# conv_window_gen

Fig. 1: conv_window_gen, where the registers sit
Scale: 1 px per um.
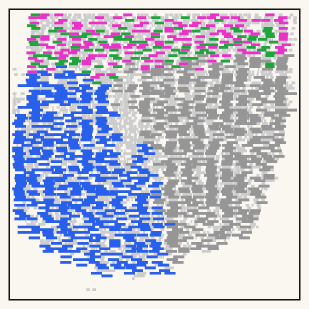

**config.mk**
```make
export PLATFORM = sky130hd
export DESIGN_NAME = conv_window_gen
export DESIGN_NICKNAME = d
export VERILOG_FILES = /design/src/rtl/conv_window_gen.sv
export SDC_FILE = /design/constraint.sdc
export NUM_CORES = 1
export LEC_CHECK = 0
export CAP_MARGIN = 25
export CORE_MARGIN = 2
export CORE_UTILIZATION = 54
export CTS_BUF_LIST = sky130_fd_sc_hd__clkbuf_4 sky130_fd_sc_hd__clkbuf_8 sky130_fd_sc_hd__clkbuf_16
export DETAILED_ROUTE_END_ITERATION = 6
export PLACE_DENSITY = 0.75
export SLEW_MARGIN = 20
export SYNTH_ARGS = -nofsm -noshare
export SYNTH_HDL_FRONTEND = slang
export SYNTH_SLANG_ARGS = --single-unit
```
**constraint.sdc**
```tcl
create_clock -name clk -period 3.92 [get_ports clk]
set_input_delay 0.784 -clock clk [delete_from_list [all_inputs] [get_ports clk]]
set_output_delay 0.784 -clock clk [all_outputs]
set_load 0.01 [all_outputs]
```
**src/rtl/conv_window_gen.sv**
```systemverilog
// Streaming 3x3 window generator: raster FP16 pixels in, packed 3x3 windows out.
// Optional macro WIN_STRIDE2_EN restricts emitted windows to stride 2.
module conv_window_gen #(
    parameter int IMG_W = 28,
    parameter int IMG_H = 28
) (
    input  logic             clk,
    input  logic             rst_n,
    input  logic             in_valid,
    output logic             in_ready,
    input  logic [15:0]      in_data,
    output logic             win_valid,
    input  logic             win_ready,
    output logic [8:0][15:0] win_data,
    output logic             win_last
);

    localparam int COL_W = $clog2(IMG_W);
    localparam int ROW_W = $clog2(IMG_H);

`ifdef WIN_STRIDE2_EN
    localparam int STRIDE = 2;
`else
    localparam int STRIDE = 1;
`endif

    localparam logic [COL_W-1:0] COL_MAX      = COL_W'(IMG_W - 1);
    localparam logic [ROW_W-1:0] ROW_MAX      = ROW_W'(IMG_H - 1);
    // Position of the final window the chosen stride actually reaches.
    localparam logic [COL_W-1:0] COL_LAST_WIN = COL_W'(2 + STRIDE * ((IMG_W - 3) / STRIDE));
    localparam logic [ROW_W-1:0] ROW_LAST_WIN = ROW_W'(2 + STRIDE * ((IMG_H - 3) / STRIDE));

    typedef enum logic {
        FILL = 1'b0,
        RUN  = 1'b1
    } state_t;

    state_t           state_q, state_d;
    logic [COL_W-1:0] col_q, col_d;
    logic [ROW_W-1:0] row_q, row_d;
    logic [8:0][15:0] shift_q, shift_d;
    logic [8:0][15:0] winData_q, winData_d;
    logic             winValid_q, winValid_d;
    logic             winLast_q, winLast_d;

    logic [15:0] lb0_q [IMG_W];
    logic [15:0] lb1_q [IMG_W];
    logic [15:0] lb0Rd, lb1Rd;

    logic accept, colEnd, rowEnd, frameEnd, strideOk, qualify;

    assign in_ready  = !winValid_q || win_ready;
    assign accept    = in_valid && in_ready;
    assign colEnd    = (col_q == COL_MAX);
    assign rowEnd    = (row_q == ROW_MAX);
    assign frameEnd  = colEnd && rowEnd;
    assign lb0Rd     = lb0_q[col_q];
    assign lb1Rd     = lb1_q[col_q];

`ifdef WIN_STRIDE2_EN
    assign strideOk  = !row_q[0] && !col_q[0];
`else
    assign strideOk  = 1'b1;
`endif

    assign win_valid = winValid_q;
    assign win_data  = winData_q;
    assign win_last  = winLast_q;

    // Line buffers are read combinationally at col before this edge overwrites them.
    always_ff @(posedge clk) begin
        if (accept) begin
            lb1_q[col_q] <= lb0_q[col_q];
            lb0_q[col_q] <= in_data;
        end
    end

    always_comb begin
        state_d    = state_q;
        col_d      = col_q;
        row_d      = row_q;
        shift_d    = shift_q;
        winData_d  = winData_q;
        winValid_d = winValid_q;
        winLast_d  = winLast_q;
        qualify    = 1'b0;

        if (accept) begin
            col_d = colEnd ? '0 : col_q + 1'b1;
            if (colEnd) begin
                row_d = rowEnd ? '0 : row_q + 1'b1;
            end

            for (int r = 0; r < 3; r++) begin
                shift_d[r*3]     = shift_q[r*3 + 1];
                shift_d[r*3 + 1] = shift_q[r*3 + 2];
            end
            shift_d[2] = lb1Rd;
            shift_d[5] = lb0Rd;
            shift_d[8] = in_data;

            case (state_q)
                FILL: begin
                    if (colEnd && row_q == ROW_W'(1)) begin
                        state_d = RUN;
                    end
                end
                RUN: begin
                    qualify = strideOk && (col_q >= COL_W'(2));
                    if (frameEnd) begin
                        state_d = FILL;
                    end
                end
                default: state_d = FILL;
            endcase
        end

        // A transfer and a new qualifying window in one cycle simply reloads.
        if (qualify) begin
            winData_d  = shift_d;
            winValid_d = 1'b1;
            winLast_d  = (row_q == ROW_LAST_WIN) && (col_q == COL_LAST_WIN);
        end else if (win_ready) begin
            winValid_d = 1'b0;
            winLast_d  = 1'b0;
        end
    end

    always_ff @(posedge clk or negedge rst_n) begin
        if (!rst_n) begin
            state_q    <= FILL;
            col_q      <= '0;
            row_q      <= '0;
            shift_q    <= '0;
            winData_q  <= '0;
            winValid_q <= 1'b0;
            winLast_q  <= 1'b0;
        end else begin
            state_q    <= state_d;
            col_q      <= col_d;
            row_q      <= row_d;
            shift_q    <= shift_d;
            winData_q  <= winData_d;
            winValid_q <= winValid_d;
            winLast_q  <= winLast_d;
        end
    end

endmodule
```
# spi_reg_slave

===== src/rtl/spi_reg_slave_pkg.sv =====
// ============================================================================
//  Module   : spi_reg_pkg
//  Brief    : Frame geometry, register map and FSM states for spi_reg_slave.
//  Revision : 1.0
// ============================================================================
`default_nettype none
`timescale 1ns/1ps

package spi_reg_pkg;

    localparam int FRAME_BITS = 16;
    localparam int ADDR_W     = 7;
    localparam int DATA_W     = 8;
    localparam int CNT_W      = 5;

    localparam logic [ADDR_W-1:0] ADDR_EN_OUT_LO = 7'h00;
    localparam logic [ADDR_W-1:0] ADDR_EN_OUT_HI = 7'h01;
    localparam logic [ADDR_W-1:0] ADDR_EN_PWM_LO = 7'h02;
    localparam logic [ADDR_W-1:0] ADDR_EN_PWM_HI = 7'h03;
    localparam logic [ADDR_W-1:0] ADDR_DUTY      = 7'h04;

    // Counter parks one past a full frame so over-long frames stay detectable.
    localparam logic [CNT_W-1:0] CNT_FULL = CNT_W'(FRAME_BITS);
    localparam logic [CNT_W-1:0] CNT_SAT  = CNT_W'(FRAME_BITS + 1);

    typedef enum logic [1:0] {
        IDLE   = 2'd0,
        SHIFT  = 2'd1,
        COMMIT = 2'd2
    } state_e;

endpackage

`default_nettype wire


===== src/rtl/spi_reg_slave_sync_ff.sv =====
// ============================================================================
//  Module   : sync_ff
//  Brief    : Multi-flop synchroniser for one asynchronous pad, with reset value.
//  Revision : 1.0
// ============================================================================
`default_nettype none
`timescale 1ns/1ps

module sync_ff #(
    parameter int   STAGES  = 2,
    parameter logic RST_VAL = 1'b0
) (
    input  logic clk,
    input  logic rst_n,
    input  logic d_i,
    output logic q_o
);

    logic [STAGES-1:0] sync_q;

    always_ff @(posedge clk or negedge rst_n) begin
        if (!rst_n) begin
            sync_q <= {STAGES{RST_VAL}};
        end else begin
            sync_q <= {sync_q[STAGES-2:0], d_i};
        end
    end

    assign q_o = sync_q[STAGES-1];

endmodule

`default_nettype wire


===== src/rtl/spi_reg_slave.sv =====
// ============================================================================
//  Module   : spi_reg_slave
//  Brief    : Mode-0 SPI target writing 16-bit frames into five control
//             registers. Define SPI_READBACK_EN to enable register reads on cipo.
//  Revision : 1.0
// ============================================================================
`default_nettype none
`timescale 1ns/1ps

module spi_reg_slave
    import spi_reg_pkg::*;
#(
    parameter int SYNC_STAGES = 2,
    parameter int NUM_REGS    = 5
) (
    input  logic              clk,
    input  logic              rst_n,
    input  logic              sclk,
    input  logic              copi,
    input  logic              ncs,
    output logic              cipo,
    output logic [DATA_W-1:0] en_reg_out_7_0,
    output logic [DATA_W-1:0] en_reg_out_15_8,
    output logic [DATA_W-1:0] en_reg_pwm_7_0,
    output logic [DATA_W-1:0] en_reg_pwm_15_8,
    output logic [DATA_W-1:0] pwm_duty_cycle,
    output logic              frame_err
);

    localparam logic [ADDR_W-1:0] NUM_REGS_A = ADDR_W'(NUM_REGS);

    logic sclk_s, copi_s, ncs_s;
    logic sclk_h_q, ncs_h_q;

    sync_ff #(.STAGES(SYNC_STAGES), .RST_VAL(1'b0)) u_sync_sclk (
        .clk(clk), .rst_n(rst_n), .d_i(sclk), .q_o(sclk_s));
    sync_ff #(.STAGES(SYNC_STAGES), .RST_VAL(1'b0)) u_sync_copi (
        .clk(clk), .rst_n(rst_n), .d_i(copi), .q_o(copi_s));
    sync_ff #(.STAGES(SYNC_STAGES), .RST_VAL(1'b1)) u_sync_ncs (
        .clk(clk), .rst_n(rst_n), .d_i(ncs), .q_o(ncs_s));

    always_ff @(posedge clk or negedge rst_n) begin
        if (!rst_n) begin
            sclk_h_q <= 1'b0;
            ncs_h_q  <= 1'b1;
        end else begin
            sclk_h_q <= sclk_s;
            ncs_h_q  <= ncs_s;
        end
    end

    logic w_sclk_rise, w_ncs_fall, w_ncs_rise;
    assign w_sclk_rise = sclk_s & ~sclk_h_q;
    assign w_ncs_fall  = ~ncs_s & ncs_h_q;
    assign w_ncs_rise  = ncs_s & ~ncs_h_q;

    state_e                  state_q;
    logic [CNT_W-1:0]        cnt_q;
    logic [FRAME_BITS-1:0]   shift_q;
    logic                    frame_err_q;
    logic [DATA_W-1:0]       regs_q [0:4];

    logic [ADDR_W-1:0] w_addr;
    logic              w_addr_ok;
    logic              w_full;
    assign w_addr    = shift_q[14:8];
    assign w_addr_ok = (w_addr < NUM_REGS_A);
    assign w_full    = (cnt_q == CNT_FULL);

`ifdef SPI_READBACK_EN
    logic              w_sclk_fall;
    logic              cipo_q;
    logic [DATA_W-1:0] rd_q;
    logic [DATA_W-1:0] w_rd_byte;
    assign w_sclk_fall = ~sclk_s & sclk_h_q;

    // Header byte sits in shift_q[7:0] exactly when the 8th rise has been counted.
    always_comb begin
        w_rd_byte = '0;
        if (!shift_q[7] && (shift_q[6:0] < NUM_REGS_A)) begin
            case (shift_q[6:0])
                ADDR_EN_OUT_LO: w_rd_byte = regs_q[0];
                ADDR_EN_OUT_HI: w_rd_byte = regs_q[1];
                ADDR_EN_PWM_LO: w_rd_byte = regs_q[2];
                ADDR_EN_PWM_HI: w_rd_byte = regs_q[3];
                ADDR_DUTY:      w_rd_byte = regs_q[4];
                default:        w_rd_byte = '0;
            endcase
        end
    end
`endif

    always_ff @(posedge clk or negedge rst_n) begin
        if (!rst_n) begin
            state_q     <= IDLE;
            cnt_q       <= '0;
            shift_q     <= '0;
            frame_err_q <= 1'b0;
            for (int i = 0; i < 5; i++) regs_q[i] <= '0;
`ifdef SPI_READBACK_EN
            cipo_q      <= 1'b0;
            rd_q        <= '0;
`endif
        end else begin
            frame_err_q <= 1'b0;
            case (state_q)
                IDLE: begin
`ifdef SPI_READBACK_EN
                    cipo_q <= 1'b0;
`endif
                    if (w_ncs_fall) begin
                        state_q <= SHIFT;
                        cnt_q   <= '0;
                        shift_q <= '0;
                    end
                end
                SHIFT: begin
                    if (w_ncs_rise) begin
                        state_q <= COMMIT;
                    end else if (w_sclk_rise) begin
                        shift_q <= {shift_q[FRAME_BITS-2:0], copi_s};
                        cnt_q   <= (cnt_q == CNT_SAT) ? CNT_SAT : cnt_q + 1'b1;
                    end
`ifdef SPI_READBACK_EN
                    else if (w_sclk_fall && cnt_q == 5'd8) begin
                        cipo_q <= w_rd_byte[7];
                        rd_q   <= {w_rd_byte[6:0], 1'b0};
                    end else if (w_sclk_fall && cnt_q > 5'd8 && cnt_q < CNT_FULL) begin
                        cipo_q <= rd_q[7];
                        rd_q   <= {rd_q[6:0], 1'b0};
                    end
`endif
                end
                COMMIT: begin
                    if (w_full && shift_q[15] && w_addr_ok) begin
                        case (w_addr)
                            ADDR_EN_OUT_LO: regs_q[0] <= shift_q[7:0];
                            ADDR_EN_OUT_HI: regs_q[1] <= shift_q[7:0];
                            ADDR_EN_PWM_LO: regs_q[2] <= shift_q[7:0];
                            ADDR_EN_PWM_HI: regs_q[3] <= shift_q[7:0];
                            ADDR_DUTY:      regs_q[4] <= shift_q[7:0];
                            default:        ;
                        endcase
                    end
`ifdef SPI_READBACK_EN
                    else if (w_full && !shift_q[15] && w_addr_ok) begin
                        frame_err_q <= 1'b0;
                    end
`endif
                    else begin
                        frame_err_q <= 1'b1;
                    end
`ifdef SPI_READBACK_EN
                    cipo_q <= 1'b0;
`endif
                    // A new frame may open while the previous one is committing.
                    if (w_ncs_fall) begin
                        state_q <= SHIFT;
                        cnt_q   <= '0;
                        shift_q <= '0;
                    end else begin
                        state_q <= IDLE;
                    end
                end
                default: state_q <= IDLE;
            endcase
        end
    end

`ifdef SPI_READBACK_EN
    assign cipo = cipo_q;
`else
    assign cipo = 1'b0;
`endif

    assign en_reg_out_7_0  = regs_q[0];
    assign en_reg_out_15_8 = regs_q[1];
    assign en_reg_pwm_7_0  = regs_q[2];
    assign en_reg_pwm_15_8 = regs_q[3];
    assign pwm_duty_cycle  = regs_q[4];
    assign frame_err       = frame_err_q;

endmodule

`default_nettype wire


===== config.mk =====
export PLATFORM = sky130hd
export DESIGN_NAME = spi_reg_slave
export DESIGN_NICKNAME = d
export VERILOG_FILES = /design/src/rtl/spi_reg_slave_pkg.sv /design/src/rtl/spi_reg_slave_sync_ff.sv /design/src/rtl/spi_reg_slave.sv
export SDC_FILE = /design/constraint.sdc
export NUM_CORES = 1
export LEC_CHECK = 0
export CORE_MARGIN = 2
export CORE_UTILIZATION = 56
export CTS_BUF_LIST = sky130_fd_sc_hd__clkbuf_16
export CTS_CLUSTER_DIAMETER = 200
export DETAILED_ROUTE_END_ITERATION = 8
export MAX_ROUTING_LAYER = met4
export PLACE_DENSITY = 0.82
export SLEW_MARGIN = 20
export SYNTH_ARGS = -nofsm -noshare
export SYNTH_HDL_FRONTEND = slang
export SYNTH_SLANG_ARGS = --single-unit

===== constraint.sdc =====
create_clock -name clk -period 3.1 [get_ports clk]
set_clock_uncertainty 0.2 [all_clocks]
set_input_delay 0.465 -clock clk [delete_from_list [all_inputs] [get_ports clk]]
set_output_delay 0.465 -clock clk [all_outputs]
set_load 0.03 [all_outputs]

Fig. 2: conv_window_gen, cell area per tile
Scale: 1 px per um. The die is cut into 29 by 29 equal tiles; dark purple is low, yellow is high, 0 to 100% covered.
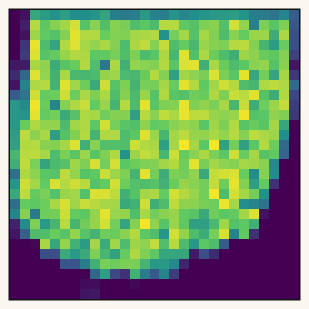
emptiest ninth of the die = south-east
tiles over 75% full = 48%
fullest tile = 99%
nearly empty tiles = 17%
mean over tiles = 60%

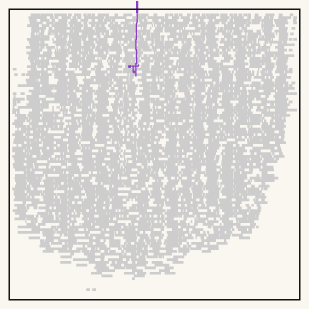
Fig. 3. Nets reached from selected ports (conv_window_gen).
Scale: 1 px per um.
`win_ready` -> purple  # bits 1, direction input, edge north, end cells 2, wire 88.1 um

## Picture notes: Fig. 1
`shift_q` -> green  # placed flops 96, where a band across the top
`win_data` -> magenta  # placed flops 144, where a band across the top
`lb0_q` -> blue  # placed flops 448
not colored = 461

==> run_summary.xml, conv_window_gen <==
<?xml version="1.0" encoding="UTF-8"?>
<metrics>
  <group name="floorplanning">
    <metric name="core_util_floorplan" unit="%">54.49</metric>
  </group>
  <group name="power">
    <metric name="vdd.ir_drop.worst" unit="mV">0.4716</metric>
    <metric name="design_internal_power" unit="mW">24.69</metric>
  </group>
  <group name="finish">
    <metric name="inverters_excl_clock" unit="">5</metric>
    <metric name="layoutNonFillerInstCount" unit="">4007</metric>
  </group>
  <group name="detailed_routing">
    <metric name="route.met3.wl" unit="um">9501</metric>
    <metric name="top_layer_used" unit="">met5</metric>
    <metric name="wl_met1" unit="um">40860</metric>
    <metric name="routed-via-count" unit="">24500</metric>
  </group>
  <group name="timing">
    <metric name="fmax" unit="MHz">296.4</metric>
  </group>
  <group name="status">
    <metric name="run_status" unit="">finished, final reports clean</metric>
  </group>
  <group name="worst_setup_path">
    <metric name="critical-path-max-stage-delay" unit="ns">0.84</metric>
    <metric name="worst-endpoint-required" unit="ns">4.49</metric>
  </group>
  <group name="synth">
    <metric name="synthesis.instances" unit="">2561</metric>
  </group>
  <group name="clock_tree">
    <metric name="numCtsBuffers" unit="">111</metric>
    <metric name="post_cts.repair.setup_buffers" unit="">0</metric>
  </group>
  <group name="placement">
    <metric name="placement.cell_area" unit="um2">47790</metric>
  </group>
</metrics>
conv_window_gen: sequential cells by signal (all words and copies together), names as in the netlist:
register	count
col_q	5
lb1_q	448
shift_q	96
lb0_q	448
win_last	1
win_data	144
state_q	1
row_q	5
win_valid	1
conv_window_gen: logic make-up (layout without fill, tap and decap cells):
family / after synthesis / in the layout / share of synthesized area (%)
adder cells (fa/ha/maj): 6 / 6 / 0.1711
multiplexers: 591 / 591 / 14.49
AND/OR/NAND/NOR: 448 / 448 / 4.644
buffers and inverters: 148 / 533 / 1.662
AND-OR/OR-AND: 218 / 218 / 3.284
flip-flops: 1149 / 1149 / 75.73
XOR/XNOR: 1 / 1 / 0.01996
other: 0 / 1 / 0
conv_window_gen: power by group through the flow:
stage | Sequential, mW | Combinational, mW | Clock [mW]
floorplan | 16.3 | 5.01 | 0
global placement | 16.5 | 8.37 | 0
detailed placement | 16.6 | 8.66 | 0
CTS | 16.3 | 8.71 | 10.7
global route | 16.4 | 9.22 | 11.2
finish | 16.3 | 8.79 | 10.7
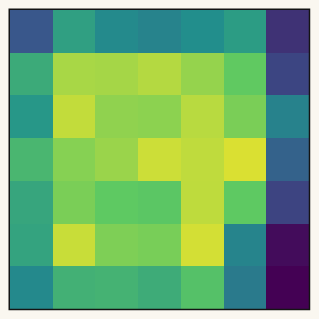
Fig. 4. Cell area per tile (spi_reg_slave).
Scale: 4 px per um. The die is cut into 7 by 7 equal tiles; dark purple is low, yellow is high, 0 to 100% covered.
mean over tiles = 64%
emptiest ninth of the die = south-east
nearly empty tiles = 2.0%
fullest tile = 95%
densest ninth of the die = center
tiles over 75% full = 43%

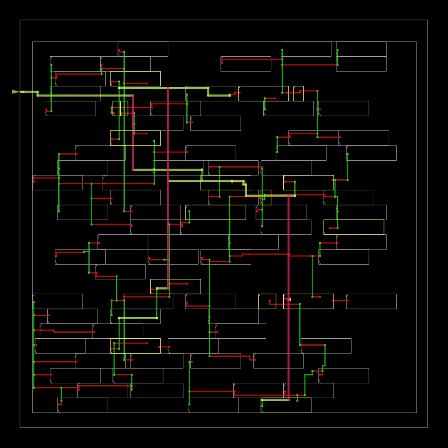
Fig. 5. Clock wiring as the flow saved it (spi_reg_slave).
layout sequential cell count: 72
number of sinks driven by the clock tree: 72

==> run_summary.xml, spi_reg_slave <==
<?xml version="1.0" encoding="UTF-8"?>
<metrics>
  <group name="power">
    <metric name="powerDensity" unit="nW/um2">603.1</metric>
  </group>
  <group name="finish">
    <metric name="most_frequent_logic_cells_in_the_routed_design" unit="">sky130_fd_sc_hd__dfrtp_1, sky130_fd_sc_hd__clkdlybuf4s50_1, sky130_fd_sc_hd__mux2_2</metric>
    <metric name="buffer_area_share" unit="%">12.96</metric>
    <metric name="seq_share" unit="%">49.49</metric>
    <metric name="ff_latch_area" unit="um2">1805</metric>
    <metric name="finalCoreUtilization" unit="%">76.24</metric>
  </group>
  <group name="worst_setup_path">
    <metric name="worst_ep_arrival_time" unit="ns">2.43</metric>
    <metric name="rrSetupSlack" unit="ns">0.68</metric>
  </group>
  <group name="timing">
    <metric name="hold_slack" unit="ns">0.02951</metric>
    <metric name="final_critical_path_setup_slack" unit="ns">0.6816</metric>
  </group>
  <group name="status">
    <metric name="run_status" unit="">finished, final reports clean</metric>
  </group>
  <group name="detailed_routing">
    <metric name="route.detailed.wl_per_inst" unit="um">19.70</metric>
  </group>
  <group name="job">
    <metric name="warnings" unit="">28</metric>
  </group>
  <group name="clock_tree">
    <metric name="htree_levels" unit="">3</metric>
  </group>
  <group name="grt">
    <metric name="track_usage" unit="%">24.96</metric>
  </group>
  <group name="synth">
    <metric name="synthesis.instances" unit="">181</metric>
    <metric name="ys_seq_share" unit="%">64.51</metric>
  </group>
</metrics>
-- spi_reg_slave: registers in the layout (all words and copies together), names as in the netlist --
signal / flops
frame_err: 1
u_sync_copi.sync_q: 2
shift_q: 16
cnt_q: 5
en_reg_out_15_8: 8
u_sync_ncs.sync_q: 2
state_q: 2
en_reg_pwm_7_0: 8
u_sync_sclk.sync_q: 2
ncs_h_q: 1
pwm_duty_cycle: 8
sclk_h_q: 1
en_reg_out_7_0: 8
en_reg_pwm_15_8: 8
-- spi_reg_slave: kinds of logic (layout without fill, tap and decap cells) --
family	Yosys count	count (layout)	share of synthesized area, %
other	1	1	0.1340
adders and majority gates	3	3	1.341
muxes	40	40	16.09
AOI/OAI and AO/OA	25	25	7.421
and+or+nand+nor	29	29	8.538
xor gates and xnor gates	2	2	0.6260
DFF	72	72	64.51
buffers and inverters	9	66	1.341
-- spi_reg_slave: worst register-to-register path: cells and delay by family, from the launching register on --
family	cells	cell delay, ns
AND/OR/NAND/NOR	3	1.01
adder cells (fa/ha/maj)	1	0.14
multiplexers	1	0.43
flip-flops	1	0.44
buffers and inverters	1	0.08

# inv_shift_row

Fig. 6: inv_shift_row, selected gate families
Scale: 3 px per um.
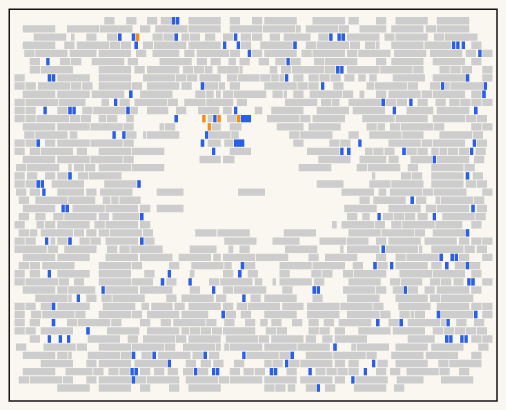

## src/rtl/inv_shift_row_pkg.sv

```systemverilog
// Shared AES definitions: state width, state/byte types and the ShiftRows byte maps.
// Imported by both the forward and the inverse ShiftRows blocks.
package inv_shift_row_pkg;

  localparam int DATA_WIDTH = 128;
  localparam int NUM_BYTES  = DATA_WIDTH / 8;

  typedef logic [7:0]            byte_t;
  typedef logic [DATA_WIDTH-1:0] state_t;

  // Source in-byte for each out-byte; byte b = 4*col + row, byte 0 at the MSBs.
  localparam logic [3:0] INV_SR_MAP [NUM_BYTES] = '{
    4'd0,  4'd13, 4'd10, 4'd7,
    4'd4,  4'd1,  4'd14, 4'd11,
    4'd8,  4'd5,  4'd2,  4'd15,
    4'd12, 4'd9,  4'd6,  4'd3
  };

  localparam logic [3:0] FWD_SR_MAP [NUM_BYTES] = '{
    4'd0,  4'd5,  4'd10, 4'd15,
    4'd4,  4'd9,  4'd14, 4'd3,
    4'd8,  4'd13, 4'd2,  4'd7,
    4'd12, 4'd1,  4'd6,  4'd11
  };

  function automatic byte_t get_byte(input state_t s, input int b);
    return s[DATA_WIDTH-1-8*b -: 8];
  endfunction

endpackage

```

## src/rtl/inv_shift_row_perm.sv

```systemverilog
// Pure-wiring InvShiftRows permutation: row r of the state rotated right by r bytes.
module inv_shift_row_perm
  import inv_shift_row_pkg::*;
(
  input  state_t data_in,
  output state_t data_out
);

  for (genvar gi = 0; gi < NUM_BYTES; gi++) begin : g_byte
    assign data_out[DATA_WIDTH-1-8*gi -: 8] = get_byte(data_in, int'(INV_SR_MAP[gi]));
  end

endmodule

```

## src/rtl/inv_shift_row.sv

```systemverilog
// InvShiftRows stage with a small output FIFO and valid/ready handshakes on both sides.
// The permutation is applied on the way in, so the buffer holds finished states.
module inv_shift_row #(
  parameter int DATA_WIDTH = 128,
  parameter int DEPTH      = 2
) (
  input  logic                     clk,
  input  logic                     rst,
  input  logic                     invShiftRow_valid_in,
  output logic                     invShiftRow_ready_out,
  input  logic [DATA_WIDTH-1:0]    invShiftRow_data_in,
  output logic [DATA_WIDTH-1:0]    invShiftRow_data_out,
  output logic                     invShiftRow_valid_out,
  input  logic                     invShiftRow_ready_in,
  input  logic                     flush,
  output logic [$clog2(DEPTH):0]   invShiftRow_count
);

  import inv_shift_row_pkg::*;

  localparam int PW = $clog2(DEPTH);
  localparam int CW = PW + 1;
  localparam logic [CW-1:0] DEPTH_C = CW'(DEPTH);

  if (DATA_WIDTH != 128 || (DEPTH != 2 && DEPTH != 4)) begin : g_bad_param
    $error("inv_shift_row: DATA_WIDTH must be 128 and DEPTH 2 or 4");
  end

  logic [DATA_WIDTH-1:0] mem [DEPTH];
  logic [DATA_WIDTH-1:0] perm_data;

  logic [PW-1:0] wr_ptr_reg, wr_ptr_next;
  logic [PW-1:0] rd_ptr_reg, rd_ptr_next;
  logic [CW-1:0] count_reg,  count_next;
  logic          ready_reg,  ready_next;
  logic          push, pop, valid;

  inv_shift_row_perm u_perm (
    .data_in  (invShiftRow_data_in),
    .data_out (perm_data)
  );

  assign valid = (count_reg != '0);
  assign push  = invShiftRow_valid_in && ready_reg;
  assign pop   = valid && invShiftRow_ready_in;

  always_comb begin
    wr_ptr_next = wr_ptr_reg;
    rd_ptr_next = rd_ptr_reg;
    count_next  = count_reg;
    if (flush) begin
      wr_ptr_next = '0;
      rd_ptr_next = '0;
      count_next  = '0;
    end else begin
      if (push) wr_ptr_next = wr_ptr_reg + PW'(1);
      if (pop)  rd_ptr_next = rd_ptr_reg + PW'(1);
      count_next = count_reg + CW'(push) - CW'(pop);
    end
    // ready is registered from the next occupancy, so a pop on a full edge
    // only reopens the input one cycle later.
    ready_next = (count_next < DEPTH_C);
  end

  always_ff @(posedge clk) begin
    if (!rst) begin
      wr_ptr_reg <= '0;
      rd_ptr_reg <= '0;
      count_reg  <= '0;
      ready_reg  <= 1'b0;
    end else begin
      wr_ptr_reg <= wr_ptr_next;
      rd_ptr_reg <= rd_ptr_next;
      count_reg  <= count_next;
      ready_reg  <= ready_next;
    end
  end

  always_ff @(posedge clk) begin
    if (rst && push && !flush) begin
      mem[wr_ptr_reg] <= perm_data;
    end
  end

  assign invShiftRow_ready_out = ready_reg;
  assign invShiftRow_valid_out = valid;
  assign invShiftRow_count     = count_reg;
  assign invShiftRow_data_out  = valid ? mem[rd_ptr_reg] : '0;

endmodule

```

## config.mk

```make
export PLATFORM = sky130hd
export DESIGN_NAME = inv_shift_row
export DESIGN_NICKNAME = d
export VERILOG_FILES = /design/src/rtl/inv_shift_row_pkg.sv /design/src/rtl/inv_shift_row_perm.sv /design/src/rtl/inv_shift_row.sv
export SDC_FILE = /design/constraint.sdc
export NUM_CORES = 1
export LEC_CHECK = 0
export CORE_ASPECT_RATIO = 0.8
export CORE_UTILIZATION = 49
export DETAILED_ROUTE_END_ITERATION = 12
export GPL_TIMING_DRIVEN = 0
export PLACE_DENSITY = 0.77
export SLEW_MARGIN = 30
export SYNTH_ARGS = -nofsm -noshare
export SYNTH_HDL_FRONTEND = slang
export SYNTH_SLANG_ARGS = --single-unit
```

## constraint.sdc

```tcl
create_clock -name clk -period 16.2 [get_ports clk]
set_input_delay 3.24 -clock clk [delete_from_list [all_inputs] [get_ports clk]]
set_output_delay 3.24 -clock clk [all_outputs]
set_load 0.01 [all_outputs]
```

# bcd_display_ctrl

## src/rtl/bcd_display_ctrl.sv

```systemverilog
// Key debounce, page/hold control and iterative shift-add-3 conversion of the
// 18-bit switch value into six BCD digits, three of which are shown at a time.
module bcd_display_ctrl #(
  parameter int DEBOUNCE_CYCLES = 50000
) (
  input  logic        clk,
  input  logic        rstn,
  input  logic [3:0]  keysn,
  input  logic [17:0] sws,
  output logic [3:0]  bcd0,
  output logic [3:0]  bcd1,
  output logic [3:0]  bcd2,
  output logic        page,
  output logic        hold,
  output logic        busy
);

  localparam int CW = $clog2(DEBOUNCE_CYCLES + 1);
  localparam logic [CW-1:0] CNT_LAST = CW'(DEBOUNCE_CYCLES - 1);

  localparam logic [1:0] IDLE  = 2'd0;
  localparam logic [1:0] LOAD  = 2'd1;
  localparam logic [1:0] SHIFT = 2'd2;
  localparam logic [1:0] DONE  = 2'd3;

  logic [3:0]    r_keysMeta, r_keysSync;
  logic [17:0]   r_swsMeta, r_swsSync;
  logic [CW-1:0] r_dbCnt [4];
  logic [3:0]    r_keyAcc;
  logic [3:0]    r_press;
  logic          r_page, r_hold;
  logic [1:0]    r_state;
  logic [17:0]   r_shreg, r_lastVal;
  logic [23:0]   r_acc, r_digits;
  logic [4:0]    r_cnt;
  logic [11:0]   r_bcd;
  logic [23:0]   w_accAdj;

  always_ff @(posedge clk) begin
    if (!rstn) begin
      r_keysMeta <= '0;
      r_keysSync <= '0;
      r_swsMeta  <= '0;
      r_swsSync  <= '0;
    end else begin
      r_keysMeta <= keysn;
      r_keysSync <= r_keysMeta;
      r_swsMeta  <= sws;
      r_swsSync  <= r_swsMeta;
    end
  end

  // Accepted level is the raw polarity (1 = released); a press pulses when it drops.
  always_ff @(posedge clk) begin
    if (!rstn) begin
      for (int i = 0; i < 4; i++) r_dbCnt[i] <= '0;
      r_keyAcc <= 4'hF;
      r_press  <= '0;
    end else begin
      for (int i = 0; i < 4; i++) begin
        r_press[i] <= 1'b0;
        if (r_keysSync[i] == r_keyAcc[i]) begin
          r_dbCnt[i] <= '0;
        end else if (r_dbCnt[i] == CNT_LAST) begin
          r_dbCnt[i]  <= '0;
          r_keyAcc[i] <= r_keysSync[i];
          r_press[i]  <= r_keyAcc[i];
        end else begin
          r_dbCnt[i] <= r_dbCnt[i] + 1'b1;
        end
      end
    end
  end

  always_ff @(posedge clk) begin
    if (!rstn) begin
      r_page <= 1'b0;
      r_hold <= 1'b0;
    end else begin
      if (r_press[0] && !r_press[1]) r_page <= 1'b0;
      else if (r_press[1] && !r_press[0]) r_page <= 1'b1;
      if (r_press[2]) r_hold <= ~r_hold;
    end
  end

  always_comb begin
    w_accAdj = r_acc;
    for (int d = 0; d < 6; d++) begin
      if (r_acc[4*d +: 4] >= 4'd5) w_accAdj[4*d +: 4] = r_acc[4*d +: 4] + 4'd3;
    end
  end

  always_ff @(posedge clk) begin
    if (!rstn) begin
      r_state   <= IDLE;
      r_shreg   <= '0;
      r_lastVal <= '0;
      r_acc     <= '0;
      r_digits  <= '0;
      r_cnt     <= '0;
    end else begin
      case (r_state)
        IDLE: begin
          if (!r_hold && ((r_swsSync != r_lastVal) || r_press[3])) r_state <= LOAD;
        end
        LOAD: begin
          r_shreg   <= r_swsSync;
          r_lastVal <= r_swsSync;
          r_acc     <= '0;
          r_cnt     <= '0;
          r_state   <= SHIFT;
        end
        SHIFT: begin
          r_acc   <= {w_accAdj[22:0], r_shreg[17]};
          r_shreg <= {r_shreg[16:0], 1'b0};
          r_cnt   <= r_cnt + 5'd1;
          if (r_cnt == 5'd17) r_state <= DONE;
        end
        default: begin
          r_digits <= r_acc;
          r_state  <= IDLE;
        end
      endcase
    end
  end

  // A frozen display ignores both page changes and fresh results.
  always_ff @(posedge clk) begin
    if (!rstn) begin
      r_bcd <= '0;
    end else if (!r_hold) begin
      r_bcd <= r_page ? r_digits[23:12] : r_digits[11:0];
    end
  end

  assign bcd0 = r_bcd[3:0];
  assign bcd1 = r_bcd[7:4];
  assign bcd2 = r_bcd[11:8];
  assign page = r_page;
  assign hold = r_hold;
  assign busy = (r_state != IDLE);

endmodule

```

## config.mk

```make
export PLATFORM = sky130hd
export DESIGN_NAME = bcd_display_ctrl
export DESIGN_NICKNAME = d
export VERILOG_FILES = /design/src/rtl/bcd_display_ctrl.sv
export SDC_FILE = /design/constraint.sdc
export NUM_CORES = 1
export LEC_CHECK = 0
export CAP_MARGIN = 10
export CORE_MARGIN = 4
export CORE_UTILIZATION = 36
export CTS_BUF_LIST = sky130_fd_sc_hd__clkbuf_8
export CTS_CLUSTER_DIAMETER = 60
export DETAILED_ROUTE_END_ITERATION = 7
export PLACE_DENSITY_LB_ADDON = 0.25
export RECOVER_POWER = 25
export SLEW_MARGIN = 30
export SYNTH_ARGS = -nofsm -noshare
export SYNTH_HDL_FRONTEND = slang
export SYNTH_SLANG_ARGS = --single-unit
```

## constraint.sdc

```tcl
create_clock -name clk -period 2.3 [get_ports clk]
set_clock_uncertainty 0.2 [all_clocks]
set_input_delay 0.46 -clock clk [delete_from_list [all_inputs] [get_ports clk]]
set_output_delay 0.46 -clock clk [all_outputs]
set_load 0.02 [all_outputs]
```

# adc_emulator

File: src/rtl/adc_pkg.sv
// rtl/adc_pkg.sv - shared types and constants for the ADC emulator
package adc_pkg;

  typedef enum logic [1:0] {
    PAT_INPUT = 2'd0,
    PAT_RAMP  = 2'd1,
    PAT_CONST = 2'd2
  } pattern_sel_e;

  typedef enum logic {
    ST_IDLE = 1'b0,
    ST_CONV = 1'b1
  } conv_state_e;

  localparam int AVG_LOG2_MAX = 4;

  function automatic logic [2:0] clamp_avg_log2(input logic [2:0] v);
    return (v > 3'(AVG_LOG2_MAX)) ? 3'(AVG_LOG2_MAX) : v;
  endfunction

endpackage

File: src/rtl/adc_emulator_spi_tx.sv
// rtl/adc_emulator_spi_tx.sv - SPI mode-0 transmit path: edge detect, shift register, sdo
module adc_emulator_spi_tx #(
  parameter int DATA_WIDTH = 24
) (
  input  logic                  clk,
  input  logic                  reset,
  input  logic                  sck,
  input  logic                  cs_n,
  input  logic [DATA_WIDTH-1:0] i_load_data,
  output logic                  o_cs_fall,
  output logic                  sdo
);

  logic                  r_sck_prev;
  logic                  r_cs_prev;
  logic                  r_sdo;
  logic [DATA_WIDTH-1:0] r_shift;
  logic                  w_sck_fall;
  logic                  w_cs_fall;

  assign w_sck_fall = r_sck_prev & ~sck;
  assign w_cs_fall  = r_cs_prev & ~cs_n;

  // Zeros fill from the right, so clocking past the last bit naturally drives 0.
  always_ff @(posedge clk or posedge reset) begin
    if (reset) begin
      r_sck_prev <= 1'b0;
      r_cs_prev  <= 1'b1;
      r_shift    <= '0;
      r_sdo      <= 1'b0;
    end else begin
      r_sck_prev <= sck;
      r_cs_prev  <= cs_n;
      if (w_cs_fall) begin
        r_shift <= i_load_data;
        r_sdo   <= i_load_data[DATA_WIDTH-1];
      end else if (cs_n) begin
        r_sdo <= 1'b0;
      end else if (w_sck_fall) begin
        r_shift <= {r_shift[DATA_WIDTH-2:0], 1'b0};
        r_sdo   <= r_shift[DATA_WIDTH-2];
      end
    end
  end

  assign o_cs_fall = w_cs_fall;
  assign sdo       = r_sdo;

endmodule

File: src/rtl/adc_emulator.sv
// rtl/adc_emulator.sv - ADC emulator top: conversion FSM, averaging, error flags
module adc_emulator
  import adc_pkg::*;
#(
  parameter int                    DATA_WIDTH    = 24,
  parameter int                    CNV_CYCLES    = 15,
  parameter logic [DATA_WIDTH-1:0] CONST_PATTERN = DATA_WIDTH'(24'hA5A5A5)
) (
  input  logic                  clk,
  input  logic                  reset,
  input  logic                  cnv,
  output logic                  busy,
  input  logic                  sck,
  input  logic                  cs_n,
  output logic                  sdo,
  input  logic [DATA_WIDTH-1:0] data_in,
  input  logic [1:0]            pattern_sel,
  input  logic [2:0]            avg_log2,
  input  logic                  err_clear,
  output logic                  err_cnv_busy,
  output logic                  err_read_busy,
  output logic [DATA_WIDTH-1:0] result
);

  localparam int ACC_W = DATA_WIDTH + 4;
  localparam int CNT_W = $clog2(CNV_CYCLES + 1);

  conv_state_e           r_state;
  logic                  r_busy;
  logic [CNT_W-1:0]      r_cnt;
  logic [DATA_WIDTH-1:0] r_sample;
  logic [DATA_WIDTH-1:0] r_ramp;
  logic [ACC_W-1:0]      r_acc;
  logic [4:0]            r_avg_cnt;
  logic [2:0]            r_avg_prev;
  logic [DATA_WIDTH-1:0] r_result;
  logic                  r_cnv_prev;
  logic                  r_err_cnv;
  logic                  r_err_read;

  logic                  w_cnv_rise;
  logic                  w_cs_fall;
  logic [2:0]            w_avg_eff;
  logic                  w_avg_chg;
  logic [ACC_W-1:0]      w_acc_base;
  logic [4:0]            w_cnt_base;
  logic [ACC_W-1:0]      w_acc_sum;
  logic [4:0]            w_cnt_inc;
  logic                  w_done;
  logic                  w_avg_full;
  logic [DATA_WIDTH-1:0] w_result_next;
  logic [DATA_WIDTH-1:0] w_src;

  assign w_cnv_rise = cnv & ~r_cnv_prev;
  assign w_avg_eff  = clamp_avg_log2(avg_log2);

  // A new averaging exponent invalidates any partial sum gathered under the old one.
  assign w_avg_chg  = (w_avg_eff != r_avg_prev) && (r_avg_cnt != '0);
  assign w_acc_base = w_avg_chg ? '0 : r_acc;
  assign w_cnt_base = w_avg_chg ? '0 : r_avg_cnt;
  assign w_acc_sum  = w_acc_base + ACC_W'(r_sample);
  assign w_cnt_inc  = w_cnt_base + 5'd1;
  assign w_done     = (r_state == ST_CONV) && (r_cnt == '0);
  assign w_avg_full = (w_cnt_inc == (5'd1 << w_avg_eff));

  assign w_result_next = (w_done && w_avg_full) ?
                         DATA_WIDTH'(w_acc_sum >> w_avg_eff) : r_result;

  always_comb begin
    w_src = data_in;
    case (pattern_sel_e'(pattern_sel))
      PAT_RAMP:  w_src = r_ramp;
      PAT_CONST: w_src = CONST_PATTERN;
      default:   w_src = data_in;
    endcase
  end

  always_ff @(posedge clk or posedge reset) begin
    if (reset) begin
      r_state    <= ST_IDLE;
      r_busy     <= 1'b0;
      r_cnt      <= '0;
      r_sample   <= '0;
      r_ramp     <= '0;
      r_acc      <= '0;
      r_avg_cnt  <= '0;
      r_avg_prev <= '0;
      r_result   <= '0;
      r_cnv_prev <= 1'b0;
    end else begin
      r_cnv_prev <= cnv;
      r_avg_prev <= w_avg_eff;
      r_result   <= w_result_next;
      if (!w_done && w_avg_chg) begin
        r_acc     <= '0;
        r_avg_cnt <= '0;
      end
      case (r_state)
        ST_IDLE: begin
          if (w_cnv_rise) begin
            r_busy   <= 1'b1;
            r_cnt    <= CNT_W'(CNV_CYCLES - 1);
            r_sample <= w_src;
            r_state  <= ST_CONV;
          end
        end
        ST_CONV: begin
          if (r_cnt == '0) begin
            r_busy  <= 1'b0;
            r_state <= ST_IDLE;
            r_ramp  <= r_ramp + 1'b1;
            if (w_avg_full) begin
              r_acc     <= '0;
              r_avg_cnt <= '0;
            end else begin
              r_acc     <= w_acc_sum;
              r_avg_cnt <= w_cnt_inc;
            end
          end else begin
            r_cnt <= r_cnt - 1'b1;
          end
        end
        default: r_state <= ST_IDLE;
      endcase
    end
  end

  // Setting wins over a simultaneous clear so no protocol violation is lost.
  always_ff @(posedge clk or posedge reset) begin
    if (reset) begin
      r_err_cnv  <= 1'b0;
      r_err_read <= 1'b0;
    end else begin
      if (w_cnv_rise && r_busy) r_err_cnv <= 1'b1;
      else if (err_clear)       r_err_cnv <= 1'b0;
      if (w_cs_fall && r_busy)  r_err_read <= 1'b1;
      else if (err_clear)       r_err_read <= 1'b0;
    end
  end

  adc_emulator_spi_tx #(
    .DATA_WIDTH(DATA_WIDTH)
  ) u_spi_tx (
    .clk        (clk),
    .reset      (reset),
    .sck        (sck),
    .cs_n       (cs_n),
    .i_load_data(w_result_next),
    .o_cs_fall  (w_cs_fall),
    .sdo        (sdo)
  );

  assign busy          = r_busy;
  assign result        = r_result;
  assign err_cnv_busy  = r_err_cnv;
  assign err_read_busy = r_err_read;

endmodule

File: config.mk
export PLATFORM = sky130hd
export DESIGN_NAME = adc_emulator
export DESIGN_NICKNAME = d
export VERILOG_FILES = /design/src/rtl/adc_pkg.sv /design/src/rtl/adc_emulator_spi_tx.sv /design/src/rtl/adc_emulator.sv
export SDC_FILE = /design/constraint.sdc
export NUM_CORES = 1
export LEC_CHECK = 0
export CORE_UTILIZATION = 56
export CTS_BUF_LIST = sky130_fd_sc_hd__clkbuf_4 sky130_fd_sc_hd__clkbuf_8
export DETAILED_ROUTE_END_ITERATION = 7
export PLACE_DENSITY = 0.79
export SLEW_MARGIN = 30
export SYNTH_ARGS = -nofsm -noshare
export SYNTH_HDL_FRONTEND = slang
export SYNTH_SLANG_ARGS = --single-unit
File: constraint.sdc
create_clock -name clk -period 4.36 [get_ports clk]
set_input_delay 0.654 -clock clk [delete_from_list [all_inputs] [get_ports clk]]
set_output_delay 0.654 -clock clk [all_outputs]
set_load 0.1 [all_outputs]
# data_mem_ctrl

===== config.mk =====
export PLATFORM = sky130hd
export DESIGN_NAME = data_mem_ctrl
export DESIGN_NICKNAME = d
export VERILOG_FILES = /design/src/rtl/data_mem_ctrl.sv
export SDC_FILE = /design/constraint.sdc
export NUM_CORES = 1
export LEC_CHECK = 0
export CAP_MARGIN = 5
export CORE_MARGIN = 2
export CORE_UTILIZATION = 41
export CTS_BUF_LIST = sky130_fd_sc_hd__clkbuf_4 sky130_fd_sc_hd__clkbuf_8
export CTS_CLUSTER_DIAMETER = 60
export DETAILED_ROUTE_END_ITERATION = 12
export PLACE_DENSITY_LB_ADDON = 0.05
export SETUP_SLACK_MARGIN = 0.05
export SYNTH_ARGS = -nofsm -noshare
export SYNTH_HDL_FRONTEND = slang
export SYNTH_SLANG_ARGS = --single-unit

===== constraint.sdc =====
create_clock -name clock -period 5.3 [get_ports clock]
set_clock_uncertainty 0.15 [all_clocks]
set_input_delay 0.53 -clock clock [delete_from_list [all_inputs] [get_ports clock]]
set_output_delay 0.53 -clock clock [all_outputs]
set_load 0.005 [all_outputs]

===== src/rtl/data_mem_ctrl.sv =====
`default_nettype none
// ============================================================================
//  Module   : data_mem_ctrl
//  Brief    : Bridges the core's single-cycle data-memory port to a multi-cycle
//             valid/ready backing memory, stalling the core until completion.
//  Revision : 1.0 - initial release
// ============================================================================
module data_mem_ctrl #(
    parameter int DEPTH   = 65536,
    parameter int TIMEOUT = 255
) (
    input  logic        clock,
    input  logic        reset,
    input  logic        en,
    input  logic        we,
    input  logic [31:0] addr,
    input  logic [31:0] wd,
    output logic [31:0] rd,
    output logic        stall,
    output logic        mem_req,
    output logic        mem_we,
    output logic [31:0] mem_addr,
    output logic [31:0] mem_wdata,
    input  logic        mem_ready,
    input  logic        mem_rvalid,
    input  logic [31:0] mem_rdata,
    output logic        err
);

    localparam int              c_CNT_W   = (TIMEOUT < 1) ? 1 : $clog2(TIMEOUT + 1);
    localparam logic [c_CNT_W-1:0] c_TIMEOUT = c_CNT_W'(TIMEOUT);
    localparam logic [c_CNT_W-1:0] c_CNT_ONE = c_CNT_W'(1);
    localparam logic [32:0]     c_DEPTH   = 33'(DEPTH);

    typedef enum logic [1:0] {
        ST_IDLE = 2'd0,
        ST_REQ  = 2'd1,
        ST_RESP = 2'd2,
        ST_DONE = 2'd3
    } state_t;

    state_t               r_state;
    state_t               w_state_next;
    logic                 r_we;
    logic [31:0]          r_addr;
    logic [31:0]          r_wd;
    logic [31:0]          r_rd;
    logic                 r_err;
    logic [c_CNT_W-1:0]   r_cnt;
    logic                 w_oor;
    logic                 w_timeout;

    // Zero-extended so DEPTH values at the top of the 32-bit range still compare correctly
    assign w_oor     = ({1'b0, addr} >= c_DEPTH);
    assign w_timeout = (r_cnt == c_TIMEOUT);

    assign rd        = r_rd;
    assign err       = r_err;
    assign mem_we    = r_we;
    assign mem_addr  = r_addr;
    assign mem_wdata = r_wd;

    always_ff @(posedge clock or negedge reset) begin
        if (!reset) begin
            r_state <= ST_IDLE;
        end else begin
            r_state <= w_state_next;
        end
    end

    always_comb begin
        w_state_next = r_state;
        stall        = 1'b0;
        mem_req      = 1'b0;
        case (r_state)
            ST_IDLE: begin
                stall = en;
                if (en) begin
                    w_state_next = w_oor ? ST_DONE : ST_REQ;
                end
            end
            ST_REQ: begin
                stall   = 1'b1;
                mem_req = 1'b1;
                if (mem_ready) begin
                    w_state_next = r_we ? ST_DONE : ST_RESP;
                end
            end
            ST_RESP: begin
                stall = 1'b1;
                if (mem_rvalid || w_timeout) begin
                    w_state_next = ST_DONE;
                end
            end
            ST_DONE: begin
                // en still belongs to the instruction that just completed
                w_state_next = ST_IDLE;
            end
            default: begin
                w_state_next = ST_IDLE;
            end
        endcase
    end

    always_ff @(posedge clock or negedge reset) begin
        if (!reset) begin
            r_we   <= 1'b0;
            r_addr <= 32'd0;
            r_wd   <= 32'd0;
            r_rd   <= 32'd0;
            r_err  <= 1'b0;
            r_cnt  <= '0;
        end else begin
            case (r_state)
                ST_IDLE: begin
                    if (en) begin
                        r_we   <= we;
                        r_addr <= addr;
                        r_wd   <= wd;
                        if (w_oor) begin
                            r_rd  <= 32'd0;
                            r_err <= 1'b1;
                        end
                    end
                end
                ST_REQ: begin
                    if (mem_ready && !r_we) begin
                        r_cnt <= '0;
                    end
                end
                ST_RESP: begin
                    r_cnt <= r_cnt + c_CNT_ONE;
                    // A response in the final waiting cycle still wins over the timeout
                    if (mem_rvalid) begin
                        r_rd <= mem_rdata;
                    end else if (w_timeout) begin
                        r_rd  <= 32'd0;
                        r_err <= 1'b1;
                    end
                end
                default: begin
                end
            endcase
        end
    end

endmodule
`default_nettype wire


# muldiv_unit

[src/rtl/muldiv_unit.sv]
// Iterative 16-bit unsigned multiply/divide unit: shift-add multiply and restoring
// divide share one 2*WIDTH accumulator, one iteration per clock.
module muldiv_unit #(
  parameter int WIDTH = 16
) (
  input  logic             clk,
  input  logic             rst,
  input  logic             start,
  input  logic [1:0]       op,
  input  logic [WIDTH-1:0] a,
  input  logic [WIDTH-1:0] b,
  input  logic [3:0]       rd_in,
  output logic             busy,
  output logic             done,
  output logic             wr,
  output logic [WIDTH-1:0] result,
  output logic [3:0]       rd_out,
  output logic             div_by_zero
);

  localparam int CNT_W = $clog2(WIDTH);
  localparam logic [CNT_W-1:0] LAST_ITER = CNT_W'(WIDTH - 1);

  typedef enum logic [1:0] {
    IDLE = 2'd0,
    RUN  = 2'd1,
    DONE = 2'd2
  } state_t;

  state_t               state_q;
  logic [CNT_W-1:0]     cnt_q;
  logic [2*WIDTH-1:0]   acc_q;
  logic [2*WIDTH-1:0]   acc_d;
  logic [WIDTH-1:0]     opnd_q;
  logic [1:0]           op_q;
  logic [3:0]           rd_q;
  logic                 busy_q;
  logic                 done_q;
  logic                 dbz_q;
  logic [WIDTH-1:0]     result_q;
  logic [3:0]           rd_out_q;

  // Multiply step: acc = {partial product, remaining multiplier bits}; add then shift right.
  function automatic logic [2*WIDTH-1:0] mul_step(input logic [2*WIDTH-1:0] acc,
                                                  input logic [WIDTH-1:0]   m);
    logic [WIDTH:0] sum;
    sum = {1'b0, acc[2*WIDTH-1:WIDTH]} + (acc[0] ? {1'b0, m} : {(WIDTH+1){1'b0}});
    return {sum, acc[WIDTH-1:1]};
  endfunction

  // Divide step: acc = {partial remainder, dividend/quotient}; shift left, trial subtract.
  function automatic logic [2*WIDTH-1:0] div_step(input logic [2*WIDTH-1:0] acc,
                                                  input logic [WIDTH-1:0]   d);
    logic [WIDTH:0] trial;
    logic [WIDTH:0] diff;
    trial = {acc[2*WIDTH-1:WIDTH], acc[WIDTH-1]};
    diff  = trial - {1'b0, d};
    if (trial >= {1'b0, d}) begin
      return {diff[WIDTH-1:0], acc[WIDTH-2:0], 1'b1};
    end
    return {trial[WIDTH-1:0], acc[WIDTH-2:0], 1'b0};
  endfunction

  always_comb begin
    acc_d = op_q[1] ? div_step(acc_q, opnd_q) : mul_step(acc_q, opnd_q);
  end

  always_ff @(posedge clk or negedge rst) begin
    if (!rst) begin
      state_q  <= IDLE;
      cnt_q    <= '0;
      acc_q    <= '0;
      opnd_q   <= '0;
      op_q     <= '0;
      rd_q     <= '0;
      busy_q   <= 1'b0;
      done_q   <= 1'b0;
      dbz_q    <= 1'b0;
      result_q <= '0;
      rd_out_q <= '0;
    end else begin
      done_q <= 1'b0;
      case (state_q)
        RUN: begin
          acc_q <= acc_d;
          cnt_q <= cnt_q + CNT_W'(1);
          if (cnt_q == LAST_ITER) begin
            state_q  <= DONE;
            busy_q   <= 1'b0;
            done_q   <= 1'b1;
            dbz_q    <= 1'b0;
            result_q <= op_q[0] ? acc_d[2*WIDTH-1:WIDTH] : acc_d[WIDTH-1:0];
            rd_out_q <= rd_q;
          end
        end
        default: begin
          // IDLE and DONE both accept a new request, giving back-to-back throughput.
          if (start) begin
            acc_q  <= {{WIDTH{1'b0}}, a};
            opnd_q <= b;
            op_q   <= op;
            rd_q   <= rd_in;
            cnt_q  <= '0;
            if (op[1] && (b == '0)) begin
              state_q  <= DONE;
              done_q   <= 1'b1;
              dbz_q    <= 1'b1;
              result_q <= op[0] ? a : {WIDTH{1'b1}};
              rd_out_q <= rd_in;
            end else begin
              state_q <= RUN;
              busy_q  <= 1'b1;
            end
          end else begin
            state_q <= IDLE;
          end
        end
      endcase
    end
  end

  assign busy        = busy_q;
  assign done        = done_q;
  assign wr          = done_q;
  assign result      = result_q;
  assign rd_out      = rd_out_q;
  assign div_by_zero = dbz_q;

endmodule
[config.mk]
export PLATFORM = sky130hd
export DESIGN_NAME = muldiv_unit
export DESIGN_NICKNAME = d
export VERILOG_FILES = /design/src/rtl/muldiv_unit.sv
export SDC_FILE = /design/constraint.sdc
export NUM_CORES = 1
export LEC_CHECK = 0
export CAP_MARGIN = 0
export CORE_UTILIZATION = 54
export CTS_CLUSTER_DIAMETER = 200
export DETAILED_ROUTE_END_ITERATION = 10
export PLACE_DENSITY = 0.78
export SLEW_MARGIN = 5
export SYNTH_ARGS = -nofsm -noshare
export SYNTH_HDL_FRONTEND = slang
export SYNTH_SLANG_ARGS = --single-unit
[constraint.sdc]
create_clock -name clk -period 6 [get_ports clk]
set_input_delay 1.8 -clock clk [delete_from_list [all_inputs] [get_ports clk]]
set_output_delay 1.8 -clock clk [all_outputs]
set_load 0.01 [all_outputs]

==> gallery <==
Where the registers sit.
shot_01.png
Scale: 2 px per um.
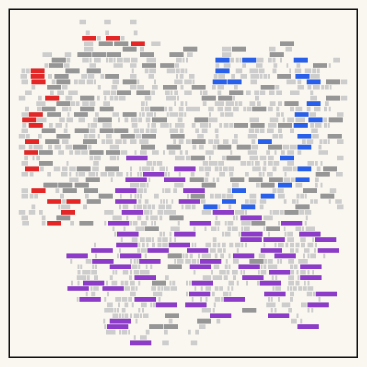
shot_02.png
Scale: 3 px per um.
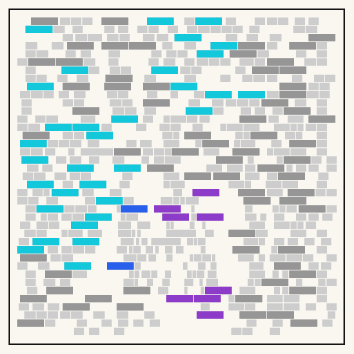
shot_03.png
Scale: 3 px per um.
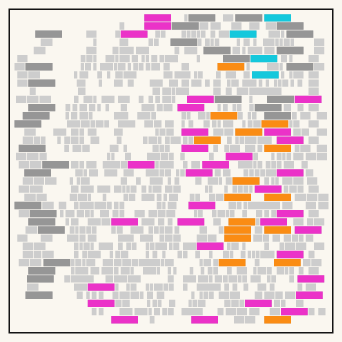
shot_04.png
Scale: 2 px per um.
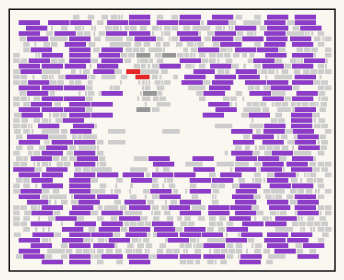
shot_05.png
Scale: 3 px per um.
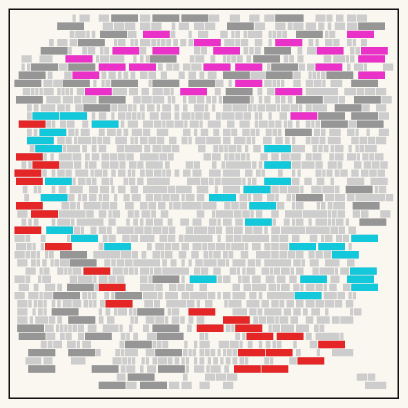
- fewest sequential cells: shot_03.png
- most sequential cells: shot_04.png
shot_03.png -> muldiv_unit
shot_01.png -> bcd_display_ctrl
shot_02.png -> data_mem_ctrl
shot_04.png -> inv_shift_row
shot_05.png -> adc_emulator

Key to shot_02.png:
`r_state` -> blue  # placed flops 2
`mem_addr` -> cyan  # placed flops 32
`r_cnt` -> purple  # placed flops 8
not colored = 66

Fig. 7: adc_emulator, clock wiring as the flow saved it
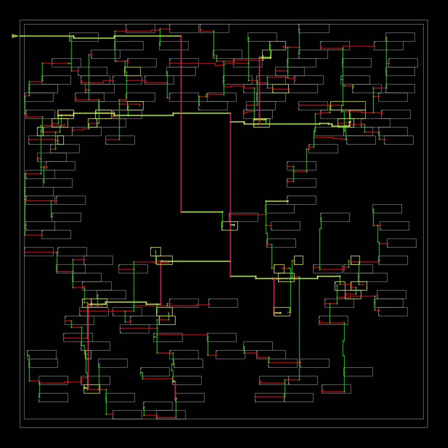
clock buffers: 20
power drawn by the clock network: 1.04 mW

==> run_summary.xml, adc_emulator <==
<?xml version="1.0" encoding="UTF-8"?>
<metrics>
  <group name="status">
    <metric name="run_status" unit="">finished, final reports clean</metric>
  </group>
  <group name="floorplanning">
    <metric name="core_region_area" unit="um2">15830</metric>
    <metric name="die-height" unit="um">129.2</metric>
  </group>
  <group name="finish">
    <metric name="seq_cells" unit="">143</metric>
    <metric name="nNonClkBuffers" unit="">227</metric>
    <metric name="final_layout_top_logic_cell" unit="">sky130_fd_sc_hd__buf_4</metric>
    <metric name="finalNetCount" unit="">1292</metric>
  </group>
  <group name="grt">
    <metric name="grt.busiest_layer" unit="">met2</metric>
    <metric name="global_route_wire_length_before_repair" unit="um">43170</metric>
    <metric name="grt_pass1_vias" unit="">8535</metric>
  </group>
  <group name="worst_setup_path">
    <metric name="bufs_and_invs_on_worst_path" unit="">3</metric>
    <metric name="critical_path_fanout_max" unit="">8</metric>
  </group>
  <group name="clock_tree">
    <metric name="clock_transition_at_the_registers_of_the_reported_paths" unit="ns">0.08</metric>
    <metric name="worst_skew_pair.late_latency" unit="ns">0.47</metric>
  </group>
  <group name="detailed_routing">
    <metric name="route.met2.wl" unit="um">12820</metric>
  </group>
  <group name="synth">
    <metric name="synth_area_per_cell" unit="um2">8.660</metric>
    <metric name="yosys.area_share.aoi" unit="%">22.67</metric>
    <metric name="synth.distinct_cells" unit="">87</metric>
  </group>
</metrics>
adc_emulator: stage by stage:
stage          std cells  power [mW]  cell area, um2  utilization, %
2_1_floorplan       1046       4.233            9115               -
3_3_place_gp        1417       5.947           10930           69.08
3_5_place_dp        1417       6.033           10930           69.08
4_1_cts             1450       7.107           11340           71.64
5_1_grt             1456       7.876           11650           73.58
6_report            1456       7.442           11650           73.58
adc_emulator: final timing paths:
| kind | from | to | slack [ns] | depth (start not counted) |
|---|---|---|---|---|
| worst min register to register | r_ramp[23] | r_ramp[23] | 0.47 | 1 |
| worst max-delay path | r_avg_cnt[1] | u_spi_tx.r_shift[16] | 0.04 | 17 |
| worst min-delay path | r_ramp[23] | r_ramp[23] | 0.47 | 1 |
| worst max register to register | r_avg_cnt[1] | u_spi_tx.r_shift[16] | 0.04 | 17 |
| max in group asynchronous | reset | r_acc[11] | 2.98 | 3 |
| min in group asynchronous | reset | r_sample[4] | 0.70 | 3 |
adc_emulator: flip-flops by register name, summed over array words and instances (netlist names), 3 cells and up:
signal            count
r_avg_prev            3
r_cnt                 4
u_spi_tx.r_shift     23
r_avg_cnt             5
r_sample             24
r_acc                28
r_ramp               24
result               24
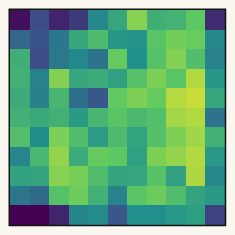
Fig. 8. Cell area per tile (muldiv_unit).
Scale: 2 px per um. The die is cut into 11 by 11 equal tiles; dark purple is low, yellow is high, 0 to 100% covered.
nearly empty tiles = 1.7%
emptiest ninth of the die = north-west
fullest tile = 92%
mean over tiles = 59%

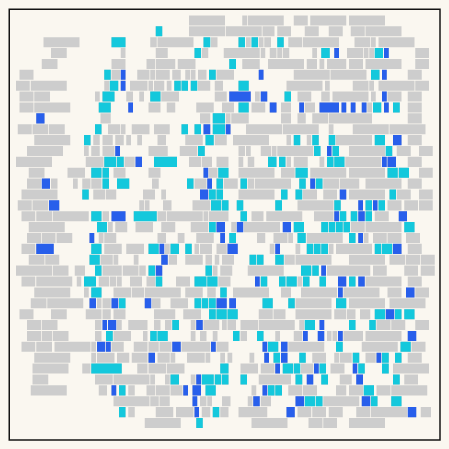
Fig. 9. Selected gate families (muldiv_unit).
Scale: 4 px per um.
inverting AOI/OAI gates -> cyan  # cells 177, most used a21oi_1, where spread over the die
NOR gates -> blue  # cells 99, most used nor2_1, where spread over the die

==> run_summary.xml, muldiv_unit <==
<?xml version="1.0" encoding="UTF-8"?>
<metrics>
  <group name="detailed_routing">
    <metric name="wl_met1" unit="um">7525</metric>
  </group>
  <group name="grt">
    <metric name="track_usage" unit="%">30.72</metric>
    <metric name="largest_net_degree_at_the_start_of_global_routing" unit="">84</metric>
    <metric name="grt_overflow" unit="">0</metric>
  </group>
  <group name="finish">
    <metric name="max_reg_flops" unit="">32</metric>
    <metric name="drive_above_1_share" unit="%">8.548</metric>
  </group>
  <group name="synth">
    <metric name="ys_top_logic_family" unit="">AND-OR/OR-AND gates</metric>
    <metric name="ys_seq_share" unit="%">34.67</metric>
  </group>
  <group name="placement">
    <metric name="preCtsSetupSlack" unit="ns">1.546</metric>
  </group>
  <group name="worst_setup_path">
    <metric name="setup_crit_end_kind" unit="">register</metric>
    <metric name="crit_cells" unit="">8</metric>
  </group>
  <group name="floorplanning">
    <metric name="fp-row-count" unit="">38</metric>
    <metric name="die_area" unit="um2">11520</metric>
  </group>
  <group name="timing">
    <metric name="max_slew.worst_pin.slew" unit="ns">1.117</metric>
  </group>
  <group name="status">
    <metric name="run_status" unit="">finished, final reports clean</metric>
  </group>
  <group name="clock_tree">
    <metric name="numCtsBuffers" unit="">9</metric>
    <metric name="htree_levels" unit="">3</metric>
    <metric name="clock_transition_at_the_registers_of_the_reported_paths" unit="ns">0.09</metric>
  </group>
  <group name="power">
    <metric name="power.share.combinational" unit="%">67.2</metric>
  </group>
</metrics>
==> muldiv_unit: worst min path at each step <==
stage | startpoint | end | slack [ns] | cells after the start
floorplan | cnt_q[2] | cnt_q[2] | 0.48 | 1
global placement | div_by_zero | div_by_zero | 0.48 | 2
detailed placement | rd_q[0] | rd_q[0] | 0.50 | 1
CTS | rd_q[0] | rd_q[0] | 0.52 | 1
global route | rd_q[2] | rd_q[2] | 0.54 | 1
finish | rd_q[2] | rd_q[2] | 0.52 | 1
==> muldiv_unit: cell usage after synthesis (all sizes together) (3+ instances only) <==
cell type	instances
o311a	3
o211ai	4
a211o	6
dfrtp	83
or2	4
a211oi	23
o21a	8
xnor2	12
buf	12
ha	33
xor2	6
nand2	49
nor3b	3
o2111ai	3
nor2	49
o31ai	7
and2	17
a21o	10
nor2b	19
mux2i	22
nor3	23
nand2b	6
and3	3
nand3	27
inv	36
a21oi	56
o21ai	61
nor4	4
clkbuf	26
a31oi	12
o31a	4
mux2	26
==> muldiv_unit: final cells by class <==
class	instances	area, um2
Fill cell	960	3909
Multi-Input combinational cell	531	3627
Tap cell	140	175.2
Clock inverter	7	106.4
Clock buffer	9	123.9
Timing Repair Buffer	70	683.2
Sequential cell	83	2077
Inverter	37	138.9
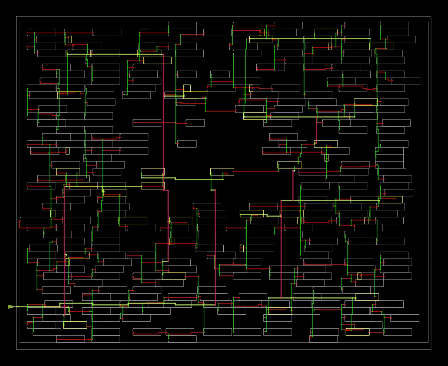
Fig. 10. Clock wiring as the flow saved it (inv_shift_row).
number of sinks driven by the clock tree: 262
power drawn by the clock network: 0.565 mW
clock latency on the worst-skew pair: 0.51 ns
Worst Skew: 0.01038 ns

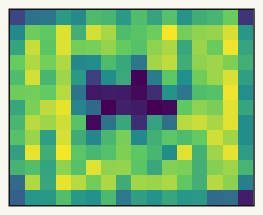
Fig. 11. Cell area per tile (inv_shift_row).
Scale: 1.5 px per um. The die is cut into 16 by 13 equal tiles; dark purple is low, yellow is high, 0 to 100% covered.
tiles over 75% full = 41%
emptiest ninth of the die = center
nearly empty tiles = 1.4%

Notes on Fig. 6 above:
NOR gates -> blue  # cells 136, most used nor2_1, where spread over the die
inverters -> orange  # cells 5, most used inv_1, where north

==> run_summary.xml, inv_shift_row <==
<?xml version="1.0" encoding="UTF-8"?>
<metrics>
  <group name="power">
    <metric name="power.sequential.fraction" unit="%">52.8</metric>
    <metric name="p_switching" unit="mW">0.2787</metric>
  </group>
  <group name="synth">
    <metric name="syn-num-nets" unit="">704</metric>
    <metric name="yosys.area_share.simple" unit="%">5.206</metric>
  </group>
  <group name="worst_setup_path">
    <metric name="critical_path_fanout_max" unit="">10</metric>
  </group>
  <group name="finish">
    <metric name="layout_cell_area_excl_fill" unit="um2">14080</metric>
    <metric name="buffer_area_share" unit="%">22.99</metric>
    <metric name="seq_cells" unit="">262</metric>
    <metric name="inverters_excl_clock" unit="">5</metric>
    <metric name="max_reg_flops" unit="">256</metric>
  </group>
  <group name="grt">
    <metric name="track_usage" unit="%">20.18</metric>
    <metric name="gr-usage-met3" unit="%">5.245</metric>
  </group>
  <group name="floorplanning">
    <metric name="floorplan.io_pins" unit="">265</metric>
  </group>
  <group name="status">
    <metric name="run_status" unit="">finished, final reports clean</metric>
  </group>
  <group name="timing">
    <metric name="max_slew.worst_pin.slew" unit="ns">0.7004</metric>
  </group>
  <group name="clock_tree">
    <metric name="post_cts.repair.setup_buffers" unit="">0</metric>
    <metric name="cts_tree" unit="">done</metric>
  </group>
</metrics>
inv_shift_row: critical path: stages (launching register included):
cell	delay, ns
sky130_fd_sc_hd__dfxtp_1	0.35
sky130_fd_sc_hd__nor2_1	0.20
sky130_fd_sc_hd__buf_2	0.37
sky130_fd_sc_hd__buf_2	0.31
sky130_fd_sc_hd__nor2_1	0.08
sky130_fd_sc_hd__clkdlybuf4s50_1	0.52
inv_shift_row: layout by cell type (no fill, tap or decap), types with 5 or more instances in the layout:
master / n
sky130_fd_sc_hd__clkdlybuf4s50_1: 264
sky130_fd_sc_hd__edfxtp_1: 256
sky130_fd_sc_hd__nor2_1: 134
sky130_fd_sc_hd__mux2i_1: 128
sky130_fd_sc_hd__buf_4: 33
sky130_fd_sc_hd__clkbuf_16: 27
sky130_fd_sc_hd__buf_12: 13
sky130_fd_sc_hd__buf_2: 12
sky130_fd_sc_hd__clkbuf_1: 9
sky130_fd_sc_hd__dfxtp_1: 6
sky130_fd_sc_hd__inv_1: 5
inv_shift_row: final timing paths:
path | end | slack (ns) | depth (start not counted)
min | register | 0.55 | 2
min reg2reg | register | 0.55 | 2
max reg2reg | mem[0][47] | 13.70 | 7
max | invShiftRow_data_out[46] | 10.62 | 5
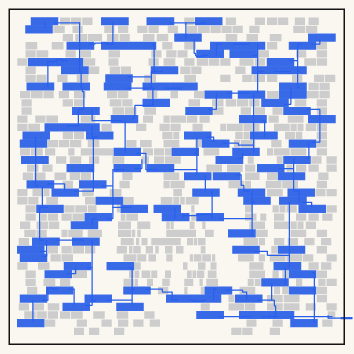
Fig. 12. Nets reached from selected ports (data_mem_ctrl).
Scale: 3 px per um.
`reset` -> blue  # bits 1, direction input, edge east, end cells 108, wire 847 um

==> run_summary.xml, data_mem_ctrl <==
<?xml version="1.0" encoding="UTF-8"?>
<metrics>
  <group name="power">
    <metric name="vdd.ir_drop.worst" unit="mV">0.2795</metric>
    <metric name="powerDensity" unit="nW/um2">559.7</metric>
    <metric name="clock_power_share" unit="%">13.1</metric>
  </group>
  <group name="worst_setup_path">
    <metric name="cp_cell_sequence" unit="">inv_1 -&gt; ha_1 -&gt; nor2_1 -&gt; a2111oi_4 -&gt; buf_4 -&gt; mux2_2</metric>
    <metric name="cp-endpoint" unit="">rd[1]</metric>
    <metric name="worst_ep_arrival_time" unit="ns">3.19</metric>
    <metric name="r2r-end" unit="">rd[1]</metric>
  </group>
  <group name="job">
    <metric name="warnings" unit="">30</metric>
  </group>
  <group name="timing">
    <metric name="hold_slack" unit="ns">0.03799</metric>
    <metric name="max_slew.worst_pin.slew" unit="ns">1.088</metric>
    <metric name="layout_min_cycle_time" unit="ns">3.087</metric>
  </group>
  <group name="synth">
    <metric name="synth.distinct_cells" unit="">33</metric>
  </group>
  <group name="detailed_routing">
    <metric name="antenna_left" unit="">0</metric>
    <metric name="drt_first_iter_violations" unit="">122</metric>
  </group>
  <group name="status">
    <metric name="run_status" unit="">finished, final reports clean</metric>
  </group>
  <group name="finish">
    <metric name="finalNetCount" unit="">631</metric>
  </group>
  <group name="floorplanning">
    <metric name="floorplan.die.width" unit="um">111.2</metric>
  </group>
</metrics>
-- data_mem_ctrl: cell families (layout without fill, tap and decap cells) --
group	count (synthesis)	count (layout)	synth area share, %
compound gates	16	16	3.188
simple gates	68	68	8.446
fa+ha+maj	6	6	1.594
buf+inv	22	224	2.231
flops	108	108	57.37
mux	99	99	26.06
xor+xnor	6	6	1.116
-- data_mem_ctrl: per-layer routing --
metal | wire length, um | vias to the layer above
li1 | - | 1547
met2 | 5272 | 129
met5 | 0 | -
met3 | 1092 | 11
met4 | 165 | 0
met1 | 4901 | 1681
-- data_mem_ctrl: layout make-up --
cell class | count | area, um2
inverters | 4 | 15.01
well taps | 143 | 178.9
clock buffers | 12 | 158.9
clock inverters | 3 | 46.29
flip-flops and latches | 108 | 2703
multi-input cells | 195 | 1906
repair buffers | 205 | 2039
fillers | 937 | 4274
-- data_mem_ctrl: sequential cells by signal (all words and copies together) (netlist names) --
signal,flops
r_state,2
mem_wdata,32
rd,32
mem_addr,32
mem_we,1
err,1
r_cnt,8
-- data_mem_ctrl: stage by stage --
step / total power, mW / cells
finish: 3.944 / 670
global route: 4.202 / 670
global placement: 3.414 / 655
CTS: 3.999 / 670
floorplan: 2.414 / 325
detailed placement: 3.468 / 655
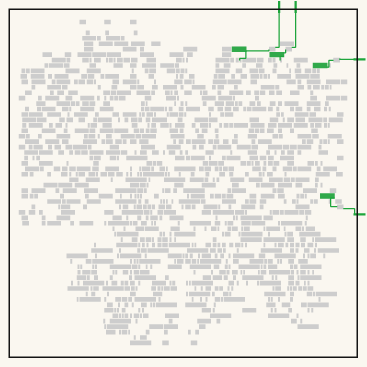
Fig. 13. Nets reached from selected ports (bcd_display_ctrl).
Scale: 2 px per um.
`bcd2` -> green  # bits 4, direction output, edge 2 north, 2 east, end cells 4, wire 99.9 um

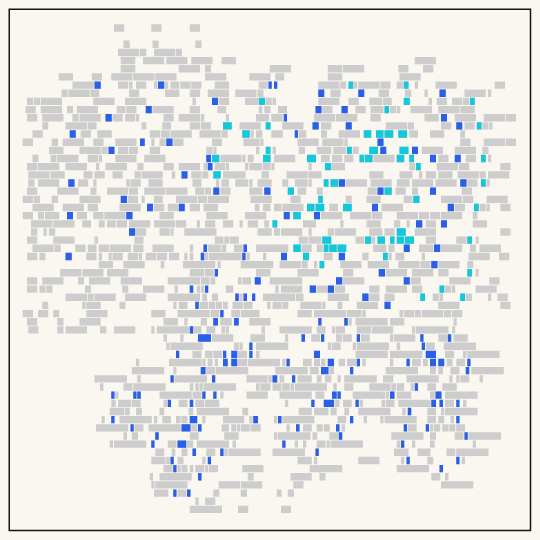
Fig. 14. Selected gate families (bcd_display_ctrl).
Scale: 3 px per um.
inverting AOI/OAI gates -> cyan  # cells 61, most used o21ai_0
NOR gates -> blue  # cells 162, most used nor2_1

==> run_summary.xml, bcd_display_ctrl <==
<?xml version="1.0" encoding="UTF-8"?>
<metrics>
  <group name="status">
    <metric name="run_status" unit="">finished, final reports clean</metric>
  </group>
  <group name="worst_setup_path">
    <metric name="crit_cells" unit="">4</metric>
    <metric name="setup_crit_end_kind" unit="">output pin</metric>
    <metric name="critPathKind" unit="">register to output pin</metric>
    <metric name="cpMaxStageDelayCell" unit="">sky130_fd_sc_hd__dfxtp_1</metric>
  </group>
  <group name="clock_tree">
    <metric name="clock_sink_count" unit="">221</metric>
    <metric name="cts_tree" unit="">done</metric>
  </group>
  <group name="timing">
    <metric name="max-slew-margin-rel" unit="%">44.83</metric>
    <metric name="fmax" unit="MHz">458.2</metric>
    <metric name="layout_min_cycle_time" unit="ns">2.182</metric>
  </group>
  <group name="grt">
    <metric name="grt_pass1_vias" unit="">6462</metric>
  </group>
  <group name="job">
    <metric name="warnings" unit="">36</metric>
  </group>
  <group name="power">
    <metric name="switching_share" unit="%">28.90</metric>
    <metric name="dominant_power_group" unit="">sequential cells</metric>
  </group>
  <group name="worst_hold_path">
    <metric name="min_path_type" unit="">register to register</metric>
  </group>
  <group name="placement">
    <metric name="portBuffers" unit="">38</metric>
  </group>
  <group name="synth">
    <metric name="yosys_register_bits" unit="">221</metric>
  </group>
</metrics>
## bcd_display_ctrl: area by class of cell
class,instances,area (um2)
repair buffers,56,516.7
flip-flops and latches,221,5066
inverters,26,97.59
clock inverters,24,108.9
multi-input cells,713,4723
fillers,2600,15250
well taps,341,426.7
clock buffers,50,688.2
## bcd_display_ctrl: metal layers
| metal | vias to the layer above | track usage (%) | routed length, um |
|---|---|---|---|
| met3 | 37 | 2.683 | 667 |
| met1 | 2965 | 16.46 | 8981 |
| met4 | 0 | 4.689 | 410 |
| met2 | 85 | 18.79 | 7529 |
| li1 | 3403 | - | - |
| met5 | - | 0 | 0 |
## bcd_display_ctrl: metrics by stage
stage               util (%)  cells  hold slack [ns]  setup slack (ns)
finish                 43.26   1431           0.2277            0.1176
detailed placement     40.30   1357           0.2185           0.08020
floorplan                  -   1006           0.2119            0.2036
global placement       40.30   1357           0.2148            0.1809
global route           43.26   1431           0.2446          0.004983
CTS                    43.27   1431          0.09923           0.02835
## bcd_display_ctrl: registers in the layout, indices dropped and copies added, names as in the netlist, 5 cells and up
signal	count
r_acc	24
r_shreg	18
r_lastVal	18
r_swsMeta	18
r_cnt	5
r_bcd	12
r_swsSync	18
r_dbCnt	64
r_digits	24


## Gallery

Clock wiring as the flow saved it.
(a)
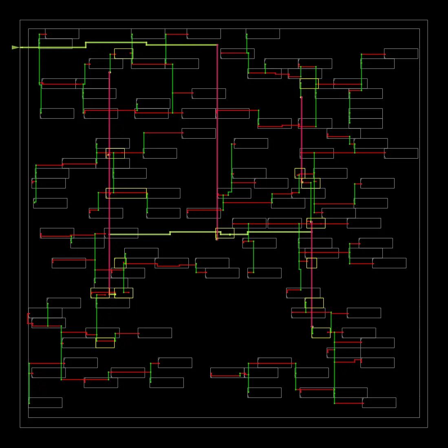
(b)
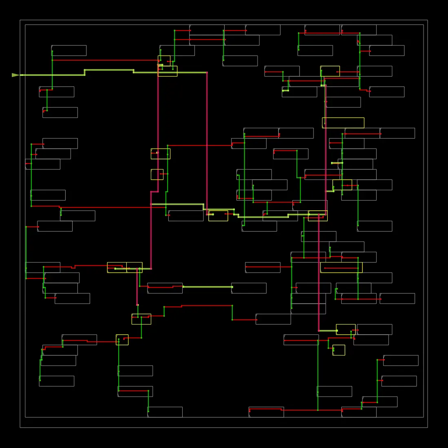
(c)
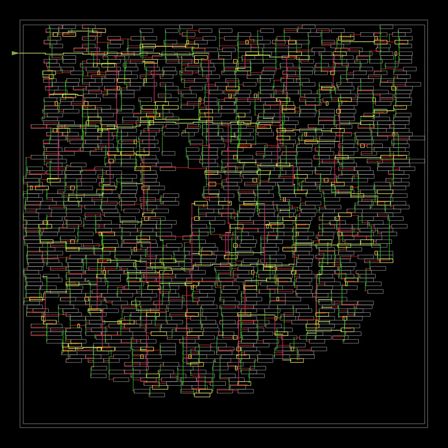
(d)
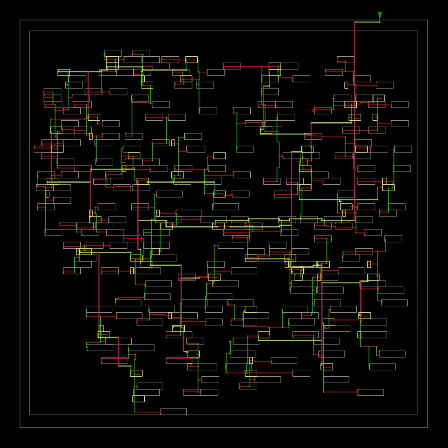
muldiv_unit: (b)
conv_window_gen: (c)
bcd_display_ctrl: (d)
data_mem_ctrl: (a)
- fewest sequential cells: (b)


==> notes/layouts.md <==
Pictures saved along the way, in no particular order.

Nets reached from selected ports.
Plate I
Scale: 4 px per um.
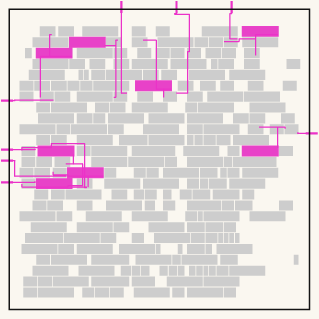
Plate II
Scale: 2 px per um.
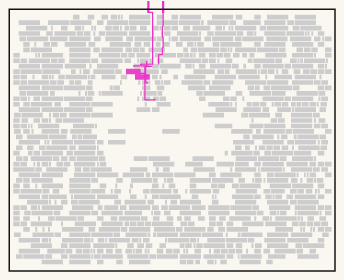
Plate III
Scale: 3 px per um.
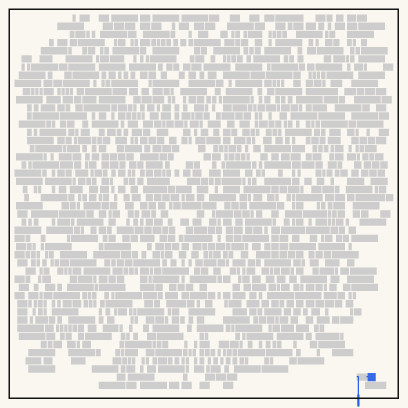
Plate IV
Scale: 3 px per um.
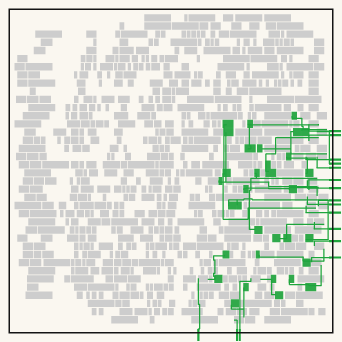
The one with the fewest cells is Plate I.
The one with the smallest die is Plate I.
Plate III comes from adc_emulator.
Plate II comes from inv_shift_row.
Plate IV comes from muldiv_unit.
Plate I comes from spi_reg_slave.

No activity file was given, so power comes from the tool's default toggle rates.
